=== pipeline_hazard_controller ===
<file path="src/rtl/pipeline_hazard_controller.sv">
// Hazard sequencer for a 5-stage RV32 pipeline: freezes on memory busy, flushes on
// taken branches, and inserts one load-use bubble. Also keeps saturating hazard counters.
module pipeline_hazard_controller #(
    parameter int FLUSH_CYCLES = 2,
    parameter int CNT_WIDTH    = 16
) (
    input  logic                 clk_i,
    input  logic                 rst_i,
    input  logic                 branch_taken_i,
    input  logic                 ex_mem_read_i,
    input  logic [4:0]           ex_rd_i,
    input  logic [4:0]           id_rs1_i,
    input  logic [4:0]           id_rs2_i,
    input  logic                 id_uses_rs1_i,
    input  logic                 id_uses_rs2_i,
    input  logic                 imem_busy_i,
    input  logic                 dmem_busy_i,
    output logic                 pc_hold_o,
    output logic                 if_id_hold_o,
    output logic                 if_id_flush_o,
    output logic                 id_ex_flush_o,
    output logic                 pipe_freeze_o,
    output logic [CNT_WIDTH-1:0] flush_count_o,
    output logic [CNT_WIDTH-1:0] stall_count_o
);

    typedef enum logic {
        RUN   = 1'b0,
        FLUSH = 1'b1
    } state_t;

    localparam logic [2:0] FLUSH_RELOAD = 3'(FLUSH_CYCLES - 1);

    state_t               state_q, state_d;
    logic [2:0]           flush_left_q, flush_left_d;
    logic [CNT_WIDTH-1:0] flush_cnt_q, flush_cnt_d;
    logic [CNT_WIDTH-1:0] stall_cnt_q, stall_cnt_d;

    logic busy;
    logic rs1_hit;
    logic rs2_hit;
    logic load_use;

    assign busy     = imem_busy_i | dmem_busy_i;
    assign rs1_hit  = id_uses_rs1_i && (id_rs1_i == ex_rd_i);
    assign rs2_hit  = id_uses_rs2_i && (id_rs2_i == ex_rd_i);
    assign load_use = ex_mem_read_i && (ex_rd_i != 5'd0) && (rs1_hit || rs2_hit);

    always_comb begin
        state_d       = state_q;
        flush_left_d  = flush_left_q;
        flush_cnt_d   = flush_cnt_q;
        stall_cnt_d   = stall_cnt_q;
        pc_hold_o     = 1'b0;
        if_id_hold_o  = 1'b0;
        if_id_flush_o = 1'b0;
        id_ex_flush_o = 1'b0;
        pipe_freeze_o = 1'b0;

        // Reset overrides every control output combinationally, not just at the next edge.
        if (rst_i) begin
            pc_hold_o = 1'b0;
        end else if (busy) begin
            pipe_freeze_o = 1'b1;
            pc_hold_o     = 1'b1;
            if_id_hold_o  = 1'b1;
        end else if (branch_taken_i) begin
            if_id_flush_o = 1'b1;
            id_ex_flush_o = 1'b1;
            if (flush_cnt_q != '1) begin
                flush_cnt_d = flush_cnt_q + 1'b1;
            end
            if (FLUSH_CYCLES > 1) begin
                state_d      = FLUSH;
                flush_left_d = FLUSH_RELOAD;
            end else begin
                state_d      = RUN;
                flush_left_d = 3'd0;
            end
        end else if (state_q == FLUSH) begin
            if_id_flush_o = 1'b1;
            flush_left_d  = flush_left_q - 3'd1;
            if (flush_left_q == 3'd1) begin
                state_d = RUN;
            end
        end else if (load_use) begin
            pc_hold_o    = 1'b1;
            if_id_hold_o = 1'b1;
            id_ex_flush_o = 1'b1;
            if (stall_cnt_q != '1) begin
                stall_cnt_d = stall_cnt_q + 1'b1;
            end
        end
    end

    always_ff @(posedge clk_i or posedge rst_i) begin
        if (rst_i) begin
            state_q      <= RUN;
            flush_left_q <= 3'd0;
            flush_cnt_q  <= '0;
            stall_cnt_q  <= '0;
        end else begin
            state_q      <= state_d;
            flush_left_q <= flush_left_d;
            flush_cnt_q  <= flush_cnt_d;
            stall_cnt_q  <= stall_cnt_d;
        end
    end

    assign flush_count_o = flush_cnt_q;
    assign stall_count_o = stall_cnt_q;

endmodule
</file>
<file path="config.mk">
export PLATFORM = sky130hd
export DESIGN_NAME = pipeline_hazard_controller
export DESIGN_NICKNAME = d
export VERILOG_FILES = /design/src/rtl/pipeline_hazard_controller.sv
export SDC_FILE = /design/constraint.sdc
export NUM_CORES = 1
export LEC_CHECK = 0
export ABC_AREA = 0
export CORE_ASPECT_RATIO = 0.5
export CORE_MARGIN = 5
export CORE_UTILIZATION = 42
export CTS_CLUSTER_DIAMETER = 150
export DETAILED_ROUTE_END_ITERATION = 10
export GPL_ROUTABILITY_DRIVEN = 1
export PLACE_DENSITY = 0.75
export SLEW_MARGIN = 20
export SYNTH_ARGS = -nofsm -noshare
export SYNTH_HDL_FRONTEND = slang
export SYNTH_SLANG_ARGS = --single-unit
</file>
<file path="constraint.sdc">
create_clock -name clk_i -period 2.1 [get_ports clk_i]
set_clock_uncertainty 0.2 [all_clocks]
set_input_delay 0.42 -clock clk_i [delete_from_list [all_inputs] [get_ports clk_i]]
set_output_delay 0.42 -clock clk_i [all_outputs]
set_load 0.05 [all_outputs]
</file>
Figure 1. Track usage over the die (pipeline_hazard_controller).
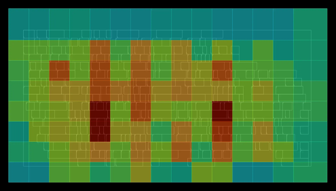
met2 track demand over resource: 25.5%
average routed wire per standard cell: 13.3 um
met1 Track Usage GR: 20.5%
combined global-route utilization of all metal layers: 15.7%

Figure 2. Layout detail (pipeline_hazard_controller).
Region (39, 26) to (69, 56) um. Cells in gray, sequential cells in the stronger gray; small squares are vias.
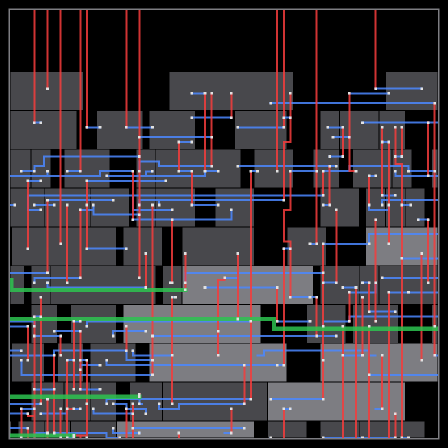
color	layer
red	M2
blue	M1
green	M3
most frequent	buf_4 (10), nor2_1 (6), buf_12 (5)
netlist names of flops here include	flush_left_q (2), stall_count_o (2)
cells with their middle in the window	55
sequential cells in the window	6

==> cell usage in the layout (no fill, tap or decap), drive strengths merged <==
master / synthesis / final
a211oi: 1 / 1
a21boi: 1 / 1
a21o: 1 / 1
a21oi: 7 / 7
and3: 5 / 5
and4: 2 / 2
buf: 2 / 71
bufinv: 0 / 1
clkbuf: 0 / 6
clkdlybuf4s15: 0 / 5
clkdlybuf4s50: 0 / 1
clkinv: 0 / 1
dfrtp: 36 / 36
dlygate4sd2: 0 / 8
ha: 4 / 4
inv: 5 / 5
mux2: 2 / 2
nand2: 17 / 17
nand3: 22 / 22
nand3b: 2 / 2
nand4: 11 / 11
nor2: 17 / 17
nor2b: 1 / 1
nor3: 6 / 6
nor4: 6 / 6
nor4b: 1 / 1
o21a: 1 / 1
o21ai: 2 / 2
o22ai: 1 / 1
o31ai: 1 / 1
or2: 1 / 1
or3: 1 / 1
or4: 1 / 1
xnor2: 32 / 32
xor2: 7 / 7
==> cell type report <==
class                   instances  area (um^2)
inverters                       5         18.8
multi-input cells             153         1190
well taps                      66         82.6
repair buffers                 85          734
flip-flops and latches         36          913
clock inverters                 2         35.0
fillers                       359         1460
clock buffers                   6         72.6
==> run notes <==
Status on the layout run. The run finished, with violations left. Path depth of the worst reg2reg path landed at 6. The checks that failed: negative setup slack.

Maximum level of the CTS H-tree landed at 2. Multiplexer share of the synthesized area landed at 1.12%. At the end of the flow, the number of nets in the layout was 313. Number of antenna violations at the first check in global routing landed at 0.

After Yosys synthesis, full adders, half adders and majority gates account for 2.48% of the synthesized area. Total wire length after detailed routing landed at 4710 um. Of all cell types, the one taking the most synthesized area is dfrtp_1.

Power dissipated in the clock network landed at 610 uW. Required time of the worst setup path landed at 1.48 ns. Number of cells in the finished layout apart from fillers landed at 353.

The floorplan step defined a die boundary enclosing 6380 um^2. Post-route worst setup slack landed at -0.145 ns. The most frequently used library cell after synthesis is dfrtp_1. Measured slew at the worst slew-check pin landed at 0.353 ns. Detailed routing placed a total of 2250 um of wire on met2. Async set-reset flop share out of synthesis landed at 100%. Setup violation total in the final timing report landed at 3. Per STA, the highest per-stage delay on the worst path measures 0.55 ns. In this run the most used layer during global routing was met2. The cell area that synthesis handed to floorplanning was 2020 um^2.

Per STA, the worst path accumulates the most delay in the family simple AND/OR/NAND/NOR gates. Of all power groups, the one with the highest power is sequential cells. The final hold violation count recorded for this run is 0. Power dissipated in sequential cells landed at 836 uW.

Highest net fanout along the worst path landed at 3.

=== pc_redirect_unit ===
Figure 3. Gate families picked out (pc_redirect_unit).
(4 px per um)
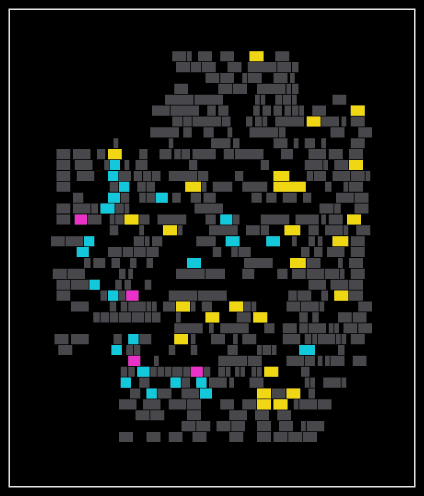
`src/rtl/uP16_pkg.sv`:
```
// Shared uP16 definitions: branch type encodings, redirect FSM states and
// the default datapath width.
package uP16_pkg;

  localparam int DSIZE_DEFAULT = 16;

  typedef enum logic [2:0] {
    BR_NONE = 3'd0,
    BR_BEQ  = 3'd1,
    BR_BNE  = 3'd2,
    BR_BLT  = 3'd3,
    BR_J    = 3'd4,
    BR_JR   = 3'd5
  } br_type_e;

  typedef enum logic [1:0] {
    IDLE   = 2'd0,
    REDIR  = 2'd1,
    SQUASH = 2'd2
  } state_e;

endpackage

```
`src/rtl/branch_cond.sv`:
```
// Combinational branch condition evaluator; J/JR are unconditionally taken,
// NONE and the reserved encodings 6/7 are never taken.
module branch_cond
  import uP16_pkg::*;
#(
  parameter int DSIZE = DSIZE_DEFAULT
) (
  input  logic [2:0]       br_type,
  input  logic [DSIZE-1:0] rs,
  input  logic [DSIZE-1:0] rt,
  output logic             taken
);

  logic signed [DSIZE-1:0] rs_s;
  logic signed [DSIZE-1:0] rt_s;

  assign rs_s = $signed(rs);
  assign rt_s = $signed(rt);

  always_comb begin
    taken = 1'b0;
    case (br_type)
      BR_BEQ:  taken = (rs == rt);
      BR_BNE:  taken = (rs != rt);
      BR_BLT:  taken = (rs_s < rt_s);
      BR_J:    taken = 1'b1;
      BR_JR:   taken = 1'b1;
      default: taken = 1'b0;
    endcase
  end

endmodule

```
`src/rtl/pc_redirect_unit.sv`:
```
// EX-stage control-flow resolver driving fetch redirect and IF/ID squash.
// Optional BRANCH_STATS_EN adds saturating resolved/taken branch counters.
module pc_redirect_unit
  import uP16_pkg::*;
#(
  parameter int DSIZE        = DSIZE_DEFAULT,
  parameter int OFF_W        = 8,
  parameter int FLUSH_CYCLES = 2
) (
  input  logic             Clk,
  input  logic             Rst,
  input  logic             ex_valid,
  input  logic             stall,
  input  logic [2:0]       br_type,
  input  logic [DSIZE-1:0] ex_PCplus1,
  input  logic [OFF_W-1:0] offset,
  input  logic [DSIZE-1:0] jimm,
  input  logic [DSIZE-1:0] rs_data,
  input  logic [DSIZE-1:0] rt_data,
  output logic             sel_PC,
  output logic [DSIZE-1:0] alt_PC,
  output logic             flush_IF,
  output logic             flush_ID,
  output logic             busy
`ifdef BRANCH_STATS_EN
  ,
  output logic [15:0]      br_resolved_cnt,
  output logic [15:0]      br_taken_cnt
`endif
);

  localparam logic [1:0] FLUSH_N = 2'(FLUSH_CYCLES);

  function automatic logic signed [DSIZE-1:0] sext_off(input logic signed [OFF_W-1:0] off);
    return {{(DSIZE-OFF_W){off[OFF_W-1]}}, off};
  endfunction

  state_e                  state_q, state_d;
  logic [1:0]              cnt_q, cnt_d;
  logic [DSIZE-1:0]        alt_q, alt_d;
  logic                    cond_taken;
  logic                    accept;
  logic signed [DSIZE-1:0] br_target;
  logic [DSIZE-1:0]        target;

  branch_cond #(.DSIZE(DSIZE)) u_branch_cond (
    .br_type (br_type),
    .rs      (rs_data),
    .rt      (rt_data),
    .taken   (cond_taken)
  );

  assign accept    = (state_q == IDLE) && ex_valid && !stall;
  assign br_target = $signed(ex_PCplus1) + sext_off($signed(offset));

  always_comb begin
    target = $unsigned(br_target);
    case (br_type)
      BR_J:    target = jimm;
      BR_JR:   target = rs_data;
      default: target = $unsigned(br_target);
    endcase
  end

  always_comb begin
    state_d = state_q;
    cnt_d   = cnt_q;
    alt_d   = alt_q;
    if (!stall) begin
      case (state_q)
        IDLE: begin
          if (ex_valid && cond_taken) begin
            state_d = REDIR;
            alt_d   = target;
            cnt_d   = 2'd1;
          end
        end
        REDIR: begin
          if (FLUSH_CYCLES > 1) begin
            state_d = SQUASH;
            cnt_d   = 2'd2;
          end else begin
            state_d = IDLE;
            cnt_d   = 2'd0;
          end
        end
        SQUASH: begin
          // cnt_q is the index of the flush cycle currently being shown
          if (cnt_q >= FLUSH_N) begin
            state_d = IDLE;
            cnt_d   = 2'd0;
          end else begin
            cnt_d = cnt_q + 2'd1;
          end
        end
        default: begin
          state_d = IDLE;
          cnt_d   = 2'd0;
        end
      endcase
    end
  end

  always_ff @(posedge Clk) begin
    if (Rst) begin
      state_q <= IDLE;
      cnt_q   <= 2'd0;
      alt_q   <= '0;
    end else begin
      state_q <= state_d;
      cnt_q   <= cnt_d;
      alt_q   <= alt_d;
    end
  end

  assign sel_PC   = (state_q == REDIR);
  assign flush_IF = (state_q != IDLE);
  assign flush_ID = (state_q != IDLE);
  assign busy     = (state_q != IDLE);
  assign alt_PC   = alt_q;

`ifdef BRANCH_STATS_EN
  function automatic logic [15:0] sat_inc(input logic [15:0] v);
    return (v == 16'hFFFF) ? v : v + 16'd1;
  endfunction

  logic is_branch;
  assign is_branch = (br_type >= BR_BEQ) && (br_type <= BR_JR);

  always_ff @(posedge Clk) begin
    if (Rst) begin
      br_resolved_cnt <= 16'd0;
      br_taken_cnt    <= 16'd0;
    end else if (accept) begin
      if (is_branch)  br_resolved_cnt <= sat_inc(br_resolved_cnt);
      if (cond_taken) br_taken_cnt    <= sat_inc(br_taken_cnt);
    end
  end
`endif

endmodule

```
`config.mk`:
```
export PLATFORM = sky130hd
export DESIGN_NAME = pc_redirect_unit
export DESIGN_NICKNAME = d
export VERILOG_FILES = /design/src/rtl/uP16_pkg.sv /design/src/rtl/branch_cond.sv /design/src/rtl/pc_redirect_unit.sv
export SDC_FILE = /design/constraint.sdc
export NUM_CORES = 1
export LEC_CHECK = 0
export CAP_MARGIN = 10
export CORE_AREA = 10 10 91 109
export DETAILED_ROUTE_END_ITERATION = 6
export DIE_AREA = 0 0 101 119
export SETUP_SLACK_MARGIN = 0.05
export SLEW_MARGIN = 5
export SYNTH_ARGS = -nofsm -noshare
export SYNTH_HDL_FRONTEND = slang
export SYNTH_SLANG_ARGS = --single-unit
```
`constraint.sdc`:
```
create_clock -name Clk -period 3.45 [get_ports Clk]
set_input_delay 0.69 -clock Clk [delete_from_list [all_inputs] [get_ports Clk]]
set_output_delay 0.69 -clock Clk [all_outputs]
set_load 0.005 [all_outputs]
```
==> run notes <==
Status on the layout run. The run finished with clean final reports. Measured in cells, the most critical reg-to-reg path has a length of 4. Critical path buffer and inverter count landed at 2. Met1 usage landed at 17.5%. Synthesis-stage register bit count landed at 20. On the final layout, the worst hold slack is 0.471 ns. Buffers inserted to repair hold after CTS numbered 0. Post-layout net count landed at 521. Power dissipated in sequential cells landed at 254 uW. Worst setup skew after layout landed at 0.00340 ns. The mapped netlist covers 2490 um^2. The highest layer touched by signal routing is met4. Cells fill 46.3% of the core in the end. For this run, the leading register cell type out of synthesis is dfxtp_1. Timing analysis after detailed placement gives a worst setup slack of 0.0902 ns. Of the post-synthesis cell area, the dominant cell type holds 16.1%. Count of clock-net buffers in the final layout landed at 4. Final hold violation count landed at 0. In this run the full chip footprint comes out at 12,000 um^2.

For the finished layout, the period the worst path requires is 3.06 ns. The slowest stage of the critical path is the clkdlybuf4s50_1 cell. Looking at hold timing, the worst path starts from alt_PC[0]$_SDFFE_PP0P_.

Post-synthesis, Yosys gives the total cell area as 2490 um^2.
## Picture notes: Figure 3
color	family	cells
magenta	xor and xnor cells	4
cyan	non-inverting ao/oa cells	23
yellow	mux cells	25
multi-input gate share of total cell area: 52.9%
most numerous logic cell after layout: clkdlybuf4s50_1

-- synth_stat cells (2+ instances only) --
master,number
o41ai_1,2
nand2_1,22
mux2_2,4
inv_1,27
o211ai_1,3
a211oi_1,9
or3_1,5
buf_4,2
a31oi_1,9
nand4_1,6
o31a_1,3
mux2i_1,19
nand2b_1,6
nand3_1,5
a211oi_2,2
xnor2_1,3
dfxtp_1,20
o21a_1,5
o221ai_1,2
a21oi_1,24
clkbuf_1,6
o21ai_0,16
ha_1,31
o311ai_0,4
nor2b_1,7
nor3_1,5
a21o_1,7
buf_2,2
and4_1,2
nor2_1,13
o31ai_1,3
nor4_1,4
-- worst max path at each step --
stage / end / slack, ns
2_1_floorplan: alt_PC[12]$_SDFFE_PP0P_ / 0.54
3_3_place_gp: alt_PC[12]$_SDFFE_PP0P_ / 0.16
3_5_place_dp: alt_PC[12]$_SDFFE_PP0P_ / 0.09
4_1_cts: alt_PC[12]$_SDFFE_PP0P_ / 0.37
5_1_grt: alt_PC[12]$_SDFFE_PP0P_ / 0.25
6_report: alt_PC[15]$_SDFFE_PP0P_ / 0.39
-- sequential cells by signal (all words and copies together) (netlist names) --
| signal | cells |
|---|---|
| alt_PC | 16 |
| state_q | 2 |
| cnt_q | 2 |

=== mc_core ===
### config.mk
export PLATFORM = sky130hd
export DESIGN_NAME = mc_core
export DESIGN_NICKNAME = d
export VERILOG_FILES = /design/src/rtl/mc_core.sv
export SDC_FILE = /design/constraint.sdc
export NUM_CORES = 1
export LEC_CHECK = 0
export CORE_ASPECT_RATIO = 2
export CORE_MARGIN = 2
export CORE_UTILIZATION = 50
export CTS_BUF_LIST = sky130_fd_sc_hd__clkbuf_4
export DETAILED_ROUTE_END_ITERATION = 16
export GPL_ROUTABILITY_DRIVEN = 1
export MAX_ROUTING_LAYER = met4
export PLACE_DENSITY = 0.68
export SLEW_MARGIN = 20
export SYNTH_ARGS = -nofsm -noshare
export SYNTH_HDL_FRONTEND = slang
export SYNTH_SLANG_ARGS = --single-unit
export TNS_END_PERCENT = 1
### constraint.sdc
create_clock -name clk -period 17.5 [get_ports clk]
set_input_delay 1.75 -clock clk [delete_from_list [all_inputs] [get_ports clk]]
set_output_delay 1.75 -clock clk [all_outputs]
set_load 0.01 [all_outputs]
### src/rtl/mc_core.sv
// mc_core: multi-cycle FETCH/EXEC/MEM processor core with req/ack instruction and data memory ports.
module mc_core #(
    parameter int DATA_W = 28,
    parameter int PC_W = 12,
    parameter int RA_W = 4,
    parameter int DADDR_W = 12,
    localparam int INSTR_W = 8 + 3 * RA_W + DATA_W
) (
    input  logic               clk,
    input  logic               rst,
    output logic               imem_req,
    output logic [PC_W-1:0]    imem_addr,
    input  logic               imem_ack,
    input  logic [INSTR_W-1:0] imem_rdata,
    output logic               dmem_req,
    output logic               dmem_we,
    output logic [DADDR_W-1:0] dmem_addr,
    output logic [DATA_W-1:0]  dmem_wdata,
    input  logic               dmem_ack,
    input  logic [DATA_W-1:0]  dmem_rdata,
    output logic               halted,
    output logic               illegal,
    output logic               zf_out
);
    typedef enum logic [1:0] {FETCH, EXEC, MEM, HALT_ST} state_t;
    state_t              r_state, w_next;
    logic [PC_W-1:0]     r_pc;
    logic [INSTR_W-1:0]  r_ir;
    logic [DATA_W-1:0]   r_rf [2**RA_W];
    logic                r_zf, r_ill, r_dwe;
    logic [DADDR_W-1:0]  r_daddr;
    logic [DATA_W-1:0]   r_dwdata;
    logic [7:0]          w_op;
    logic [RA_W-1:0]     w_dst, w_s0, w_s1;
    logic [DATA_W-1:0]   w_imm, w_rs0, w_rs1, w_alu;
    logic                w_wr, w_zupd, w_bad, w_take, w_mem, w_halt;
    assign w_op   = r_ir[INSTR_W-1 -: 8];
    assign w_dst  = r_ir[DATA_W+3*RA_W-1 -: RA_W];
    assign w_s0   = r_ir[DATA_W+2*RA_W-1 -: RA_W];
    assign w_s1   = r_ir[DATA_W+RA_W-1 -: RA_W];
    assign w_imm  = r_ir[DATA_W-1:0];
    assign w_rs0  = r_rf[w_s0];
    assign w_rs1  = r_rf[w_s1];
    assign w_mem  = (w_op == 8'h10) || (w_op == 8'h11);
    assign w_halt = w_op == 8'hFF;
    // Conditional jumps see zf as registered before this EXEC.
    assign w_take = (w_op == 8'h20) || (w_op == 8'h21 && r_zf) || (w_op == 8'h22 && !r_zf);
    assign imem_req   = !rst && r_state == FETCH;
    assign imem_addr  = r_pc;
    assign dmem_req   = !rst && r_state == MEM;
    assign dmem_we    = r_dwe;
    assign dmem_addr  = r_daddr;
    assign dmem_wdata = r_dwdata;
    assign halted     = r_state == HALT_ST;
    assign illegal    = r_ill;
    assign zf_out     = r_zf;
    always_comb begin
        w_alu  = '0;
        w_wr   = 1'b0;
        w_zupd = 1'b0;
        w_bad  = 1'b0;
        case (w_op)
            8'h01: begin w_alu = w_rs0 + w_rs1; w_wr = 1'b1; w_zupd = 1'b1; end
            8'h02: begin w_alu = w_rs0 - w_rs1; w_wr = 1'b1; w_zupd = 1'b1; end
            8'h03: begin w_alu = w_rs0 & w_rs1; w_wr = 1'b1; w_zupd = 1'b1; end
            8'h04: begin w_alu = w_rs0 | w_rs1; w_wr = 1'b1; w_zupd = 1'b1; end
            8'h05: begin w_alu = w_rs0 ^ w_rs1; w_wr = 1'b1; w_zupd = 1'b1; end
            8'h06: begin w_alu = w_imm; w_wr = 1'b1; end
            8'h07: begin w_alu = w_rs0 + w_imm; w_wr = 1'b1; w_zupd = 1'b1; end
            8'h00, 8'h10, 8'h11, 8'h20, 8'h21, 8'h22, 8'hFF: ;
            default: w_bad = 1'b1;
        endcase
    end
    always_comb begin
        w_next = r_state;
        case (r_state)
            FETCH:   w_next = imem_ack ? EXEC : FETCH;
            EXEC:    w_next = w_halt ? HALT_ST : w_mem ? MEM : FETCH;
            MEM:     w_next = dmem_ack ? FETCH : MEM;
            default: w_next = HALT_ST;
        endcase
    end
    always_ff @(posedge clk) begin
        r_state <= rst ? FETCH : w_next;
    end
    always_ff @(posedge clk) begin
        if (rst) begin
            r_pc     <= '0;
            r_ir     <= '0;
            r_zf     <= 1'b0;
            r_ill    <= 1'b0;
            r_dwe    <= 1'b0;
            r_daddr  <= '0;
            r_dwdata <= '0;
            for (int i = 0; i < 2**RA_W; i++) r_rf[i] <= '0;
        end else begin
            if (r_state == FETCH && imem_ack) r_ir <= imem_rdata;
            if (r_state == EXEC) begin
                if (w_wr) r_rf[w_dst] <= w_alu;
                if (w_zupd) r_zf <= (w_alu == '0);
                if (w_bad) r_ill <= 1'b1;
                // Store address/data are frozen here so they stay stable for the whole MEM wait.
                if (w_mem) begin
                    r_dwe    <= w_op[0];
                    r_daddr  <= w_rs1[DADDR_W-1:0];
                    r_dwdata <= w_rs0;
                end else if (!w_halt) begin
                    r_pc <= w_take ? w_imm[PC_W-1:0] : r_pc + 1'b1;
                end
            end
            if (r_state == MEM && dmem_ack) begin
                if (!r_dwe) r_rf[w_dst] <= dmem_rdata;
                r_pc <= r_pc + 1'b1;
            end
        end
    end
endmodule

Figure 4. Signal wires by layer (mc_core).
(1.5 px per um) Only two layers are drawn.
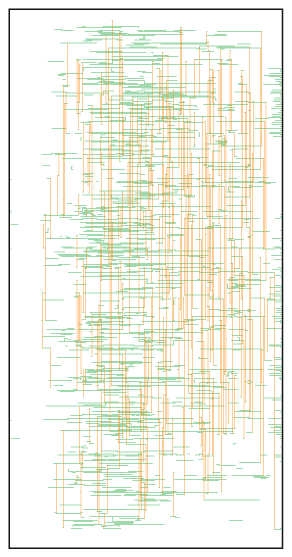
color	layer	wire length
green	M3	12,700 um
orange	M4	13,100 um
number of vias in the routed layout: 25,200
average routed wire per standard cell: 32.2 um
Detailed Route WL: 119,000 um
combined global-route utilization of all metal layers: 38.1%

Figure 5. Metal 1 (mc_core).
(1.5 px per um) Supply wires on this layer in gray.
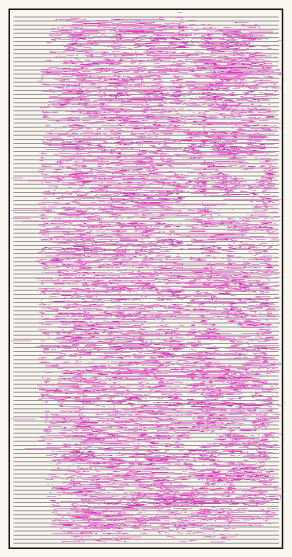
main direction	horizontal
longest straight run	81.9 um
share of all routed wire	29%
nets with wire on the layer	2,830
wire length on this layer	34.2 mm
met1 Track Usage GR: 36.2%

==> run notes <==
Status on the layout run. The chip area line in the Yosys stat output reads 31,400 um^2. After layout, the setup clock skew is reported as 0.0580 ns. Floorplan net count landed at 2,846. The internal power of the cells totals 2250 uW. Final-report max-slew violation count landed at 0. Xor and xnor area share after synthesis landed at 0.977%.

Total net switching power landed at 1000 uW. The cell sitting at the root of the clock tree is a clkbuf_4. Setup repair after global routing left no endpoint under its margin. From left edge to right edge, the die measures 181 um. Met3 layer usage reported by global route landed at 9.47%. Total of fill cells in the finished design landed at 5,171.

Post-detailed-placement half-perimeter wirelength landed at 78,700 um. The number of warnings reported in the stage logs is 57. Number of instances resized during post-cts repair landed at 0.

For the pin with the worst max-slew slack, the measured transition is 1.25 ns. For reference, the top logic cell family by area is multiplexers. Ranked by instance count, the synthesized netlist is headed by nor2_1, edfxtp_1, nand2_1.

The worst register-to-register path has a setup slack of 8.00 ns. Instance tally after logic synthesis landed at 2,680. The run finished with clean final reports.
Figure 6. Gate families picked out (mc_core).
(1.5 px per um)
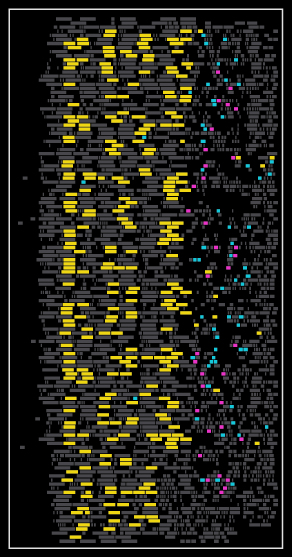
color	family	cells
magenta	xor and xnor cells	35
cyan	non-inverting ao/oa cells	60
yellow	mux cells	273
multi-input gate share of total cell area: 41.5%
final non-filler cell total: 3,689

## placed cells by master (no fill, tap or decap), types with 41 or more instances in the layout
cell	count
ha_1	85
edfxtp_1	448
mux4_2	250
inv_1	63
clkdlybuf4s50_1	136
nor3_1	41
nor2_1	502
o21ai_0	66
buf_4	80
dfxtp_1	104
a21oi_1	165
a22oi_1	57
nand2_1	291
clkbuf_4	188
## power by group through the flow
stage / Combinational, uW / Clock, uW / Sequential, uW
final: 653 / 1080 / 1520
after global routing: 686 / 1150 / 1530
after detailed placement: 630 / 0 / 1550
after global placement: 623 / 0 / 1540
after floorplan: 420 / 0 / 1530
after CTS: 632 / 1090 / 1520
## area by class of cell
class	instances	area share, %
multi-input combinational	1830	41.5
clock buffer	188	4.01
antenna	5	0.0356
clock inverter	37	0.665
tap	786	2.80
inverter	66	0.704
sequential	561	44.7
timing repair buffer	216	5.58
## flip-flops by register name, summed over array words and instances (netlist names), named ones only
name,count
imem_addr,12
r_state,2
r_rf,448
dmem_we,1
dmem_wdata,28
dmem_addr,12
r_ir,48
illegal,1
zf_out,1
## layer usage
layer / vias up / share of wire, %
met5: - / 0
met4: 0 / 11
met2: 1892 / 50
li1: 10300 / -
met3: 712 / 11
met1: 12200 / 29

=== err_rsp_fw_reader ===
Figure 7. Signal wires by layer (err_rsp_fw_reader).
(3 px per um) Only two layers are drawn.
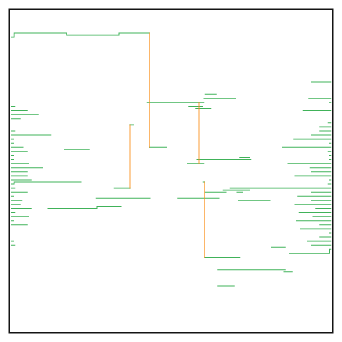
Figure 8. Metal 1 (err_rsp_fw_reader).
(3 px per um) Supply wires on this layer in gray.
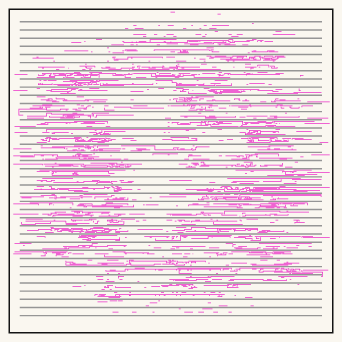
### config.mk
export PLATFORM = sky130hd
export DESIGN_NAME = err_rsp_fw_reader
export DESIGN_NICKNAME = d
export VERILOG_FILES = /design/src/rtl/crc_pkg.sv /design/src/rtl/err_rsp_fw_reader.sv
export SDC_FILE = /design/constraint.sdc
export NUM_CORES = 1
export LEC_CHECK = 0
export CORE_MARGIN = 3
export CORE_UTILIZATION = 38
export CTS_CLUSTER_DIAMETER = 120
export CTS_CLUSTER_SIZE = 28
export DETAILED_ROUTE_END_ITERATION = 8
export PLACE_DENSITY = 0.67
export SYNTH_ARGS = -nofsm -noshare
export SYNTH_HDL_FRONTEND = slang
export SYNTH_SLANG_ARGS = --single-unit
### constraint.sdc
create_clock -name i_clk -period 1.79 [get_ports i_clk]
set_clock_uncertainty 0.2 [all_clocks]
set_input_delay 0.358 -clock i_clk [delete_from_list [all_inputs] [get_ports i_clk]]
set_output_delay 0.358 -clock i_clk [all_outputs]
set_load 0.03 [all_outputs]
### src/rtl/crc_pkg.sv
// Shared CRC-engine types and constants, including the error-response FW reader's
// register map and FSM state encoding.
package crc_pkg;

    localparam int unsigned CRC_PARAM_RSP_WITDH  = 72;
    localparam int unsigned CRC_REQ_MAX_OUTSTAND = 4;

    typedef logic [CRC_PARAM_RSP_WITDH-1:0] crc_param_rsp_t;

    localparam int unsigned ERR_RSP_STATUS_ADDR    = 0;
    localparam int unsigned ERR_RSP_DATA_ADDR_BASE = 1;

    typedef enum logic [0:0] {
        ERR_RSP_RD_IDLE = 1'b0,
        ERR_RSP_RD_HOLD = 1'b1
    } err_rsp_rd_state_e;

endpackage

### src/rtl/err_rsp_fw_reader.sv
// FW read side of the error-response FIFO: prefetches one entry, serves it as register words.
// Optional consumed-entry counter in STATUS[31:16] is enabled by defining ERR_RSP_RD_CNT_EN.
module err_rsp_fw_reader
    import crc_pkg::*;
#(
    parameter int unsigned RSP_WIDTH  = CRC_PARAM_RSP_WITDH,
    parameter int unsigned BUS_WIDTH  = 32,
    parameter int unsigned ADDR_WIDTH = 4
) (
    input  logic                  i_clk,
    input  logic                  i_reset,
    input  logic                  i_fifo_empty,
    input  logic [RSP_WIDTH-1:0]  i_fifo_rd_data,
    output logic                  o_fifo_pop,
    input  logic                  i_fw_rd_req,
    input  logic [ADDR_WIDTH-1:0] i_fw_rd_addr,
    output logic                  o_fw_rd_ack,
    output logic [BUS_WIDTH-1:0]  o_fw_rd_data,
    output logic                  o_irq
);

    localparam int unsigned NUM_WORDS = (RSP_WIDTH + BUS_WIDTH - 1) / BUS_WIDTH;
    localparam int unsigned EXT_WIDTH = NUM_WORDS * BUS_WIDTH;
    localparam int unsigned LAST_ADDR = ERR_RSP_DATA_ADDR_BASE + NUM_WORDS - 1;

    err_rsp_rd_state_e     state;
    logic [RSP_WIDTH-1:0]  hold_data;
    logic                  hold_vld;
    logic                  load;
    logic                  release_hit;
    logic [EXT_WIDTH-1:0]  hold_ext;
    logic [BUS_WIDTH-1:0]  status_word;
    logic [BUS_WIDTH-1:0]  read_word;
    logic [NUM_WORDS-1:0]  word_hit;
    logic [BUS_WIDTH-1:0]  word_acc [NUM_WORDS+1];

    assign hold_vld    = (state == ERR_RSP_RD_HOLD);
    assign o_irq       = hold_vld;
    // Pop is the same-cycle handshake of the show-ahead FIFO; the entry is captured on this edge.
    assign load        = !i_reset && (state == ERR_RSP_RD_IDLE) && !i_fifo_empty;
    assign o_fifo_pop  = load;
    assign release_hit = hold_vld && i_fw_rd_req && (i_fw_rd_addr == ADDR_WIDTH'(LAST_ADDR));
    assign hold_ext    = EXT_WIDTH'(hold_data);

`ifdef ERR_RSP_RD_CNT_EN
    logic [15:0] rd_cnt;

    // Consumed-entry counter, saturating.
    always_ff @(posedge i_clk) begin
        if (i_reset) begin
            rd_cnt <= '0;
        end else if (release_hit && (rd_cnt != 16'hFFFF)) begin
            rd_cnt <= rd_cnt + 16'd1;
        end
    end
`endif

    always_comb begin
        status_word    = '0;
        status_word[0] = hold_vld;
        status_word[1] = i_fifo_empty;
`ifdef ERR_RSP_RD_CNT_EN
        status_word[31:16] = rd_cnt;
`endif
    end

    // Data words only answer while an entry is held; the top word is zero-extended.
    assign word_acc[0] = '0;
    for (genvar k = 0; k < NUM_WORDS; k++) begin : g_word
        assign word_hit[k]   = hold_vld &&
                               (i_fw_rd_addr == ADDR_WIDTH'(ERR_RSP_DATA_ADDR_BASE + k));
        assign word_acc[k+1] = word_acc[k] |
                               (word_hit[k] ? hold_ext[k*BUS_WIDTH +: BUS_WIDTH] : '0);
    end

    always_comb begin
        read_word = word_acc[NUM_WORDS];
        if (i_fw_rd_addr == ADDR_WIDTH'(ERR_RSP_STATUS_ADDR)) begin
            read_word = status_word;
        end
    end

    always_ff @(posedge i_clk) begin
        if (i_reset) begin
            state        <= ERR_RSP_RD_IDLE;
            hold_data    <= '0;
            o_fw_rd_ack  <= 1'b0;
            o_fw_rd_data <= '0;
        end else begin
            o_fw_rd_ack  <= i_fw_rd_req;
            o_fw_rd_data <= i_fw_rd_req ? read_word : '0;
            case (state)
                ERR_RSP_RD_IDLE: begin
                    if (load) begin
                        hold_data <= i_fifo_rd_data;
                        state     <= ERR_RSP_RD_HOLD;
                    end
                end
                ERR_RSP_RD_HOLD: begin
                    if (release_hit) begin
                        state <= ERR_RSP_RD_IDLE;
                    end
                end
                default: state <= ERR_RSP_RD_IDLE;
            endcase
        end
    end

endmodule

==> run notes <==
Status on the layout run. The run finished with clean final reports. Latest clock arrival within the worst-skew pair landed at 0.36 ns. Detailed placement reports a standard cell area of 5230 um^2. In the synthesized netlist, the number of instances is 461. Area of the die landed at 11,500 um^2.

Looking at the gate-level netlist, the highest instance count belongs to nand2_1. Total core area landed at 9860 um^2. Buffers inserted to repair hold after CTS numbered 0. Number of flip-flops under the largest register name landed at 72. The first routing iteration left 122 violations. The netlist uses 24 different library cells.

For the sequential group, total power comes out at 2500 uW. Layout overhead on the synthesized area landed at 39.0%. The vertical die dimension reported for this design is 107 um. The post-route netlist has 9.33% of its cells at a drive strength greater than 1. Final hold violation count landed at 0. Net switching is 25.0% of the power. Total standard cell area after synthesis landed at 3900 um^2.
## Picture notes: Figure 7
color	layer	wire length
orange	M4	105 um
green	M3	666 um
number of vias in the routed layout: 3,483
average routed wire per standard cell: 14.2 um
combined global-route utilization of all metal layers: 17.6%
Detailed Route WL: 10,100 um

## Picture notes: Figure 8
main direction	horizontal
share of all routed wire	44%
nets with wire on the layer	580
longest straight run	49.7 um
met1 Track Usage GR: 22.2%

## worst max-delay path: stages, from the launching register on
cell and delay [ns]:
dfxtp_4 0.35, or2_4 0.24, nor2_4 0.10, buf_6 0.14
## final cells by class
| cell class | count | area (um^2) | share of cell area, % |
|---|---|---|---|
| clock buffers | 9 | 124 | 2.28 |
| well taps | 133 | 166 | 3.07 |
| multi-input cells | 319 | 1580 | 29.2 |
| repair buffers | 139 | 1350 | 24.9 |
| clock inverters | 6 | 73.8 | 1.36 |
| flip-flops and latches | 106 | 2130 | 39.2 |
## per-stage QoR
step                setup TNS, ns  cells  setup slack [ns]  hold WS [ns]  power (uW)
global route              -0.0154    712           -0.0154         0.210        4730
global placement           -18.01    695            -0.563         0.240        3110
finish                          0    712            0.0440         0.208        4540
floorplan                       0    461            0.0434         0.232        2840
CTS                             0    711           0.00622         0.193        4590
detailed placement         -21.54    695            -0.612         0.246        3120
## metal layers
metal  up-vias  global-route usage [%]  wire length [um]
li1       1761                       -                 -
met1      1599                    22.2              4480
met2       115                    29.7              4860
met3         8                    4.32               665
met4         0                    5.48               104
met5         -                       0                 0

=== cpu_sequencer ===
Figure 9. Track usage over the die (cpu_sequencer).
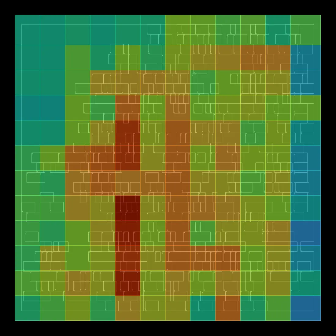
Figure 10. Signal wires by layer (cpu_sequencer).
(4 px per um) Only two layers are drawn.
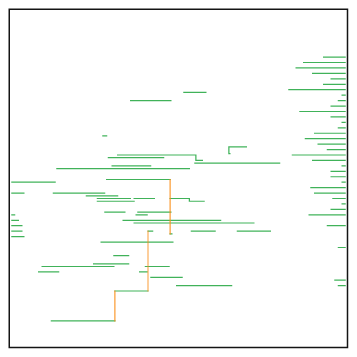
Figure 11. Layout detail (cpu_sequencer).
Region (27, 44) to (57, 74) um. Cells in gray, sequential cells in the stronger gray; small squares are vias.
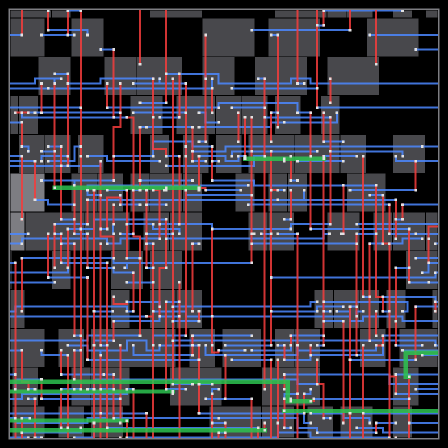
[src/rtl/cpu_sequencer.sv]
// MSP430 instruction-cycle sequencer: decodes Format I/II/jump words, steps addressing modes and interrupt entry.
// Optional build macro NMI_EN adds an edge-triggered, unmaskable nmi input with vector 16'hFFFC.
module cpu_sequencer #(
  parameter logic [15:0] RST_VEC = 16'hFFFE
) (
  input  logic        clk,
  input  logic        rst,
`ifdef NMI_EN
  input  logic        nmi,
`endif
  input  logic [15:0] mdb_in,
  input  logic        gie,
  input  logic        irq,
  input  logic [15:0] irq_vec,
  input  logic        jmp_cond,
  output logic        IF,
  output logic        IdxF,
  output logic        SPF,
  output logic        INTACK,
  output logic        Ex,
  output logic        RW,
  output logic        IW6,
  output logic [3:0]  srcA,
  output logic [3:0]  dstA,
  output logic        srcInc,
  output logic        dstInc,
  output logic        mem_rd,
  output logic        mem_wr,
  output logic [2:0]  mab_sel,
  output logic [1:0]  mdb_sel,
  output logic        res_sel,
  output logic        src_idx_ld,
  output logic        dst_idx_ld,
  output logic        op_src_ld,
  output logic        op_dst_ld,
  output logic [15:0] vec_addr,
  output logic [15:0] iw,
  output logic        irq_ack
);

  typedef enum logic [4:0] {
    S_RST_VEC, S_FETCH, S_SRC_IDX, S_SRC_RD, S_DST_IDX, S_DST_RD, S_EXEC,
    S_WB_MEM, S_PUSH_SP, S_CALL_PC, S_POP_SR, S_POP_PC,
    S_INT_SP1, S_INT_WPC, S_INT_SP2, S_INT_WSR, S_INT_VEC
  } state_t;

  state_t      state_q, state_d;
  logic [15:0] iw_q, iw_d;

  // In FETCH the word is still on the bus; afterwards it lives in iw_q.
  logic [15:0] dw;
  logic        is_jmp, is_f1, is_f2, f2_single, is_push, is_call, is_reti, is_mov;
  logic        ad, src_skip, mem_dst, no_rw_op, int_take, use_nmi;
  logic [3:0]  opc, src_reg;
  logic [2:0]  f2op;
  logic [1:0]  as_m;
  state_t      bnd, after_src;

  assign dw        = (state_q == S_FETCH) ? mdb_in : iw_q;
  assign opc       = dw[15:12];
  assign f2op      = dw[9:7];
  assign is_jmp    = (dw[15:13] == 3'b001);
  assign is_f2     = (dw[15:10] == 6'b000100);
  assign is_f1     = (opc >= 4'd4);
  assign f2_single = is_f2 && (f2op <= 3'd3);
  assign is_push   = is_f2 && (f2op == 3'd4);
  assign is_call   = is_f2 && (f2op == 3'd5);
  assign is_reti   = is_f2 && (f2op == 3'd6);
  assign is_mov    = is_f1 && (opc == 4'd4);
  assign no_rw_op  = is_f1 && ((opc == 4'd9) || (opc == 4'd11));
  assign ad        = dw[7];
  assign as_m      = dw[5:4];
  assign src_reg   = is_f1 ? dw[11:8] : dw[3:0];
  // Register mode and constant-generator encodings need no memory operand.
  assign src_skip  = (as_m == 2'b00) || (src_reg == 4'd3) || ((src_reg == 4'd2) && as_m[1]);
  assign mem_dst   = (is_f1 && ad) || (f2_single && !src_skip);
  assign after_src = is_f1 ? (ad ? S_DST_IDX : S_EXEC)
                           : ((is_push || is_call) ? S_PUSH_SP : S_EXEC);

`ifdef NMI_EN
  logic nmi_prev_q, nmi_pend_q, nmi_sel_q;
  logic nmi_pend_d, nmi_sel_d;

  assign int_take   = (irq && gie) || nmi_pend_q;
  assign use_nmi    = nmi_sel_q;
  assign nmi_pend_d = (nmi_pend_q && !((state_q == S_INT_VEC) && nmi_sel_q)) || (nmi && !nmi_prev_q);
  assign nmi_sel_d  = (state_d == S_INT_SP1) ? nmi_pend_q : nmi_sel_q;

  always_ff @(posedge clk) begin
    if (rst) begin
      nmi_prev_q <= 1'b0;
      nmi_pend_q <= 1'b0;
      nmi_sel_q  <= 1'b0;
    end else begin
      nmi_prev_q <= nmi;
      nmi_pend_q <= nmi_pend_d;
      nmi_sel_q  <= nmi_sel_d;
    end
  end
`else
  assign int_take = irq && gie;
  assign use_nmi  = 1'b0;
`endif

  assign bnd = int_take ? S_INT_SP1 : S_FETCH;
  assign iw  = rst ? 16'h0000 : iw_q;

  always_ff @(posedge clk) begin
    if (rst) begin
      state_q <= S_RST_VEC;
      iw_q    <= 16'h0000;
    end else begin
      state_q <= state_d;
      iw_q    <= iw_d;
    end
  end

  always_comb begin
    state_d    = state_q;
    iw_d       = iw_q;
    IF         = 1'b0;
    IdxF       = 1'b0;
    SPF        = 1'b0;
    INTACK     = 1'b0;
    Ex         = 1'b0;
    RW         = 1'b0;
    IW6        = 1'b0;
    srcA       = 4'd0;
    dstA       = 4'd0;
    srcInc     = 1'b0;
    dstInc     = 1'b0;
    mem_rd     = 1'b0;
    mem_wr     = 1'b0;
    mab_sel    = 3'd0;
    mdb_sel    = 2'd0;
    res_sel    = 1'b0;
    src_idx_ld = 1'b0;
    dst_idx_ld = 1'b0;
    op_src_ld  = 1'b0;
    op_dst_ld  = 1'b0;
    vec_addr   = 16'h0000;
    irq_ack    = 1'b0;
    if (rst) begin
      state_d = S_RST_VEC;
    end else begin
      IW6  = iw_q[6];
      srcA = src_reg;
      dstA = dw[3:0];
      case (state_q)
        S_RST_VEC: begin
          IW6      = 1'b0;
          mem_rd   = 1'b1;
          mab_sel  = 3'd4;
          vec_addr = RST_VEC;
          INTACK   = 1'b1;
          state_d  = S_FETCH;
        end
        S_FETCH: begin
          mem_rd = 1'b1;
          IF     = 1'b1;
          iw_d   = mdb_in;
          if (is_jmp)
            state_d = S_EXEC;
          else if (is_reti)
            state_d = S_POP_SR;
          else if (is_f1 || f2_single || is_push || is_call)
            state_d = src_skip ? after_src : ((as_m == 2'b01) ? S_SRC_IDX : S_SRC_RD);
          else
            state_d = bnd;
        end
        S_SRC_IDX: begin
          mem_rd     = 1'b1;
          IdxF       = 1'b1;
          src_idx_ld = 1'b1;
          state_d    = S_SRC_RD;
        end
        S_SRC_RD: begin
          mem_rd    = 1'b1;
          mab_sel   = 3'd1;
          op_src_ld = 1'b1;
          srcInc    = (as_m == 2'b11);
          state_d   = after_src;
        end
        S_DST_IDX: begin
          mem_rd     = 1'b1;
          IdxF       = 1'b1;
          dst_idx_ld = 1'b1;
          state_d    = is_mov ? S_EXEC : S_DST_RD;
        end
        S_DST_RD: begin
          mem_rd    = 1'b1;
          mab_sel   = 3'd2;
          op_dst_ld = 1'b1;
          state_d   = S_EXEC;
        end
        S_EXEC: begin
          if (is_jmp) begin
            dstA    = 4'd0;
            RW      = jmp_cond;
            state_d = bnd;
          end else begin
            Ex      = !is_mov;
            RW      = !mem_dst && !no_rw_op;
            state_d = mem_dst ? S_WB_MEM : bnd;
          end
        end
        S_WB_MEM: begin
          mem_wr = 1'b1;
          if (is_push || is_call) begin
            IW6     = 1'b0;
            mab_sel = 3'd3;
            mdb_sel = is_call ? 2'd1 : 2'd0;
          end else begin
            mab_sel = is_f2 ? 3'd1 : 3'd2;
          end
          state_d = is_call ? S_CALL_PC : bnd;
        end
        S_PUSH_SP: begin
          IW6     = 1'b0;
          SPF     = 1'b1;
          state_d = S_WB_MEM;
        end
        S_CALL_PC: begin
          IW6     = 1'b0;
          dstA    = 4'd0;
          RW      = 1'b1;
          state_d = bnd;
        end
        S_POP_SR, S_POP_PC: begin
          IW6     = 1'b0;
          mem_rd  = 1'b1;
          mab_sel = 3'd3;
          dstA    = (state_q == S_POP_SR) ? 4'd2 : 4'd0;
          RW      = 1'b1;
          res_sel = 1'b1;
          srcA    = 4'd1;
          srcInc  = 1'b1;
          state_d = (state_q == S_POP_SR) ? S_POP_PC : bnd;
        end
        // Interrupt entry: push PC, push SR, then load the vector.
        S_INT_SP1, S_INT_SP2: begin
          IW6     = 1'b0;
          SPF     = 1'b1;
          state_d = (state_q == S_INT_SP1) ? S_INT_WPC : S_INT_WSR;
        end
        S_INT_WPC, S_INT_WSR: begin
          IW6     = 1'b0;
          mem_wr  = 1'b1;
          mab_sel = 3'd3;
          mdb_sel = (state_q == S_INT_WPC) ? 2'd1 : 2'd2;
          state_d = (state_q == S_INT_WPC) ? S_INT_SP2 : S_INT_VEC;
        end
        S_INT_VEC: begin
          IW6      = 1'b0;
          mem_rd   = 1'b1;
          mab_sel  = 3'd4;
          vec_addr = use_nmi ? 16'hFFFC : irq_vec;
          INTACK   = 1'b1;
          irq_ack  = !use_nmi;
          state_d  = S_FETCH;
        end
        default: state_d = S_RST_VEC;
      endcase
    end
  end

endmodule

[config.mk]
export PLATFORM = sky130hd
export DESIGN_NAME = cpu_sequencer
export DESIGN_NICKNAME = d
export VERILOG_FILES = /design/src/rtl/cpu_sequencer.sv
export SDC_FILE = /design/constraint.sdc
export NUM_CORES = 1
export LEC_CHECK = 0
export ABC_CLOCK_PERIOD_IN_PS = 6300
export CAP_MARGIN = 20
export CORE_MARGIN = 1.5
export CORE_UTILIZATION = 35
export DETAILED_ROUTE_END_ITERATION = 7
export HOLD_SLACK_MARGIN = 0.03
export PLACE_DENSITY = 0.68
export SYNTH_ARGS = -nofsm -noshare
export SYNTH_HDL_FRONTEND = slang
export SYNTH_SLANG_ARGS = --single-unit
[constraint.sdc]
create_clock -name clk -period 6.3 [get_ports clk]
set_input_delay 1.26 -clock clk [delete_from_list [all_inputs] [get_ports clk]]
set_output_delay 1.26 -clock clk [all_outputs]
set_load 0.01 [all_outputs]
==> run notes <==
Status on the layout run. Per the synth stats, the proportion of register bits with asynchronous set or reset is 0%. TritonCTS built the clock tree. The worst register-to-register path has a depth of 8. The repair_antennas step left the layout with diodes totalling 0. The run finished with clean final reports.

Critical path buffer and inverter count landed at 2. The floorplan step defined a die boundary enclosing 7090 um^2. Per the GRT log, the top usage layer is met1. In this run the worst path has a maximum fanout of 13. Die width landed at 84.2 um.

The synthesis run shows multiplexers occupying 4.12% of the cell area. Total standard cell area after synthesis landed at 2310 um^2. Power dissipated in the clock network landed at 94.9 uW. Number of cells in the design after placement landed at 500.

For flop-to-flop paths, the worst setup slack is 3.05 ns. Of the total synthesized cell area, the portion taken by AND-OR and OR-AND cells is 27.9%. The power report puts the net switching power at 472 uW. Per the post-CTS timing run, clock transition at the registers of the reported paths is 0.08 ns. Entering global routing, the biggest net connects 45 pins. Number of global-route vias before repair landed at 2,410. Fraction of final layout cells with drive strength greater than 1 landed at 6.32%. Final-report max-slew violation count landed at 0.
About Figure 9:
global routing met3 resource utilization: 3.24%
met1 Track Usage GR: 33.8%

About Figure 10:
color	layer	wire length
green	M3	593 um
orange	M4	36.0 um
average routed wire per standard cell: 16.1 um
Detailed Route WL: 8110 um

About Figure 11:
color	layer
blue	M1
green	M3
red	M2
most frequent	nor2_1 (11), o21ai_0 (8), a21oi_1 (7)
cells with their middle in the window	81
sequential cells in the window	0

[worst reg2reg max path, stage by stage (launching register included)]
cell and delay (ns):
dfxtp_1 0.76, nor3b_4 0.51, and2_0 0.74, buf_4 0.38, nor3_1 0.10, a31oi_2 0.22, o21ai_0 0.10, a31oi_1 0.20
a31oi_1 0.12
[final cells by class]
type                       instances  share of cell area (%)
multi-input combinational        281                    50.2
timing repair buffer             100                    30.2
sequential                        21                    12.8
tap                               77                    2.93
inverter                          21                    2.40
clock buffer                       3                    1.26
clock inverter                     1                   0.152
[registers in the layout, indices dropped and copies added, names as in the netlist]
register	cells
iw_q	16
state_q	5
[cell usage in the layout, fill, tap and decap left out, types with 3 or more instances in the layout]
cell type,netlist,final
clkdlybuf4s50_1,0,97
inv_1,21,21
nor4_1,8,8
o21ai_0,19,19
nand3b_1,3,3
nand2b_1,7,7
a31oi_1,4,4
nor2_1,31,31
mux2i_1,8,8
a21oi_1,43,43
nor4b_1,4,4
nand2_1,54,54
dfxtp_1,21,21
buf_4,2,3
nor2b_1,16,16
nand3_1,11,11
and3_1,6,6
nor3_1,9,9
clkbuf_8,0,3

=== shift_register_piso_hs ===
--- src/rtl/shift_register_piso_hs.sv ---
// Parallel-in serial-out serializer with valid/ready handshakes on both sides and first/last markers.
// Optional even-parity trailer bit is enabled by defining SHIFT_REGISTER_PISO_PARITY_EN.
module shift_register_piso_hs #(
  parameter int N         = 8,
  parameter bit MSB_FIRST = 1'b1
) (
  input  logic         clk,
  input  logic         rst,
  input  logic [N-1:0] PI,
  input  logic         pi_valid,
  output logic         pi_ready,
  output logic         SO,
  output logic         so_valid,
  input  logic         so_ready,
  output logic         so_first,
  output logic         so_last
);

`ifdef SHIFT_REGISTER_PISO_PARITY_EN
  localparam int F = N + 1;
`else
  localparam int F = N;
`endif
  localparam int CW = $clog2(F);

  typedef enum logic {S_IDLE, S_SHIFT} state_t;

  state_t         state_q, state_d;
  logic [N-1:0]   sreg_q, sreg_d;
  logic [CW-1:0]  cnt_q, cnt_d;
  logic           load, xfer, data_bit;
`ifdef SHIFT_REGISTER_PISO_PARITY_EN
  logic           par_q, par_d;
`endif

  assign load     = pi_valid && pi_ready;
  assign xfer     = so_valid && so_ready;
  assign data_bit = MSB_FIRST ? sreg_q[N-1] : sreg_q[0];

  // state register; reset wins over any same-cycle load or transfer
  always_ff @(posedge clk) begin
    if (rst) begin
      state_q <= S_IDLE;
      sreg_q  <= '0;
      cnt_q   <= '0;
`ifdef SHIFT_REGISTER_PISO_PARITY_EN
      par_q   <= 1'b0;
`endif
    end else begin
      state_q <= state_d;
      sreg_q  <= sreg_d;
      cnt_q   <= cnt_d;
`ifdef SHIFT_REGISTER_PISO_PARITY_EN
      par_q   <= par_d;
`endif
    end
  end

  // next state
  always_comb begin
    state_d = state_q;
    case (state_q)
      S_IDLE:  if (load) state_d = S_SHIFT;
      S_SHIFT: if (xfer && so_last && !load) state_d = S_IDLE;
      default: state_d = S_IDLE;
    endcase
  end

  // datapath: a load takes precedence, it only coincides with the last-bit transfer
  always_comb begin
    sreg_d = sreg_q;
    cnt_d  = cnt_q;
`ifdef SHIFT_REGISTER_PISO_PARITY_EN
    par_d  = par_q;
`endif
    if (load) begin
      sreg_d = PI;
      cnt_d  = '0;
`ifdef SHIFT_REGISTER_PISO_PARITY_EN
      par_d  = ^PI;
`endif
    end else if (xfer) begin
      sreg_d = MSB_FIRST ? {sreg_q[N-2:0], 1'b0} : {1'b0, sreg_q[N-1:1]};
      cnt_d  = so_last ? '0 : cnt_q + CW'(1);
    end
  end

  // outputs; pi_ready is combinational so the next word lands on the last-bit edge
  always_comb begin
    pi_ready = 1'b1;
    so_valid = 1'b0;
    so_first = 1'b0;
    so_last  = 1'b0;
    SO       = 1'b0;
    if (state_q == S_SHIFT) begin
      so_valid = 1'b1;
      so_first = (cnt_q == '0);
      so_last  = (cnt_q == CW'(F - 1));
`ifdef SHIFT_REGISTER_PISO_PARITY_EN
      SO       = (cnt_q == CW'(N)) ? par_q : data_bit;
`else
      SO       = data_bit;
`endif
      pi_ready = so_ready && so_last;
    end
  end

endmodule

--- config.mk ---
export PLATFORM = sky130hd
export DESIGN_NAME = shift_register_piso_hs
export DESIGN_NICKNAME = d
export VERILOG_FILES = /design/src/rtl/shift_register_piso_hs.sv
export SDC_FILE = /design/constraint.sdc
export NUM_CORES = 1
export LEC_CHECK = 0
export CAP_MARGIN = 25
export CORE_AREA = 3 3 42 44
export DETAILED_ROUTE_END_ITERATION = 8
export DIE_AREA = 0 0 45 47
export PLACE_DENSITY = 0.89
export SLEW_MARGIN = 10
export SYNTH_ARGS = -nofsm -noshare
export SYNTH_HDL_FRONTEND = slang
export SYNTH_SLANG_ARGS = --single-unit
--- constraint.sdc ---
create_clock -name clk -period 4.6 [get_ports clk]
set_input_delay 0.92 -clock clk [delete_from_list [all_inputs] [get_ports clk]]
set_output_delay 0.92 -clock clk [all_outputs]
set_load 0.02 [all_outputs]
Figure 12. Metal 1 (shift_register_piso_hs).
(8 px per um) Supply wires on this layer in gray.
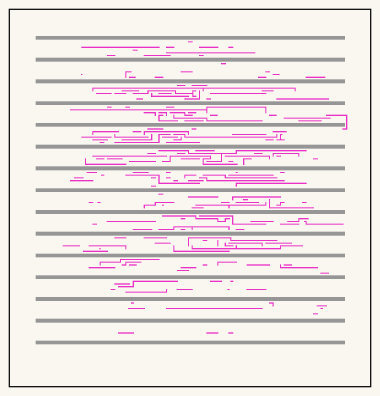
nets with wire on the layer	86
longest straight run	25.3 um
Detailed Route WL: 1330 um
met1 Track Usage GR: 17.3%

Figure 13. Gate families picked out (shift_register_piso_hs).
(10 px per um)
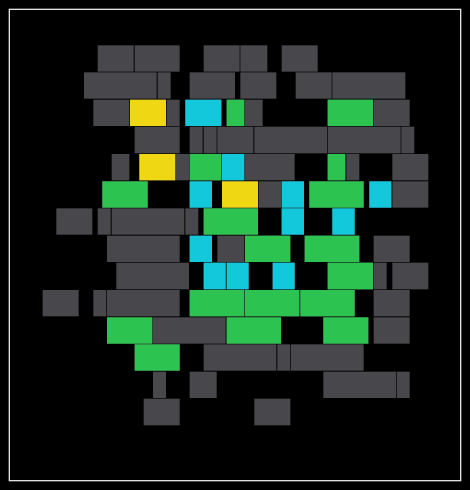
color	family	cells
yellow	mux cells	3
cyan	and/or cells	11
green	aoi and oai cells	17
multi-input gate share of total cell area: 44.9%
final non-filler cell total: 101
most numerous logic cell after layout: clkdlybuf4s50_1

Figure 14. Layout detail (shift_register_piso_hs).
Region (8, 17) to (38, 47) um. Cells in gray, sequential cells in the stronger gray; small squares are vias.
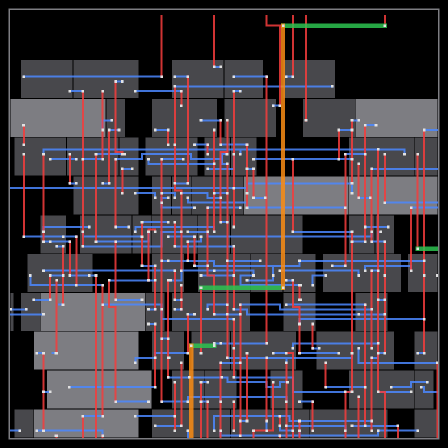
color	layer
green	M3
red	M2
blue	M1
orange	M4
netlist names of flops here include	sreg_q (4), cnt_q (3)
most frequent	dfxtp_1 (8), and3_1 (7)
sequential cells in the window	8
cells with their middle in the window	61

==> run notes <==
Status on the layout run. The flow ran to the end, and the final reports show no timing, DRC or antenna violations. Number of maximum-capacitance constraint violations landed at 0. The die covers 2120 um^2. Cell-internal power landed at 186 uW. Number of antenna diodes landed at 0. Post-CTS repair changed the size of 0 cells. The area taken by multi-input combinational cells is reported as 403 um^2.

The routed design could run at a clock period as short as 3.64 ns. The commonest cells after synthesis are dfxtp_1, inv_1, a211oi_2, a221oi_2, and3_1. In the routed design, unresolved DRC markers number 0. Per the timing report, the most critical flop-to-flop path finishes at sreg_q[4]$_SDFFE_PP0P_. The kind of cell with the highest combined delay along the critical path is buffers and inverters.

In the post-synthesis netlist, the cell with the most instances is dfxtp_1. Per the gpl log, the routability congestion estimate is 0.733. Clock share of power landed at 33.0%. Critical path buffer and inverter count landed at 2. The number of nets in the synthesized netlist is 86.

The power report attributes to the combinational group a share of 20.8%. After the last flow step, the layout net total stands at 101. Area share of the largest cell type after synthesis landed at 33.3%. Post-placement cell area landed at 861 um^2. Overall via count from detail_route landed at 570.
-- logic make-up after synthesis --
group | share of synthesized area (%)
simple gates | 15.8
fa+ha+maj | 5.21
mux | 4.17
compound gates | 30.7
flops | 33.3
buf+inv | 10.8
-- routing by layer --
metal / vias up / part of all wire, % / global-route usage (%)
met1: 269 / 45 / 17.3
met2: 13 / 48 / 24.3
met3: 4 / 4.9 / 2.30
met4: 0 / 2.3 / 10.5
met5: - / 0 / 0
li1: 284 / - / -
-- area by class of cell --
class,instances,share of cell area (%)
Multi-Input combinational cell,43,44.9
Clock buffer,4,4.04
Tap cell,16,2.23
Timing Repair Buffer,16,17.9
Inverter,10,4.18
Sequential cell,12,26.8
-- power groups by stage --
stage	sequential [uW]	clock (uW)	combinational, uW
after floorplan	117	0	38.4
after global placement	119	0	51.5
after detailed placement	119	0	52.8
after CTS	117	87.5	52.9
after global routing	118	89.7	57.1
final	117	83.3	52.6
-- worst reg2reg max path, stage by stage (launching register included) --
cell and delay (ns):
dfxtp_1 0.39, ha_1 0.17, ha_1 0.20, a21bo_1 0.42
and2_1 0.55, a211oi_2 0.14
-- registers in the layout, summed over array words and instances (netlist names) --
register and count:
cnt_q 3, state_q 1, sreg_q 8

=== pipe_stage_reg ===
--- config.mk ---
export PLATFORM = sky130hd
export DESIGN_NAME = pipe_stage_reg
export DESIGN_NICKNAME = d
export VERILOG_FILES = /design/src/rtl/pipe_pkg.sv /design/src/rtl/pipe_stage_reg.sv
export SDC_FILE = /design/constraint.sdc
export NUM_CORES = 1
export LEC_CHECK = 0
export ABC_AREA = 1
export ABC_CLOCK_PERIOD_IN_PS = 2500
export CORE_UTILIZATION = 54
export CTS_BUF_LIST = sky130_fd_sc_hd__clkbuf_4
export DETAILED_ROUTE_END_ITERATION = 7
export GPL_ROUTABILITY_DRIVEN = 0
export PLACE_DENSITY = 0.8
export SYNTH_ARGS = -nofsm -noshare
export SYNTH_HDL_FRONTEND = slang
export SYNTH_SLANG_ARGS = --single-unit
--- constraint.sdc ---
create_clock -name clock -period 2.5 [get_ports clock]
set_input_delay 0.625 -clock clock [delete_from_list [all_inputs] [get_ports clock]]
set_output_delay 0.625 -clock clock [all_outputs]
set_load 0.03 [all_outputs]
--- src/rtl/pipe_pkg.sv ---
// Shared definitions for the pipeline stage register: occupancy states and
// the default bubble payload.
package pipe_pkg;

    typedef enum logic [1:0] {
        EMPTY = 2'd0,
        ONE   = 2'd1,
        TWO   = 2'd2
    } stage_state_t;

    localparam int unsigned PIPE_DATA_W_DEFAULT = 64;
    localparam int unsigned PIPE_CNT_W_DEFAULT  = 16;
    localparam logic [63:0] PIPE_NOP_DEFAULT    = '0;

endpackage

--- src/rtl/pipe_stage_reg.sv ---
// Two-entry pipeline stage (main + skid) with hazard hold, flush and a
// saturating count of held cycles.
module pipe_stage_reg
    import pipe_pkg::*;
#(
    parameter int unsigned         DATA_W    = PIPE_DATA_W_DEFAULT,
    parameter logic [DATA_W-1:0]   NOP_VALUE = DATA_W'(PIPE_NOP_DEFAULT),
    parameter int unsigned         CNT_W     = PIPE_CNT_W_DEFAULT
) (
    input  logic              clock,
    input  logic              reset,
    input  logic              in_valid,
    input  logic [DATA_W-1:0] in_data,
    output logic              in_ready,
    output logic              out_valid,
    output logic [DATA_W-1:0] out_data,
    input  logic              out_ready,
    input  logic              hold,
    input  logic              flush,
    output logic [CNT_W-1:0]  stall_cnt
);

    stage_state_t      state_q;
    logic [DATA_W-1:0] main_q;
    logic [DATA_W-1:0] skid_q;
    logic [CNT_W-1:0]  cnt_q;
    logic              in_fire;
    logic              out_fire;

    // Handshakes are gated by reset so nothing transfers while it is asserted.
    always_comb begin
        in_ready  = (state_q != TWO) && !hold && !flush && !reset;
        out_valid = (state_q != EMPTY) && !hold && !reset;
        in_fire   = in_valid && in_ready;
        out_fire  = out_valid && out_ready;
    end

    assign out_data  = main_q;
    assign stall_cnt = cnt_q;

    always_ff @(posedge clock) begin
        if (reset) begin
            state_q <= EMPTY;
            main_q  <= NOP_VALUE;
            skid_q  <= NOP_VALUE;
            cnt_q   <= '0;
        end else if (flush) begin
            state_q <= EMPTY;
            main_q  <= NOP_VALUE;
            skid_q  <= NOP_VALUE;
        end else begin
            if (hold && (cnt_q != '1)) begin
                cnt_q <= cnt_q + CNT_W'(1);
            end
            // hold forces both fire signals low, so the FSM below is frozen by it.
            case (state_q)
                EMPTY: begin
                    if (in_fire) begin
                        state_q <= ONE;
                        main_q  <= in_data;
                    end
                end
                ONE: begin
                    if (in_fire && out_fire) begin
                        main_q <= in_data;
                    end else if (in_fire) begin
                        state_q <= TWO;
                        skid_q  <= in_data;
                    end else if (out_fire) begin
                        state_q <= EMPTY;
                        main_q  <= NOP_VALUE;
                    end
                end
                TWO: begin
                    if (out_fire) begin
                        state_q <= ONE;
                        main_q  <= skid_q;
                        skid_q  <= NOP_VALUE;
                    end
                end
                default: begin
                    state_q <= EMPTY;
                    main_q  <= NOP_VALUE;
                    skid_q  <= NOP_VALUE;
                end
            endcase
        end
    end

endmodule

Figure 15. Gate families picked out (pipe_stage_reg).
(4 px per um)
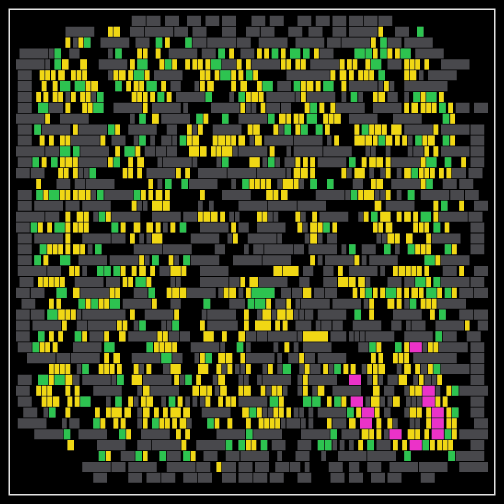
color	family	cells	where
yellow	nand cells	582	widely spread
green	aoi and oai cells	182	widely spread
magenta	xor and xnor cells	12	lower right
most numerous logic cell after layout: nand2_1
multi-input gate share of total cell area: 41.9%
final non-filler cell total: 1,513

==> run notes <==
Status on the layout run. By area the synthesized netlist is led by dfxtp_1, nand2_1, a21oi_1. The layer flagged by global routing as most heavily used is met2. Maximum level of the CTS H-tree landed at 4. The setup check on the worst reg-to-reg path leaves a slack of 0.42 ns. Multiplexer cells account for 0% of the synthesized area. Clock sink count landed at 146. Counting endpoints that fail hold in the final report gives 0. Net switching fraction of the power landed at 25.0%. Boundary pin count landed at 152. The synthesis run shows the most used standard cells to be nand2_1, dfxtp_1, a21oi_1. The internal portion of the total power is 3360 uW.

The clock reaches the later pin of the worst-skew pair after 0.58 ns. Count of clock-net buffers in the final layout landed at 18. The flow ran to the end, and the final reports show no timing, DRC or antenna violations.

According to the Yosys statistics, the synthesized design has a chip area of 7650 um^2.
worst reg2reg max path, delay by kind of cell (launching register included):
kind / cells / cell delay, ns
compound gates: 1 / 0.15
fa+ha+maj: 1 / 0.26
buf+inv: 1 / 0.23
flops: 1 / 0.44
simple gates: 5 / 0.94
cell usage in the layout (no fill, tap or decap), drive strengths merged, types with 4 or more instances in the layout:
cell type / n
nand2: 464
clkdlybuf4s50: 149
dfxtp: 146
a21oi: 136
nor2: 122
nand3: 97
inv: 59
buf: 43
o21bai: 37
nand3b: 19
clkbuf: 18
clkinv: 9
xor2: 8
xnor2: 4
o22ai: 4
bufinv: 4
nor3: 4
o21ai: 4
repair_timing:
item                                    in CTS  in global routing
gates cloned                                 0                  0
endpoints found under the setup margin       1                  1
resized                                      1                  1
logic make-up after synthesis:
| kind of cell | Yosys count |
|---|---|
| xor gates and xnor gates | 12 |
| adders and majority gates | 1 |
| AOI/OAI and AO/OA | 182 |
| DFF | 146 |
| and+or+nand+nor | 709 |
| buffers and inverters | 140 |
sequential cells by signal, summed over array words and instances, names as in the netlist:
name / cells
state_q: 2
out_data: 64
stall_cnt: 16
skid_q: 64

=== instruction_fetch_flat ===
$ cat src/rtl/mips_pkg.sv
// Shared MIPS opcode constants and fetch FSM state encoding.
// Later pipeline stages import this package alongside instr_decode.
package mips_pkg;
    localparam logic [5:0] OP_J   = 6'h02;
    localparam logic [5:0] OP_JAL = 6'h03;
    localparam logic [5:0] OP_BEQ = 6'h04;
    localparam logic [5:0] OP_BNE = 6'h05;

    localparam int WAIT_W = 5;

    typedef enum logic [1:0] {IDLE, FETCH, HOLD, ERROR} fetch_state_e;
endpackage

$ cat src/rtl/instruction_fetch_if.sv
// Instruction-memory read channel between the fetch unit (master) and the memory (slave).
interface instruction_fetch_if;
    logic        imem_req;
    logic [31:0] imem_addr;
    logic        imem_ack;
    logic [31:0] imem_rdata;

    modport master (output imem_req, imem_addr, input  imem_ack, imem_rdata);
    modport slave  (input  imem_req, imem_addr, output imem_ack, imem_rdata);
endinterface

$ cat src/rtl/instr_decode.sv
// Combinational branch/jump decode of a latched instruction word.
module instr_decode
    import mips_pkg::*;
(
    input  logic [31:0] instr_i,
    input  logic        instr_valid_i,
    input  logic        regs_equal_i,
    output logic        branch_select_o,
    output logic        jump_enable_o,
    output logic [31:0] sign_extended_immediate_o,
    output logic [25:0] jump_address_o
);
    logic [5:0] opcode;
    logic       is_jump;
    logic       is_branch;

    assign opcode    = instr_i[31:26];
    assign is_jump   = (opcode == OP_J) || (opcode == OP_JAL);
    assign is_branch = ((opcode == OP_BEQ) &&  regs_equal_i) ||
                       ((opcode == OP_BNE) && !regs_equal_i);

    // A jump always wins over a branch decode.
    assign jump_enable_o   = instr_valid_i && is_jump;
    assign branch_select_o = instr_valid_i && is_branch && !is_jump;

    assign sign_extended_immediate_o = {{16{instr_i[15]}}, instr_i[15:0]};
    assign jump_address_o            = instr_i[25:0];
endmodule

$ cat src/rtl/instruction_fetch.sv
// Fetch unit: requests the word at pc, latches it, holds it until the next stage
// accepts, and locks into ERROR on a misaligned pc or a memory that never answers.
module instruction_fetch
    import mips_pkg::*;
#(
    parameter int TIMEOUT_CYCLES = 16
) (
    input  logic                       clk,
    input  logic                       reset_n,
    input  logic [31:0]                pc,
    input  logic                       regs_equal,
    instruction_fetch_if.master        imem,
    output logic [31:0]                instr,
    output logic                       instr_valid,
    input  logic                       instr_ready,
    output logic                       pc_advance,
    output logic                       branch_select,
    output logic                       jump_enable,
    output logic [31:0]                sign_extended_immediate,
    output logic [25:0]                jump_address,
    output logic                       fetch_error
);
    localparam logic [WAIT_W-1:0] WAIT_LAST = WAIT_W'(TIMEOUT_CYCLES - 1);

    fetch_state_e      state_q, state_d;
    logic [31:0]       instr_q, instr_d;
    logic [WAIT_W-1:0] wait_q,  wait_d;
    logic              aligned;
    logic              req;
    logic              valid;
    logic              adv;

    assign aligned = (pc[1:0] == 2'b00);

    // reset_n is active-high despite its name.
    always_ff @(posedge clk or posedge reset_n) begin
        if (reset_n) begin
            state_q <= IDLE;
            instr_q <= '0;
            wait_q  <= '0;
        end else begin
            state_q <= state_d;
            instr_q <= instr_d;
            wait_q  <= wait_d;
        end
    end

    always_comb begin
        state_d = state_q;
        instr_d = instr_q;
        wait_d  = wait_q;
        req     = 1'b0;
        valid   = 1'b0;
        adv     = 1'b0;
        case (state_q)
            IDLE: begin
                state_d = FETCH;
                wait_d  = '0;
            end
            FETCH: begin
                if (!aligned) begin
                    state_d = ERROR;
                end else begin
                    req = 1'b1;
                    if (imem.imem_ack) begin
                        instr_d = imem.imem_rdata;
                        state_d = HOLD;
                    end else if (wait_q == WAIT_LAST) begin
                        state_d = ERROR;
                    end else begin
                        wait_d = wait_q + 1'b1;
                    end
                end
            end
            HOLD: begin
                valid = 1'b1;
                if (instr_ready) begin
                    adv     = 1'b1;
                    wait_d  = '0;
                    state_d = FETCH;
                end
            end
            ERROR:   ;
            default: state_d = IDLE;
        endcase
    end

    // Gate with reset so the request drops the instant reset rises.
    assign imem.imem_req  = req && !reset_n;
    assign imem.imem_addr = pc;
    assign instr          = instr_q;
    assign instr_valid    = valid;
    assign pc_advance     = adv;
    assign fetch_error    = (state_q == ERROR);

    instr_decode u_decode (
        .instr_i                   (instr_q),
        .instr_valid_i             (valid),
        .regs_equal_i              (regs_equal),
        .branch_select_o           (branch_select),
        .jump_enable_o             (jump_enable),
        .sign_extended_immediate_o (sign_extended_immediate),
        .jump_address_o            (jump_address)
    );
endmodule

$ cat src/flat_wrapper.sv
// flat-port wrapper written by rule: the top's interface ports become plain ports
module instruction_fetch_flat import mips_pkg::*;
#(
    parameter int TIMEOUT_CYCLES = 16
)
  (clk, reset_n, pc, regs_equal, instr, instr_valid, instr_ready, pc_advance, branch_select, jump_enable, sign_extended_immediate, jump_address, fetch_error, imem_imem_req, imem_imem_addr, imem_imem_ack, imem_imem_rdata);
  instruction_fetch_if imem_i ();
  input  logic clk;
  input  logic reset_n;
  input  logic [31:0] pc;
  input  logic regs_equal;
  output logic [31:0] instr;
  output logic instr_valid;
  input  logic instr_ready;
  output logic pc_advance;
  output logic branch_select;
  output logic jump_enable;
  output logic [31:0] sign_extended_immediate;
  output logic [25:0] jump_address;
  output logic fetch_error;
  output wire logic [$bits(imem_i.imem_req)-1:0] imem_imem_req;
  output wire logic [$bits(imem_i.imem_addr)-1:0] imem_imem_addr;
  input wire logic [$bits(imem_i.imem_ack)-1:0] imem_imem_ack;
  input wire logic [$bits(imem_i.imem_rdata)-1:0] imem_imem_rdata;
  assign imem_imem_req = imem_i.imem_req;
  assign imem_imem_addr = imem_i.imem_addr;
  assign imem_i.imem_ack = imem_imem_ack;
  assign imem_i.imem_rdata = imem_imem_rdata;
  instruction_fetch #(.TIMEOUT_CYCLES(TIMEOUT_CYCLES)) u_core (.clk(clk), .reset_n(reset_n), .pc(pc), .regs_equal(regs_equal), .imem(imem_i), .instr(instr), .instr_valid(instr_valid), .instr_ready(instr_ready), .pc_advance(pc_advance), .branch_select(branch_select), .jump_enable(jump_enable), .sign_extended_immediate(sign_extended_immediate), .jump_address(jump_address), .fetch_error(fetch_error));
endmodule
$ cat config.mk
export PLATFORM = sky130hd
export DESIGN_NAME = instruction_fetch_flat
export DESIGN_NICKNAME = d
export VERILOG_FILES = /design/src/rtl/mips_pkg.sv /design/src/rtl/instruction_fetch_if.sv /design/src/rtl/instr_decode.sv /design/src/rtl/instruction_fetch.sv /design/src/flat_wrapper.sv
export SDC_FILE = /design/constraint.sdc
export NUM_CORES = 1
export LEC_CHECK = 0
export CAP_MARGIN = 40
export CORE_MARGIN = 2
export CORE_UTILIZATION = 25
export CTS_CLUSTER_DIAMETER = 120
export DETAILED_ROUTE_END_ITERATION = 8
export GPL_ROUTABILITY_DRIVEN = 0
export PLACE_DENSITY = 0.69
export SLEW_MARGIN = 5
export SYNTH_ARGS = -nofsm -noshare
export SYNTH_HDL_FRONTEND = slang
export SYNTH_SLANG_ARGS = --single-unit
export TNS_END_PERCENT = 50
$ cat constraint.sdc
create_clock -name clk -period 3.3 [get_ports clk]
set_input_delay 0.66 -clock clk [delete_from_list [all_inputs] [get_ports clk]]
set_output_delay 0.66 -clock clk [all_outputs]
set_load 0.005 [all_outputs]
Figure 16. Gate families picked out (instruction_fetch_flat).
(4 px per um)
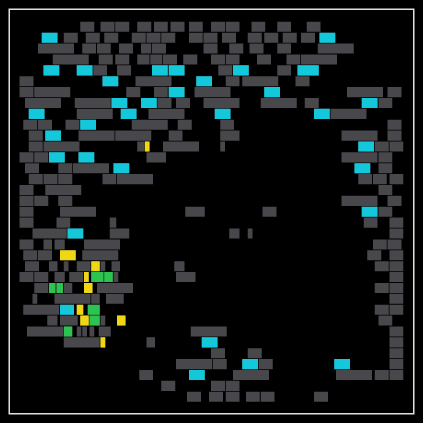
color	family	cells
cyan	mux cells	33
green	aoi and oai cells	7
yellow	nand cells	9
most numerous logic cell after layout: clkdlybuf4s50_1
multi-input gate share of total cell area: 19.3%
final non-filler cell total: 371

==> run notes <==
Status on the layout run. The run finished with clean final reports. Boundary pin count landed at 197. The highest layer touched by signal routing is met4. The die is 101 um tall. Die width landed at 101 um. For the worst reg-to-reg path, the startpoint reported by OpenROAD is u_core.wait_q[0]$_DFFE_PP0P_.

The leakage power in the latest report is 0.00139 uW. Synthesis-stage register bit count landed at 39. Data on the critical path is required at its endpoint by 2.64 ns. Met1 wire length landed at 2030 um.

Async set-reset flop share out of synthesis landed at 100%. Number of antenna diodes landed at 0. Power spread over the standard cell area amounts to 686 nW/um^2.

In the routed design, unresolved DRC markers number 0. The die covers 10,200 um^2. Maximum root-to-sink buffer count landed at 2. Achievable frequency landed at 365 MHz. After synthesis, flip-flops and latches occupy 41.7% of the total area.

Count of tool warnings landed at 26. Number of cells in the design after placement landed at 363. The transition time recorded at the tightest slew-check pin is 0.519 ns. Number of cells traversed by the worst hold path landed at 1.
Figure 17. Layout detail (instruction_fetch_flat).
Region (35, 56) to (65, 86) um. Cells in gray, sequential cells in the stronger gray; small squares are vias.
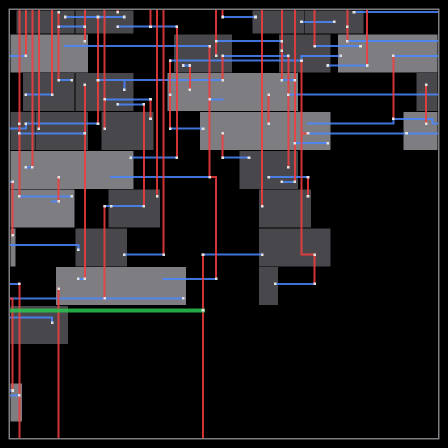
color	layer
green	M3
red	M2
blue	M1
most frequent	clkdlybuf4s50_1 (8), mux2_2 (6), dfrtp_1 (6)
cells with their middle in the window	23
sequential cells in the window	6
netlist names of flops here include	u_core.instr (6)

-- Yosys cell counts, types with 2 or more instances --
library cell,number
nor2_1,2
clkbuf_8,2
ha_1,2
and2_1,3
buf_4,90
mux2_2,31
nand2_1,3
a21oi_1,2
nand4_1,2
nand2b_1,2
o22ai_1,2
dfrtp_1,39
inv_1,7
-- worst max-delay path, cell delays in order, from the launching register on --
cell and delay, ns:
dfrtp_1 0.51, nor2b_1 0.33, nand2_1 0.14, nor4b_1 0.26, clkdlybuf4s50_1 0.55
-- cells by family after synthesis --
kind of cell	after synthesis	share of synthesized area [%]
compound gates	9	2.83
xor+xnor	1	0.374
fa+ha+maj	2	1.07
buf+inv	100	31.6
flops	39	41.7
mux	33	16.0
simple gates	22	6.41
-- power breakdown --
group	internal [uW]	switching, uW	leakage (uW)
Sequential	632	160	0.000514
Combinational	800	300	0.000838
Clock	148	180	0.0000412
-- layout make-up --
cell class / count / area, um^2
clock buffers: 6 / 72.6
clock inverters: 2 / 12.5
fillers: 903 / 5920
inverters: 7 / 26.3
multi-input cells: 67 / 624
flip-flops and latches: 39 / 976
well taps: 111 / 139
repair buffers: 139 / 1380

=== forward_regfile ===
--- src/rtl/y86_pkg.sv ---
// Shared Y86 constants: register ids, default widths, instruction codes and
// helpers used by the forwarding register file.
package y86_pkg;

  localparam int DATA_W_DEF = 64;
  localparam int ADDR_W_DEF = 4;

  localparam logic [3:0] RRSP  = 4'h4;
  localparam logic [3:0] RNONE = 4'hF;

  typedef enum logic [3:0] {
    IHALT   = 4'h0,
    INOP    = 4'h1,
    IRRMOVQ = 4'h2,
    IIRMOVQ = 4'h3,
    IRMMOVQ = 4'h4,
    IMRMOVQ = 4'h5,
    IOPQ    = 4'h6,
    IJXX    = 4'h7,
    ICALL   = 4'h8,
    IRET    = 4'h9,
    IPUSHQ  = 4'hA,
    IPOPQ   = 4'hB
  } icode_e;

  function automatic int pend_w(input int max_pend);
    return $clog2(max_pend + 1);
  endfunction

endpackage

--- src/rtl/forward_regfile_pend_counter.sv ---
// Per-register in-flight write counter: adds issues, subtracts retirements in
// one step, clamps at zero and at MAX_PEND, and is cleared by flush.
module pend_counter
  import y86_pkg::*;
#(
  parameter int MAX_PEND = 3,
  parameter int CW       = pend_w(MAX_PEND)
) (
  input  logic          clk_i,
  input  logic          rst_n_i,
  input  logic          flush_i,
  input  logic [1:0]    inc_i,
  input  logic [1:0]    dec_i,
  output logic [CW-1:0] cnt_o
);

  logic [CW-1:0] cnt_q;
  logic [CW-1:0] cnt_d;
  logic [CW+1:0] sum_s;
  logic [CW+1:0] dec_s;
  logic [CW+1:0] diff_s;

  // Net change for this cycle; retirements beyond the pending count bottom out at zero.
  always_comb begin
    sum_s  = {2'b00, cnt_q} + {{CW{1'b0}}, inc_i};
    dec_s  = {{CW{1'b0}}, dec_i};
    diff_s = sum_s - dec_s;
    if (flush_i) begin
      cnt_d = '0;
    end else if (sum_s <= dec_s) begin
      cnt_d = '0;
    end else if (diff_s > (CW+2)'(MAX_PEND)) begin
      cnt_d = CW'(MAX_PEND);
    end else begin
      cnt_d = diff_s[CW-1:0];
    end
  end

  // Counter state.
  always_ff @(posedge clk_i or negedge rst_n_i) begin
    if (!rst_n_i) begin
      cnt_q <= '0;
    end else begin
      cnt_q <= cnt_d;
    end
  end

  assign cnt_o = cnt_q;

endmodule

--- src/rtl/forward_regfile.sv ---
// Register file with two writeback ports, per-register pending-write tracking
// and issue throttling. Define REGFILE_BYPASS_EN to forward same-cycle writes.
module forward_regfile
  import y86_pkg::*;
#(
  parameter int DATA_W   = DATA_W_DEF,
  parameter int NREGS    = 15,
  parameter int ADDR_W   = ADDR_W_DEF,
  parameter int NRD      = 2,
  parameter int MAX_PEND = 3
) (
  input  logic                  clk_i,
  input  logic                  rst_n_i,
  input  logic [NRD*ADDR_W-1:0] rd_addr_i,
  output logic [NRD*DATA_W-1:0] rd_data_o,
  output logic [NRD-1:0]        rd_busy_o,
  input  logic                  iss_valid_i,
  input  logic [ADDR_W-1:0]     iss_dstE_i,
  input  logic [ADDR_W-1:0]     iss_dstM_i,
  output logic                  iss_ready_o,
  input  logic [ADDR_W-1:0]     wbE_addr_i,
  input  logic [ADDR_W-1:0]     wbM_addr_i,
  input  logic [DATA_W-1:0]     wbE_data_i,
  input  logic [DATA_W-1:0]     wbM_data_i,
  input  logic                  flush_i
);

  localparam int CW = pend_w(MAX_PEND);

  function automatic logic is_reg(input logic [ADDR_W-1:0] a);
    return (a != {ADDR_W{1'b1}}) && (32'(a) < NREGS);
  endfunction

  logic [DATA_W-1:0] regs_q [NREGS];
  logic [CW-1:0]     cnt_s  [NREGS];
  logic [1:0]        need_s [NREGS];
  logic [1:0]        inc_s  [NREGS];
  logic [1:0]        dec_s  [NREGS];
  logic [ADDR_W-1:0] rd_a_s [NRD];
  logic              de_ok_s, dm_ok_s, we_e_s, we_m_s, iss_acc_s;

  // Decode which ports actually target an architectural register.
  always_comb begin
    de_ok_s   = is_reg(iss_dstE_i);
    dm_ok_s   = is_reg(iss_dstM_i);
    we_e_s    = is_reg(wbE_addr_i);
    we_m_s    = is_reg(wbM_addr_i);
    iss_acc_s = iss_valid_i && iss_ready_o;
  end

  // Per-register demand of the issuing instruction and this cycle's retirements.
  always_comb begin
    for (int i = 0; i < NREGS; i++) begin
      need_s[i] = {1'b0, de_ok_s && (iss_dstE_i == ADDR_W'(i))}
                + {1'b0, dm_ok_s && (iss_dstM_i == ADDR_W'(i))};
      dec_s[i]  = {1'b0, we_e_s && (wbE_addr_i == ADDR_W'(i))}
                + {1'b0, we_m_s && (wbM_addr_i == ADDR_W'(i))};
    end
  end

  // Issue is refused when any destination would overflow; retirements are not credited.
  always_comb begin
    iss_ready_o = 1'b1;
    for (int i = 0; i < NREGS; i++) begin
      if ((int'(cnt_s[i]) + int'(need_s[i])) > MAX_PEND) begin
        iss_ready_o = 1'b0;
      end else begin
        iss_ready_o = iss_ready_o;
      end
    end
  end

  // Only an accepted issue allocates.
  always_comb begin
    for (int i = 0; i < NREGS; i++) begin
      if (iss_acc_s) begin
        inc_s[i] = need_s[i];
      end else begin
        inc_s[i] = 2'b00;
      end
    end
  end

  for (genvar g = 0; g < NREGS; g++) begin : g_cnt
    pend_counter #(
      .MAX_PEND (MAX_PEND),
      .CW       (CW)
    ) u_cnt (
      .clk_i   (clk_i),
      .rst_n_i (rst_n_i),
      .flush_i (flush_i),
      .inc_i   (inc_s[g]),
      .dec_i   (dec_s[g]),
      .cnt_o   (cnt_s[g])
    );
  end

  // Register storage; M port wins when both writebacks hit the same register.
  always_ff @(posedge clk_i or negedge rst_n_i) begin
    if (!rst_n_i) begin
      for (int i = 0; i < NREGS; i++) begin
        regs_q[i] <= '0;
      end
    end else begin
      for (int i = 0; i < NREGS; i++) begin
        if (we_m_s && (wbM_addr_i == ADDR_W'(i))) begin
          regs_q[i] <= wbM_data_i;
        end else if (we_e_s && (wbE_addr_i == ADDR_W'(i))) begin
          regs_q[i] <= wbE_data_i;
        end else begin
          regs_q[i] <= regs_q[i];
        end
      end
    end
  end

  for (genvar k = 0; k < NRD; k++) begin : g_rd_a
    assign rd_a_s[k] = rd_addr_i[k*ADDR_W +: ADDR_W];
  end

  // Combinational read ports; RNONE reads as zero and never busy.
  always_comb begin
    rd_data_o = '0;
    rd_busy_o = '0;
    for (int k = 0; k < NRD; k++) begin
      for (int i = 0; i < NREGS; i++) begin
        if (is_reg(rd_a_s[k]) && (rd_a_s[k] == ADDR_W'(i))) begin
`ifdef REGFILE_BYPASS_EN
          if (we_m_s && (wbM_addr_i == rd_a_s[k])) begin
            rd_data_o[k*DATA_W +: DATA_W] = wbM_data_i;
          end else if (we_e_s && (wbE_addr_i == rd_a_s[k])) begin
            rd_data_o[k*DATA_W +: DATA_W] = wbE_data_i;
          end else begin
            rd_data_o[k*DATA_W +: DATA_W] = regs_q[i];
          end
          rd_busy_o[k] = int'(cnt_s[i]) > int'(dec_s[i]);
`else
          rd_data_o[k*DATA_W +: DATA_W] = regs_q[i];
          rd_busy_o[k] = (cnt_s[i] != '0);
`endif
        end else begin
          rd_busy_o[k] = rd_busy_o[k];
        end
      end
    end
  end

endmodule

--- config.mk ---
export PLATFORM = sky130hd
export DESIGN_NAME = forward_regfile
export DESIGN_NICKNAME = d
export VERILOG_FILES = /design/src/rtl/y86_pkg.sv /design/src/rtl/forward_regfile_pend_counter.sv /design/src/rtl/forward_regfile.sv
export SDC_FILE = /design/constraint.sdc
export NUM_CORES = 2
export LEC_CHECK = 0
export CAP_MARGIN = 20
export CORE_ASPECT_RATIO = 0.7
export CORE_MARGIN = 1.5
export CORE_UTILIZATION = 25
export CTS_BUF_LIST = sky130_fd_sc_hd__clkbuf_8
export DETAILED_ROUTE_END_ITERATION = 8
export GPL_TIMING_DRIVEN = 1
export HOLD_SLACK_MARGIN = 0.05
export SYNTH_ARGS = -nofsm -noshare
export SYNTH_HDL_FRONTEND = slang
export SYNTH_SLANG_ARGS = --single-unit
--- constraint.sdc ---
create_clock -name clk_i -period 4 [get_ports clk_i]
set_input_delay 0.4 -clock clk_i [delete_from_list [all_inputs] [get_ports clk_i]]
set_output_delay 0.4 -clock clk_i [all_outputs]
set_load 0.01 [all_outputs]
Figure 18. Signal wires by layer (forward_regfile).
(1 px per um) Only two layers are drawn.
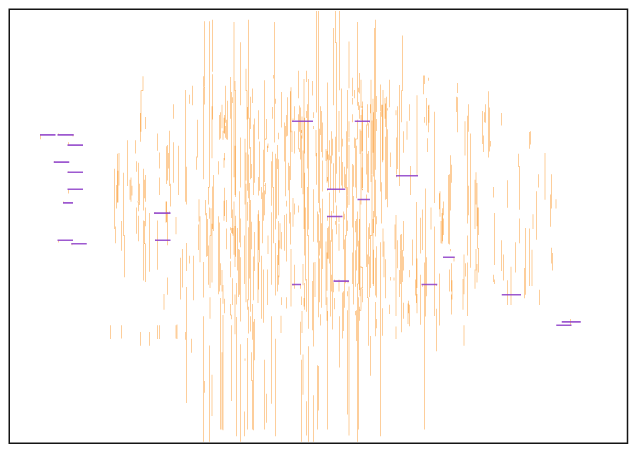
color	layer	wire length
orange	M4	23.7 mm
purple	M5	337 um
Detailed Route WL: 344,000 um
combined global-route utilization of all metal layers: 24.9%
number of vias in the routed layout: 66,500
average routed wire per standard cell: 30.4 um

==> run notes <==
Status on the layout run. The run finished, with violations left. The checks that failed: negative setup slack. Worst slew margin relative to its limit landed at 27.7%. Instance tally after logic synthesis landed at 7,558.

After clock tree synthesis, the clock-pin slew on the worst setup and hold paths is 0.06 ns. CTS saw 990 sinks. Once layout is complete, the cells apart from fillers number 11,300. The die is 617 um wide. The synthesized design contains 0 enable-type register cells. Of the total power, the share spent switching nets is 36.8%.

The internal power of the cells totals 20,800 uW. Hold-fix buffer count after cts landed at 1. Among the non-sequential cells, AND-OR/OR-AND gates take the most area.

The final timing report gives a worst setup slack of -0.0698 ns. The final max-slew violation count recorded for this run is 0. Setup violations remaining at the end of the flow were counted as 2.

Power density relative to cell area landed at 420 nW/um^2.
Figure 19. Metal 1 (forward_regfile).
(1 px per um) Supply wires on this layer in gray.
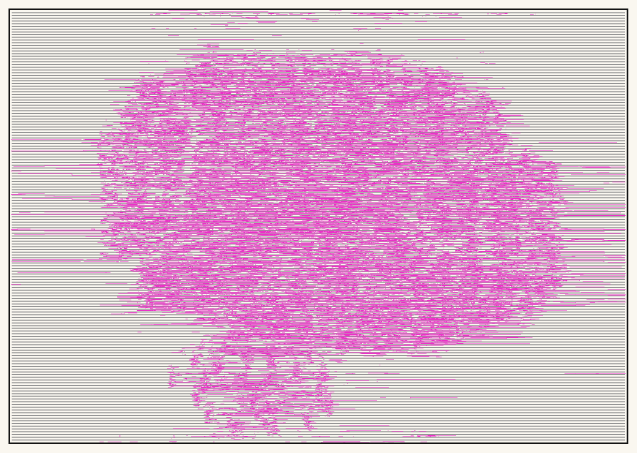
longest straight run	150 um
main direction	horizontal
met1 Track Usage GR: 30.7%

power by group through the flow:
stage               combinational [uW]  clock (uW)  sequential (uW)
CTS                               8490       10200            13800
detailed placement                8470           0            14000
floorplan                         4880           0            13400
global placement                  8240           0            13900
finish                            8660       10200            14000
global route                      9340       10700            14200
through the flow:
stage               hold WS [ns]  util (%)  worst slack, ns
floorplan                  0.104         -            0.154
global placement           0.468      28.4           -0.910
detailed placement         0.477      28.4           -0.975
CTS                        0.106      29.8           0.0365
global route               0.162      29.8         0.000976
finish                     0.136      29.9          -0.0698
critical path, stage by stage:
cell	delay, ns
buf_6	0.18
buf_4	0.32
nor2b_2	0.64
buf_4	0.39
a22oi_1	0.14
o221ai_1	0.25
a31oi_1	0.22
o2111ai_1	0.39
buf_4	0.18
clkdlybuf4s50_1	0.52
sequential cells by signal (all words and copies together), names as in the netlist:
| signal | flops |
|---|---|
| g_cnt.u_cnt.cnt_o | 30 |
| regs_q | 960 |
area by class of cell:
cell class | count | share of cell area, %
multi-input cells | 5658 | 48.1
inverters | 116 | 0.583
clock inverters | 86 | 0.655
clock buffers | 225 | 3.96
flip-flops and latches | 990 | 31.7
repair buffers | 717 | 9.29
well taps | 3498 | 5.60
diodes | 24 | 0.0768

=== reg_chain_fpga ===
`src/rtl/reg_chain_fpga.sv`:
```
// ============================================================================
// reg_chain_fpga : DEPTH-stage enabled register chain with fill tracking and
//                  a rotating nibble view of the oldest word.
// Revision 1.0
// ============================================================================
`default_nettype none

module reg_chain_fpga #(
  parameter int W     = 64,
  parameter int DEPTH = 4,
  parameter int NIB   = 4
) (
  input  logic                                  clk,
  input  logic                                  R,
  input  logic                                  E,
  input  logic [1:0]                            mode,
  input  logic [W-1:0]                          data,
  output logic [W-1:0]                          q,
  output logic [NIB-1:0]                        q3,
  output logic [((W/NIB) > 1 ? $clog2(W/NIB) : 1)-1:0] nib_idx,
  output logic [$clog2(DEPTH+1)-1:0]            fill,
  output logic                                  full
);

  localparam int c_NNIB = W / NIB;
  localparam int c_IW   = (c_NNIB > 1) ? $clog2(c_NNIB) : 1;
  localparam int c_FW   = $clog2(DEPTH + 1);

  localparam logic [1:0] c_MODE_HOLD  = 2'b00;
  localparam logic [1:0] c_MODE_LOAD  = 2'b01;
  localparam logic [1:0] c_MODE_ROT   = 2'b10;
  localparam logic [1:0] c_MODE_CLEAR = 2'b11;

  localparam logic [c_FW-1:0] c_FILL_MAX = c_FW'(DEPTH);
  localparam logic [c_IW-1:0] c_NIB_LAST = c_IW'(c_NNIB - 1);

  logic [1:0]       r_rst_sync;
  logic             rst_n;
  logic [W-1:0]     r_stage [DEPTH];
  logic [DEPTH-1:0] r_valid;
  logic [c_FW-1:0]  r_fill;
  logic [c_IW-1:0]  r_nib;

  // Assertion follows R immediately; deassertion is aligned to clk.
  always_ff @(posedge clk or negedge R) begin
    if (!R) begin
      r_rst_sync <= 2'b00;
    end else begin
      r_rst_sync <= {r_rst_sync[0], 1'b1};
    end
  end

  assign rst_n = r_rst_sync[1];

  always_ff @(posedge clk or negedge rst_n) begin
    if (!rst_n) begin
      for (int i = 0; i < DEPTH; i++) begin
        r_stage[i] <= '0;
      end
      r_valid <= '0;
      r_fill  <= '0;
      r_nib   <= '0;
    end else if (E) begin
      case (mode)
        c_MODE_LOAD: begin
          r_stage[0] <= data;
          r_valid[0] <= 1'b1;
          for (int i = 1; i < DEPTH; i++) begin
            r_stage[i] <= r_stage[i-1];
            r_valid[i] <= r_valid[i-1];
          end
          if (r_fill != c_FILL_MAX) begin
            r_fill <= r_fill + 1'b1;
          end
          // A new oldest word is always shown starting from its low nibble.
          r_nib <= '0;
        end
        c_MODE_ROT: begin
          if (r_nib == c_NIB_LAST) begin
            r_nib <= '0;
          end else begin
            r_nib <= r_nib + 1'b1;
          end
        end
        c_MODE_CLEAR: begin
          for (int i = 0; i < DEPTH; i++) begin
            r_stage[i] <= '0;
          end
          r_valid <= '0;
          r_fill  <= '0;
          r_nib   <= '0;
        end
        c_MODE_HOLD: begin
        end
        default: begin
        end
      endcase
    end
  end

  assign q       = r_stage[DEPTH-1];
  assign q3      = q[r_nib*NIB +: NIB];
  assign nib_idx = r_nib;
  assign fill    = r_fill;
  // The last valid bit is set exactly when every stage holds a loaded word.
  assign full    = r_valid[DEPTH-1];

endmodule

`default_nettype wire

```
`config.mk`:
```
export PLATFORM = sky130hd
export DESIGN_NAME = reg_chain_fpga
export DESIGN_NICKNAME = d
export VERILOG_FILES = /design/src/rtl/reg_chain_fpga.sv
export SDC_FILE = /design/constraint.sdc
export NUM_CORES = 1
export LEC_CHECK = 0
export CAP_MARGIN = 20
export CELL_PAD_IN_SITES_DETAIL_PLACEMENT = 1
export CELL_PAD_IN_SITES_GLOBAL_PLACEMENT = 2
export CORE_MARGIN = 5
export CORE_UTILIZATION = 30
export DETAILED_ROUTE_END_ITERATION = 10
export GPL_ROUTABILITY_DRIVEN = 0
export PLACE_DENSITY_LB_ADDON = 0.1
export SYNTH_ARGS = -nofsm -noshare
export SYNTH_HDL_FRONTEND = slang
export SYNTH_SLANG_ARGS = --single-unit
```
`constraint.sdc`:
```
create_clock -name clk -period 11.1 [get_ports clk]
set_input_delay 2.22 -clock clk [delete_from_list [all_inputs] [get_ports clk]]
set_output_delay 2.22 -clock clk [all_outputs]
set_load 0.05 [all_outputs]
```
Figure 20. Signal wires by layer (reg_chain_fpga).
(2 px per um) Only two layers are drawn.
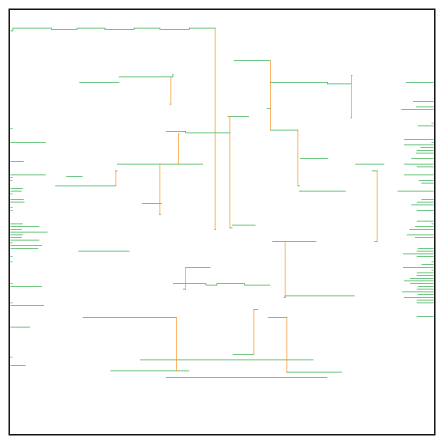
color	layer	wire length
orange	M4	452 um
green	M3	1,560 um
combined global-route utilization of all metal layers: 14.8%
average routed wire per standard cell: 17.8 um
Detailed Route WL: 33,300 um
number of vias in the routed layout: 8,478

Figure 21. Layout detail (reg_chain_fpga).
Region (91, 133) to (121, 163) um. Cells in gray, sequential cells in the stronger gray; small squares are vias.
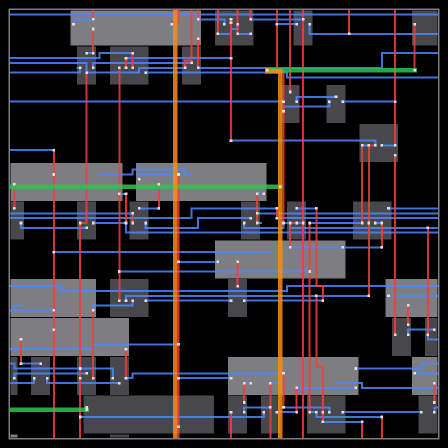
color	layer
red	M2
orange	M4
green	M3
blue	M1
netlist names of flops here include	r_stage (7)
sequential cells in the window	7
most frequent	nand2_1 (19), dfrtp_1 (7), nand3b_1 (6)
cells with their middle in the window	33

==> run notes <==
Status on the layout run. The flow ran to the end, and the final reports show no timing, DRC or antenna violations. The detailed router reports a met3 wire length of 1560 um. Post-layout net count landed at 1,391. Total of fill cells in the finished design landed at 4,616.

When the netlist entered floorplanning its net count stood at 1,360. The core region is 40,600 um^2. Fraction of final layout cells with drive strength greater than 1 landed at 5.22%. Number of maximum-capacitance constraint violations landed at 0. In the final layout, flip-flops and latches occupy 6740 um^2. Net switching fraction of the power landed at 25.8%. Counting distinct cell types in the post-synthesis netlist gives 31. Synthesized area per cell landed at 9.50 um^2. End-of-flow core utilization landed at 36.2%. On the critical path, the stage with the largest delay is an instance of dfrtp_1. Summing every instance area after synthesis gives 12,200 um^2.

Of the total standard cell area in the layout, the sequential portion is 45.9%. Combinational cell fraction of total power landed at 10.5%. CTS clock-pin slew for the worst setup and hold paths landed at 0.05 ns. DRC violation total after the first TritonRoute iteration landed at 571. Design area landed at 14,700 um^2. Achievable frequency landed at 187 MHz.

In the log, the iteration count for the first detailed-route pass is 7. Global-route congestion overflow total landed at 0. After Yosys synthesis, full adders, half adders and majority gates account for 0.307% of the synthesized area. Setup repair after global routing left no endpoint under its margin.
cells in the mapped netlist (3+ instances only):
cell type | instances | share of area, %
a21oi_1 | 3 | 0.12
nor2_1 | 4 | 0.12
mux4_1 | 4 | 0.86
inv_1 | 3 | 0.092
nand3b_1 | 259 | 16
a22oi_1 | 4 | 0.25
nand2b_1 | 5 | 0.26
dfrtp_1 | 269 | 55
clkbuf_1 | 60 | 1.8
buf_4 | 66 | 4.0
mux4_2 | 8 | 1.5
o21ai_0 | 5 | 0.20
ha_1 | 3 | 0.31
buf_2 | 25 | 1.0
buf_1 | 4 | 0.12
nand4_1 | 4 | 0.20
nand2_1 | 537 | 16
mux2i_1 | 8 | 0.65
registers in the layout, summed over array words and instances, names as in the netlist:
register / cells
nib_idx: 4
r_rst_sync: 2
fill: 3
r_stage: 192
r_valid: 4
q: 64
power groups by stage:
stage | combinational, uW | sequential [uW] | clock [uW]
finish | 257 | 1110 | 1080
global route | 287 | 1120 | 1170
CTS | 263 | 1110 | 1120
detailed placement | 262 | 1130 | 0
global placement | 259 | 1130 | 0
floorplan | 170 | 1130 | 0

=== pc_fetch_ctrl_flat ===
Figure 22. Track usage over the die (pc_fetch_ctrl_flat).
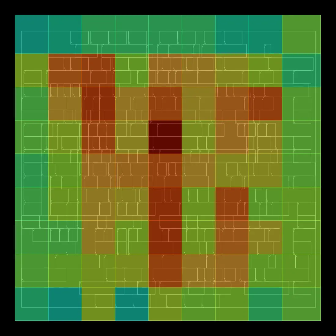
Figure 23. Layout detail (pc_fetch_ctrl_flat).
Region (17, 29) to (47, 59) um. Cells in gray, sequential cells in the stronger gray; small squares are vias.
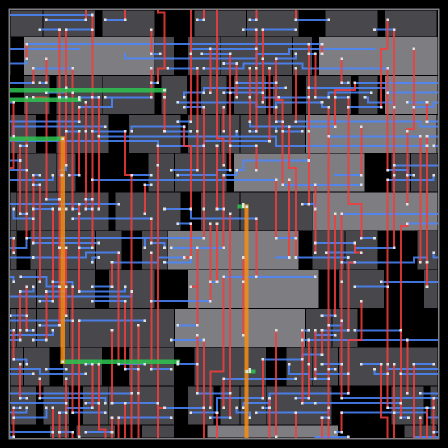
Figure 24. Metal 1 (pc_fetch_ctrl_flat).
(6 px per um) Supply wires on this layer in gray.
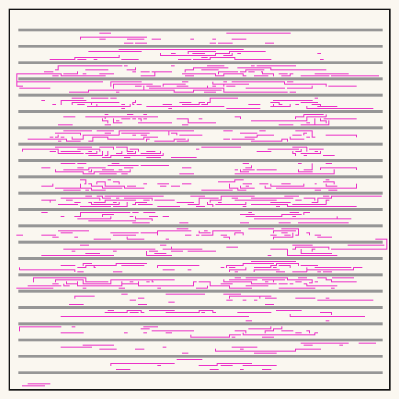
**config.mk**
```make
export PLATFORM = sky130hd
export DESIGN_NAME = pc_fetch_ctrl_flat
export DESIGN_NICKNAME = d
export VERILOG_FILES = /design/src/rtl/pc_pkg.sv /design/src/rtl/pc_fetch_ctrl_if.sv /design/src/rtl/pc_next_sel.sv /design/src/rtl/pc_fetch_ctrl.sv /design/src/flat_wrapper.sv
export SDC_FILE = /design/constraint.sdc
export NUM_CORES = 1
export LEC_CHECK = 0
export CAP_MARGIN = 10
export CORE_UTILIZATION = 52
export CTS_CLUSTER_SIZE = 12
export DETAILED_ROUTE_END_ITERATION = 12
export PLACE_DENSITY = 0.89
export REMOVE_ABC_BUFFERS = 1
export SYNTH_ARGS = -nofsm -noshare
export SYNTH_HDL_FRONTEND = slang
export SYNTH_SLANG_ARGS = --single-unit
```
**constraint.sdc**
```tcl
create_clock -name clk -period 4.75 [get_ports clk]
set_input_delay 0.95 -clock clk [delete_from_list [all_inputs] [get_ports clk]]
set_output_delay 0.95 -clock clk [all_outputs]
set_load 0.02 [all_outputs]
```
**src/rtl/pc_pkg.sv**
```systemverilog
// Shared types and widths for the fetch stage, instruction decoder and branch-target LUT.
package pc_pkg;

   localparam int unsigned PC_W      = 10;
   localparam int unsigned LUT_IDX_W = 4;
   localparam int unsigned RET_W     = 16;

   typedef enum logic [1:0] {IDLE, RUN, HALT} pc_state_t;

   typedef enum logic [1:0] {SEL_HOLD, SEL_SEQ, SEL_ABS, SEL_REL} pc_sel_t;

endpackage

```
**src/rtl/pc_fetch_ctrl_if.sv**
```systemverilog
// Fetch-stage bundle: run control, decoded branch/halt fields, LUT lookup and PC outputs.
interface pc_fetch_ctrl_if
   import pc_pkg::*;
#(
   parameter int unsigned D     = PC_W,
   parameter int unsigned CNT_W = RET_W
);

   logic                 start;
   logic                 stall;
   logic                 halt;
   logic                 branch_en;
   logic                 branch_taken;
   logic                 branch_rel;
   logic [LUT_IDX_W-1:0] branch_idx;
   logic [LUT_IDX_W-1:0] lut_addr;
   logic [D-1:0]         lut_target;
   logic [D-1:0]         pc;
   logic                 fetch_valid;
   logic                 done;
   logic [CNT_W-1:0]     retired;

   modport master (
      output start, stall, halt, branch_en, branch_taken, branch_rel, branch_idx, lut_target,
      input  lut_addr, pc, fetch_valid, done, retired
   );

   modport slave (
      input  start, stall, halt, branch_en, branch_taken, branch_rel, branch_idx, lut_target,
      output lut_addr, pc, fetch_valid, done, retired
   );

endinterface

```
**src/rtl/pc_next_sel.sv**
```systemverilog
// Pure combinational next-PC selector; all sums wrap modulo 2**D with the carry dropped.
module pc_next_sel
   import pc_pkg::*;
#(
   parameter int unsigned D = PC_W
) (
   input  logic [D-1:0] pc,
   input  logic [D-1:0] lut_target,
   input  pc_sel_t      sel,
   output logic [D-1:0] pc_next
);

   always_comb begin
      pc_next = pc;
      unique case (sel)
         SEL_SEQ:  pc_next = pc + D'(1);
         SEL_ABS:  pc_next = lut_target;
         SEL_REL:  pc_next = pc + lut_target;
         default:  pc_next = pc;
      endcase
   end

endmodule

```
**src/rtl/pc_fetch_ctrl.sv**
```systemverilog
// Program-counter / fetch control: run FSM, next-PC selection and retired-instruction count.
module pc_fetch_ctrl
   import pc_pkg::*;
#(
   parameter int unsigned D     = PC_W,
   parameter int unsigned CNT_W = RET_W
) (
   input  logic            clk,
   input  logic            reset,
   pc_fetch_ctrl_if.slave  bus
);

   pc_state_t        state_q, state_d;
   logic [D-1:0]     pc_q, pc_d, pc_next;
   logic [CNT_W-1:0] retired_q, retired_d;
   pc_sel_t          sel;
   logic             restart;

   pc_next_sel #(
      .D (D)
   ) u_next_sel (
      .pc         (pc_q),
      .lut_target (bus.lut_target),
      .sel        (sel),
      .pc_next    (pc_next)
   );

   // Stall wins over everything; a halt still retires but holds the PC.
   always_comb begin
      state_d   = state_q;
      sel       = SEL_HOLD;
      retired_d = retired_q;
      restart   = 1'b0;
      unique case (state_q)
         IDLE, HALT: begin
            if (bus.start) begin
               state_d = RUN;
               restart = 1'b1;
            end
         end
         RUN: begin
            if (!bus.stall) begin
               retired_d = (&retired_q) ? retired_q : retired_q + CNT_W'(1);
               if (bus.halt) begin
                  state_d = HALT;
               end else if (bus.branch_en && bus.branch_taken) begin
                  sel = bus.branch_rel ? SEL_REL : SEL_ABS;
               end else begin
                  sel = SEL_SEQ;
               end
            end
         end
         default: state_d = IDLE;
      endcase
      if (restart) begin
         retired_d = '0;
      end
      pc_d = restart ? '0 : pc_next;
   end

   always_ff @(posedge clk or negedge reset) begin
      if (!reset) begin
         state_q   <= IDLE;
         pc_q      <= '0;
         retired_q <= '0;
      end else begin
         state_q   <= state_d;
         pc_q      <= pc_d;
         retired_q <= retired_d;
      end
   end

   assign bus.lut_addr    = bus.branch_idx;
   assign bus.pc          = pc_q;
   assign bus.fetch_valid = (state_q == RUN);
   assign bus.done        = (state_q == HALT);
   assign bus.retired     = retired_q;

endmodule

```
**src/flat_wrapper.sv**
```systemverilog
// flat-port wrapper written by rule: the top's interface ports become plain ports
module pc_fetch_ctrl_flat import pc_pkg::*;
#(
   parameter int unsigned D     = PC_W,
   parameter int unsigned CNT_W = RET_W
)
  (clk, reset, bus_start, bus_stall, bus_halt, bus_branch_en, bus_branch_taken, bus_branch_rel, bus_branch_idx, bus_lut_target, bus_lut_addr, bus_pc, bus_fetch_valid, bus_done, bus_retired);
  pc_fetch_ctrl_if #(.D(D), .CNT_W(CNT_W)) bus_i ();
  input  logic clk;
  input  logic reset;
  input wire logic [$bits(bus_i.start)-1:0] bus_start;
  input wire logic [$bits(bus_i.stall)-1:0] bus_stall;
  input wire logic [$bits(bus_i.halt)-1:0] bus_halt;
  input wire logic [$bits(bus_i.branch_en)-1:0] bus_branch_en;
  input wire logic [$bits(bus_i.branch_taken)-1:0] bus_branch_taken;
  input wire logic [$bits(bus_i.branch_rel)-1:0] bus_branch_rel;
  input wire logic [$bits(bus_i.branch_idx)-1:0] bus_branch_idx;
  input wire logic [$bits(bus_i.lut_target)-1:0] bus_lut_target;
  output wire logic [$bits(bus_i.lut_addr)-1:0] bus_lut_addr;
  output wire logic [$bits(bus_i.pc)-1:0] bus_pc;
  output wire logic [$bits(bus_i.fetch_valid)-1:0] bus_fetch_valid;
  output wire logic [$bits(bus_i.done)-1:0] bus_done;
  output wire logic [$bits(bus_i.retired)-1:0] bus_retired;
  assign bus_i.start = bus_start;
  assign bus_i.stall = bus_stall;
  assign bus_i.halt = bus_halt;
  assign bus_i.branch_en = bus_branch_en;
  assign bus_i.branch_taken = bus_branch_taken;
  assign bus_i.branch_rel = bus_branch_rel;
  assign bus_i.branch_idx = bus_branch_idx;
  assign bus_i.lut_target = bus_lut_target;
  assign bus_lut_addr = bus_i.lut_addr;
  assign bus_pc = bus_i.pc;
  assign bus_fetch_valid = bus_i.fetch_valid;
  assign bus_done = bus_i.done;
  assign bus_retired = bus_i.retired;
  pc_fetch_ctrl #(.D(D), .CNT_W(CNT_W)) u_core (.clk(clk), .reset(reset), .bus(bus_i));
endmodule
```
==> run notes <==
Status on the layout run. Cells fill 70.6% of the core in the end. Total standard cell area after synthesis landed at 1950 um^2. According to the floorplan report, the placeable core area is 3470 um^2.

After clock tree synthesis, the flow added hold-fix buffers numbering 0. Total number of placement rows landed at 21. In the post-route analysis, the smallest setup slack over all paths is 0.912 ns. A synthesized cell averages 9.05 um^2. The library cell used most frequently in the layout, excluding fill and tap cells, is clkdlybuf4s50_1. In this run, synthesis inferred 0 flip-flops with an integrated enable. The worst setup path is captured at a flop. No sink is reached through more buffers than the 2 on the longest clock path.

The worst register-to-register path has a setup slack of 1.65 ns. Async set-reset flop share out of synthesis landed at 100%. Per the timing report, the biggest fanout along the worst path comes to 21. For reference, the clock transition at the flip-flops on the worst setup and hold paths is 0.10 ns. Number of instances resized during post-cts repair landed at 0. The pin closest to its max-slew limit shows a slew of 0.714 ns. The script computed the net switching share of total power as 36.5%. In the layout the commonest cells are clkdlybuf4s50_1, dfrtp_1, o21ai_0, nand3_1, nor2_1. In the Yosys report the total cell count is 215. The flow ran to the end, and the final reports show no timing, DRC or antenna violations. The worst register-to-register path ends at u_core.bus.pc[6]$_DFFE_PN0P_.

Synthesis-stage register bit count landed at 28.
## Picture notes: Figure 22
global routing met3 resource utilization: 2.72%
average routed wire per standard cell: 14.3 um
met2 track demand over resource: 41.7%

## Picture notes: Figure 23
color	layer
orange	M4
blue	M1
green	M3
red	M2
most frequent	clkdlybuf4s50_1 (10), dfrtp_1 (8), o21ai_0 (7)
cells with their middle in the window	77
sequential cells in the window	8
netlist names of flops here include	u_core.bus.pc (3), u_core.bus.retired (3), u_core.state_q (2)

## Picture notes: Figure 24
wire length on this layer	1,930 um
longest straight run	31.3 um
main direction	horizontal
Detailed Route WL: 4280 um
number of vias in the routed layout: 1,738
met1 Track Usage GR: 27.8%

-- power by group through the flow --
stage | logic (uW) | registers, uW | clock network (uW)
finish | 279 | 307 | 149
global placement | 272 | 309 | 0
detailed placement | 280 | 311 | 0
global route | 305 | 312 | 162
floorplan | 131 | 332 | 0
CTS | 281 | 307 | 153
-- logic make-up (layout without fill, tap and decap cells) --
kind of cell,count (synthesis),count (layout),synth area share [%]
adder cells (fa/ha/maj),11,11,7.46
AND/OR/NAND/NOR,83,83,24.2
multiplexers,6,6,3.09
flip-flops,28,28,36.0
AND-OR/OR-AND,55,55,18.3
XOR/XNOR,14,14,6.30
buffers and inverters,18,56,4.63
-- metal layers --
layer  track usage (%)  share of wire [%]  vias to the layer above
met5                 0                  0                        -
met4              7.39                1.2                        0
met3              2.72                3.3                        5
met2              41.7                 50                       43
met1              27.8                 45                      829
li1                  -                  -                      861
-- registers in the layout, summed over array words and instances (netlist names) --
name,flops
u_core.bus.pc,10
u_core.bus.retired,16
u_core.state_q,2
-- final cells by class --
class                           instances  area share [%]
Multi-Input combinational cell        169            47.2
Inverter                                6           0.920
Clock buffer                            4            2.25
Timing Repair Buffer                   46            18.7
Sequential cell                        28            28.6
Tap cell                               46            2.35

=== i2s_master_tx ===
==> src/rtl/i2s_pkg.sv <==
// Shared I2S definitions: serial format encodings and slot legality check,
// used by both the transmit and receive sides.
package i2s_pkg;

  typedef enum logic {
    I2S_FMT_LJ      = 1'b0,
    I2S_FMT_PHILIPS = 1'b1
  } i2s_fmt_e;

  localparam int I2S_FORMAT_LJ      = 0;
  localparam int I2S_FORMAT_PHILIPS = 1;

  // A slot must hold the optional one-bit delay plus the whole sample.
  function automatic bit slot_fits(input int data_w, input int slot_w, input int fmt);
    return (slot_w >= data_w + fmt);
  endfunction

endpackage

==> src/rtl/i2s_clk_gen.sv <==
// SCLK divider and frame bit counter; emits the falling-event strobe and the
// word-select edge strobes that the serializer acts on.
module i2s_clk_gen #(
  parameter int SLOT_WIDTH = 32,
  parameter int SCLK_HALF  = 4,
  localparam int CNT_W = $clog2(2*SLOT_WIDTH),
  localparam int DIV_W = (SCLK_HALF > 1) ? $clog2(SCLK_HALF) : 1
) (
  input  logic clk_i,
  input  logic rst_n_i,
  output logic o_sclk,
  output logic o_fall,
  output logic o_load,
  output logic o_slot1
);

  logic [DIV_W-1:0] r_div;
  logic [CNT_W-1:0] r_bit_cnt;
  logic             r_sclk;
  logic             w_div_end;
  logic [CNT_W-1:0] w_bit_nxt;

  assign w_div_end = (r_div == DIV_W'(SCLK_HALF-1));
  assign o_fall    = w_div_end && r_sclk;
  assign w_bit_nxt = (r_bit_cnt == CNT_W'(2*SLOT_WIDTH-1)) ? '0 : r_bit_cnt + 1'b1;
  assign o_load    = o_fall && (w_bit_nxt == '0);
  assign o_slot1   = o_fall && (w_bit_nxt == CNT_W'(SLOT_WIDTH));
  assign o_sclk    = r_sclk;

  // bit_cnt resets to the last position so the first fall wraps it to 0.
  always_ff @(posedge clk_i or negedge rst_n_i) begin
    if (!rst_n_i) begin
      r_div     <= '0;
      r_sclk    <= 1'b0;
      r_bit_cnt <= CNT_W'(2*SLOT_WIDTH-1);
    end else begin
      if (w_div_end) begin
        r_div  <= '0;
        r_sclk <= ~r_sclk;
      end else begin
        r_div  <= r_div + 1'b1;
      end
      if (o_fall) r_bit_cnt <= w_bit_nxt;
    end
  end

endmodule

==> src/rtl/i2s_master_tx.sv <==
// I2S master transmitter: one-deep pending pair, frame-wide shift register
// loaded at each word-select fall, data/LRCLK changed on SCLK falling events.
module i2s_master_tx
  import i2s_pkg::*;
#(
  parameter int DATA_WIDTH = 24,
  parameter int SLOT_WIDTH = 32,
  parameter int SCLK_HALF  = 4,
  parameter int I2S_FORMAT = I2S_FORMAT_PHILIPS
) (
  input  logic                  clk_i,
  input  logic                  rst_n_i,
  input  logic [DATA_WIDTH-1:0] left_data_i,
  input  logic [DATA_WIDTH-1:0] right_data_i,
  input  logic                  data_val_i,
  output logic                  data_ready_o,
  output logic                  i2s_sclk_o,
  output logic                  i2s_lrclk_o,
  output logic                  i2s_data_o,
  output logic                  frame_start_o,
  output logic                  underrun_o
);

  localparam int FRAME_W = 2*SLOT_WIDTH;
  localparam int PAD     = SLOT_WIDTH - DATA_WIDTH - I2S_FORMAT;

  if (!slot_fits(DATA_WIDTH, SLOT_WIDTH, I2S_FORMAT)) begin : g_bad_slot
    $error("i2s_master_tx: SLOT_WIDTH too small for DATA_WIDTH and format");
  end

  logic                  w_fall, w_load, w_slot1, w_hs;
  logic [SLOT_WIDTH-1:0] w_slot_l, w_slot_r;
  logic [FRAME_W-1:0]    w_frame;
  logic [FRAME_W-1:0]    r_shift;
  logic [DATA_WIDTH-1:0] r_pend_l, r_pend_r;
  logic                  r_pend_vld, r_lrclk, r_data, r_fs, r_ur;

  i2s_clk_gen #(
    .SLOT_WIDTH (SLOT_WIDTH),
    .SCLK_HALF  (SCLK_HALF)
  ) u_clk_gen (
    .clk_i   (clk_i),
    .rst_n_i (rst_n_i),
    .o_sclk  (i2s_sclk_o),
    .o_fall  (w_fall),
    .o_load  (w_load),
    .o_slot1 (w_slot1)
  );

  assign w_hs     = data_val_i && !r_pend_vld;
  assign w_slot_l = SLOT_WIDTH'(r_pend_l) << PAD;
  assign w_slot_r = SLOT_WIDTH'(r_pend_r) << PAD;
  // An empty pending register at load time sends silence.
  assign w_frame  = r_pend_vld ? {w_slot_l, w_slot_r} : '0;

  always_ff @(posedge clk_i or negedge rst_n_i) begin
    if (!rst_n_i) begin
      r_shift <= '0;
      r_data  <= 1'b0;
      r_lrclk <= 1'b1;
      r_fs    <= 1'b0;
      r_ur    <= 1'b0;
    end else begin
      r_fs <= w_load;
      r_ur <= w_load && !r_pend_vld;
      if (w_load) begin
        r_data  <= w_frame[FRAME_W-1];
        r_shift <= w_frame << 1;
        r_lrclk <= 1'b0;
      end else if (w_fall) begin
        r_data  <= r_shift[FRAME_W-1];
        r_shift <= r_shift << 1;
        if (w_slot1) r_lrclk <= 1'b1;
      end
    end
  end

  // A handshake in the load cycle (pending empty) is kept for the next frame.
  always_ff @(posedge clk_i or negedge rst_n_i) begin
    if (!rst_n_i) begin
      r_pend_vld <= 1'b0;
      r_pend_l   <= '0;
      r_pend_r   <= '0;
    end else if (w_load && r_pend_vld) begin
      r_pend_vld <= 1'b0;
    end else if (w_hs) begin
      r_pend_vld <= 1'b1;
      r_pend_l   <= left_data_i;
      r_pend_r   <= right_data_i;
    end
  end

  assign data_ready_o  = !r_pend_vld;
  assign i2s_lrclk_o   = r_lrclk;
  assign i2s_data_o    = r_data;
  assign frame_start_o = r_fs;
  assign underrun_o    = r_ur;

endmodule

==> config.mk <==
export PLATFORM = sky130hd
export DESIGN_NAME = i2s_master_tx
export DESIGN_NICKNAME = d
export VERILOG_FILES = /design/src/rtl/i2s_pkg.sv /design/src/rtl/i2s_clk_gen.sv /design/src/rtl/i2s_master_tx.sv
export SDC_FILE = /design/constraint.sdc
export NUM_CORES = 1
export LEC_CHECK = 0
export ABC_AREA = 1
export ABC_CLOCK_PERIOD_IN_PS = 3900
export CAP_MARGIN = 20
export CORE_MARGIN = 1
export CORE_UTILIZATION = 35
export CTS_BUF_LIST = sky130_fd_sc_hd__clkbuf_4 sky130_fd_sc_hd__clkbuf_8
export CTS_CLUSTER_DIAMETER = 100
export DETAILED_ROUTE_END_ITERATION = 8
export GPL_TIMING_DRIVEN = 0
export PLACE_DENSITY = 0.64
export SYNTH_ARGS = -nofsm -noshare
export SYNTH_HDL_FRONTEND = slang
export SYNTH_HIERARCHICAL = 1
export SYNTH_SLANG_ARGS = --single-unit
==> constraint.sdc <==
create_clock -name clk_i -period 3.9 [get_ports clk_i]
set_input_delay 1.17 -clock clk_i [delete_from_list [all_inputs] [get_ports clk_i]]
set_output_delay 1.17 -clock clk_i [all_outputs]
set_load 0.05 [all_outputs]
Figure 25. Layout detail (i2s_master_tx).
Region (48, 73) to (78, 103) um. Cells in gray, sequential cells in the stronger gray; small squares are vias.
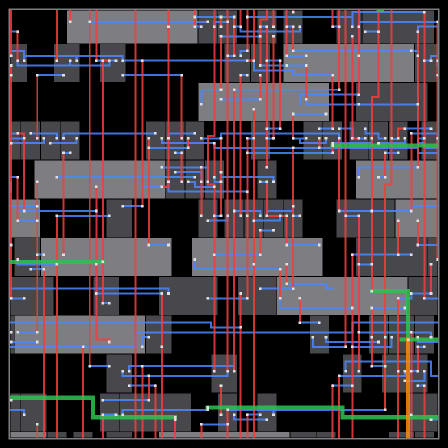
color	layer
red	M2
blue	M1
green	M3
orange	M4
sequential cells in the window	9
cells with their middle in the window	69
most frequent	nand2_1 (34), nand3_1 (9), dfrtp_1 (9)
netlist names of flops here include	r_shift (5), r_pend_l (3)

Figure 26. Gate families picked out (i2s_master_tx).
(4 px per um)
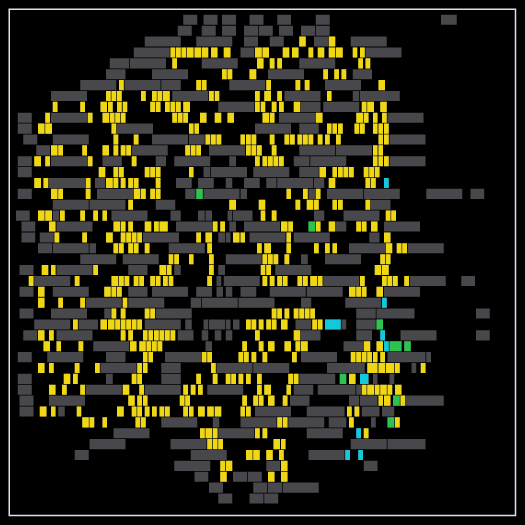
color	family	cells
green	aoi and oai cells	8
cyan	nor cells	9
yellow	nand cells	483
most numerous logic cell after layout: nand2_1
final non-filler cell total: 952

==> run notes <==
Status on the layout run. The flow ran to the end, and the final reports show no timing, DRC or antenna violations. Count of clock-net buffers in the final layout landed at 28. In this run, power in flip-flops and latches comes to 1220 uW. The worst setup path is launched from a flop.

CTS saw 118 sinks. The critical path's slowest stage uses the library cell clkdlybuf4s50_1. Maximum root-to-sink buffer count landed at 2. Number of antenna violations at the first check in global routing landed at 0.

TritonCTS built the clock tree. Delay of the slowest cell on the worst path landed at 0.83 ns. Leakage power of the design landed at 0.00364 uW.

Setup TNS after final layout landed at 0 ns. The highest clock rate this design can be run at is 302 MHz. Of the total standard cell area in the layout, the multi-input combinational portion is 31.8%. The largest registers in the layout are r_shift: 56 flops, r_pend_l: 24 flops, r_pend_r: 24 flops. In this run the worst hold path is classified as reg -> reg. Total of fill cells in the finished design landed at 1,494.

After synthesis, the design contains 676 cells according to Yosys. Tap insertion was completed with 188 tapcells. Power comes to 2340 uW. The worst register-to-register path ends at r_shift[61]$_DFFE_PN0P_. The finished design was reported to have a net count of 806. Period utilization landed at 85.0%. The final layout report lists a non-clock buffer count of 102.
Figure 27. Track usage over the die (i2s_master_tx).
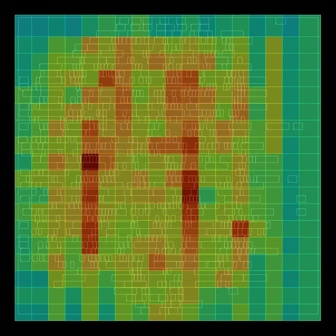
combined global-route utilization of all metal layers: 16.1%
global routing met3 resource utilization: 3.61%
met2 track demand over resource: 25.5%

[cell usage after synthesis]
cell type | number | share of area (%)
nand2_1 | 367 | 26
nand3_1 | 113 | 10
dfrtp_1 | 111 | 51
a21oi_2 | 1 | 0.16
nand2_2 | 2 | 0.23
buf_1 | 1 | 0.069
ha_1 | 3 | 0.70
inv_2 | 3 | 0.21
xnor2_1 | 1 | 0.16
nor2_2 | 1 | 0.12
dfstp_2 | 7 | 3.4
clkbuf_1 | 2 | 0.14
nor2_1 | 7 | 0.49
a21oi_1 | 2 | 0.19
o21ai_0 | 5 | 0.46
buf_4 | 7 | 0.97
buf_2 | 24 | 2.2
nor2_4 | 1 | 0.21
inv_1 | 5 | 0.35
buf_6 | 11 | 2.3
nand3b_1 | 1 | 0.14
clkinv_1 | 1 | 0.069
[cell families (layout without fill, tap and decap cells)]
group	after synthesis	in the layout	synth area share [%]
buf+inv	54	142	6.33
fa+ha+maj	3	3	0.695
flops	118	118	54.8
compound gates	8	8	0.811
simple gates	492	492	37.2
xor+xnor	1	1	0.162
[layer usage]
metal  vias up  track usage (%)  routed length, um
met5         -                0                  0
met4         0             6.73                197
met3        15             3.61                461
met2        81             25.5               5470
met1      2034             21.3               5580
li1       2274                -                  -


==> gallery <==
Metal 1.
image #1
(4 px per um) Supply wires on this layer in gray.
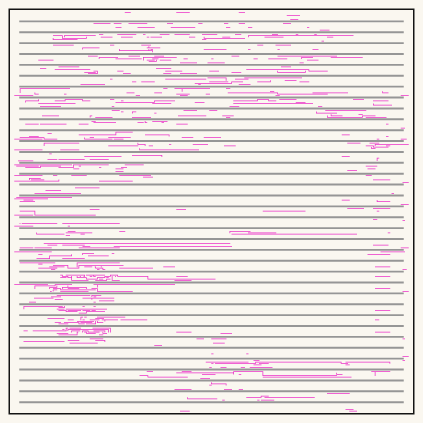
image #2
(4 px per um) Supply wires on this layer in gray.
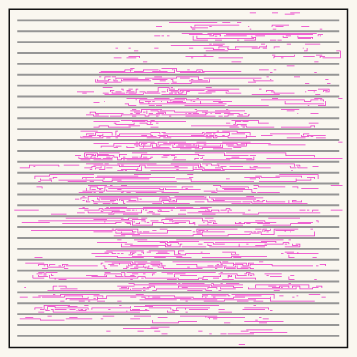
image #3
(4 px per um) Supply wires on this layer in gray.
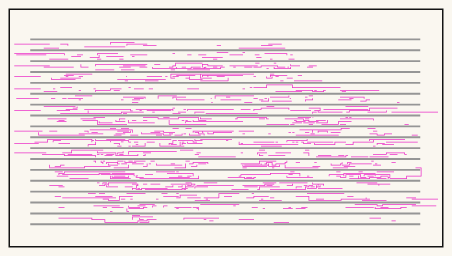
image #4
(3 px per um) Supply wires on this layer in gray.
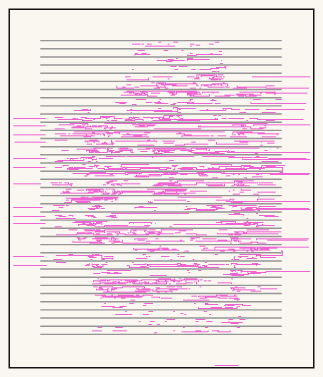
image #5
(2 px per um) Supply wires on this layer in gray.
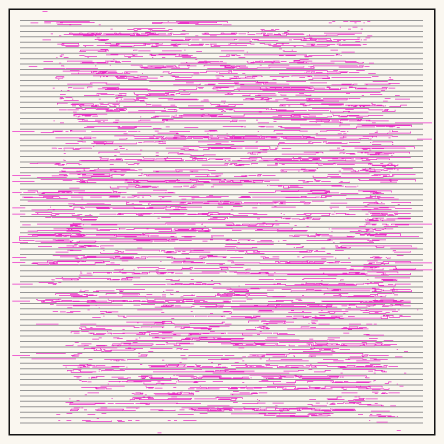
image #6
(3 px per um) Supply wires on this layer in gray.
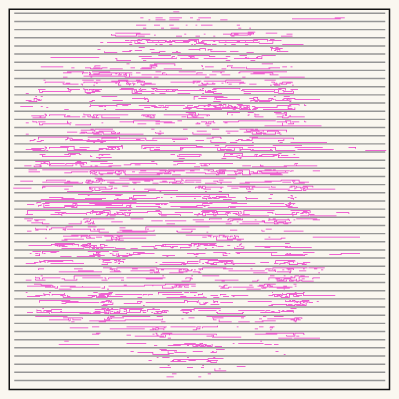
image #1: instruction_fetch_flat
image #3: pipeline_hazard_controller
image #6: i2s_master_tx
image #4: pc_redirect_unit
image #5: reg_chain_fpga
image #2: cpu_sequencer


==> notes/layouts.md <==
Pictures saved along the way, in no particular order.

Layout detail.
picture 1
Region (36, 68) to (66, 98) um. Cells in gray, sequential cells in the stronger gray; small squares are vias.
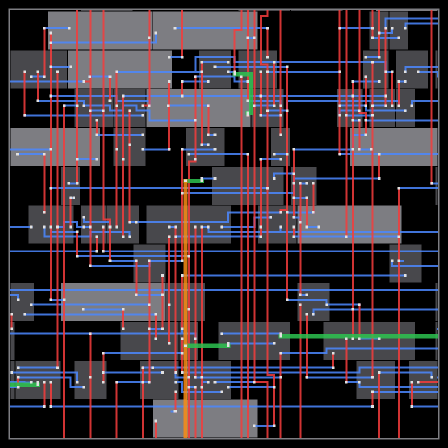
picture 2
Region (46, 70) to (76, 100) um. Cells in gray, sequential cells in the stronger gray; small squares are vias.
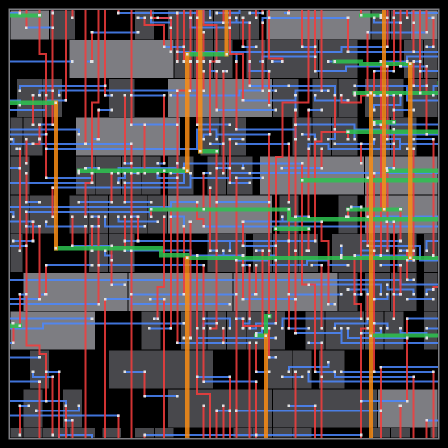
picture 3
Region (76, 236) to (106, 266) um. Cells in gray, sequential cells in the stronger gray; small squares are vias.
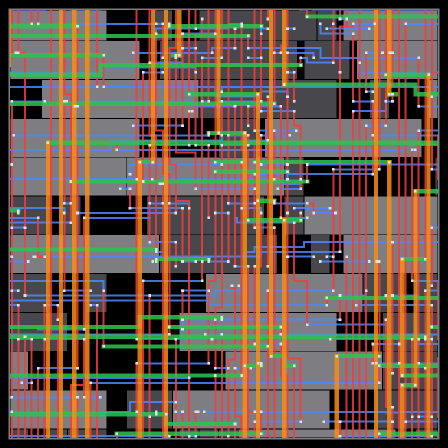
picture 4
Region (293, 288) to (323, 318) um. Cells in gray, sequential cells in the stronger gray; small squares are vias.
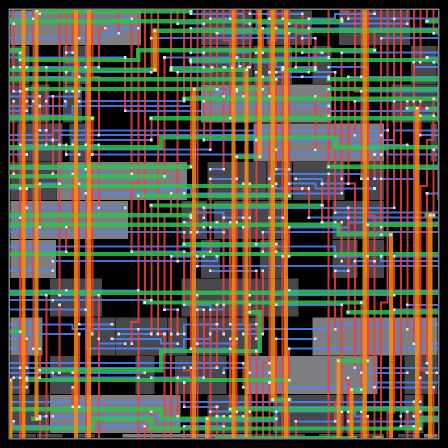
picture 5
Region (39, 60) to (69, 90) um. Cells in gray, sequential cells in the stronger gray; small squares are vias.
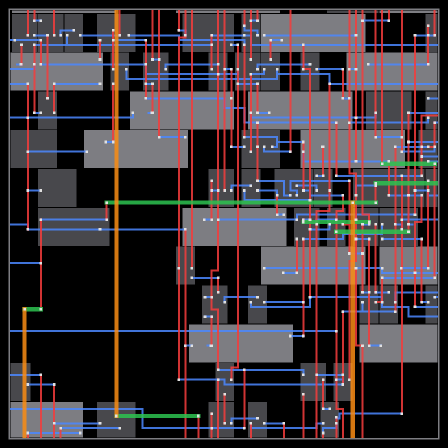
picture 2 -> pipe_stage_reg
picture 1 -> pc_redirect_unit
picture 3 -> mc_core
picture 4 -> forward_regfile
picture 5 -> err_rsp_fw_reader

No activity file was given, so power comes from the tool's default toggle rates.
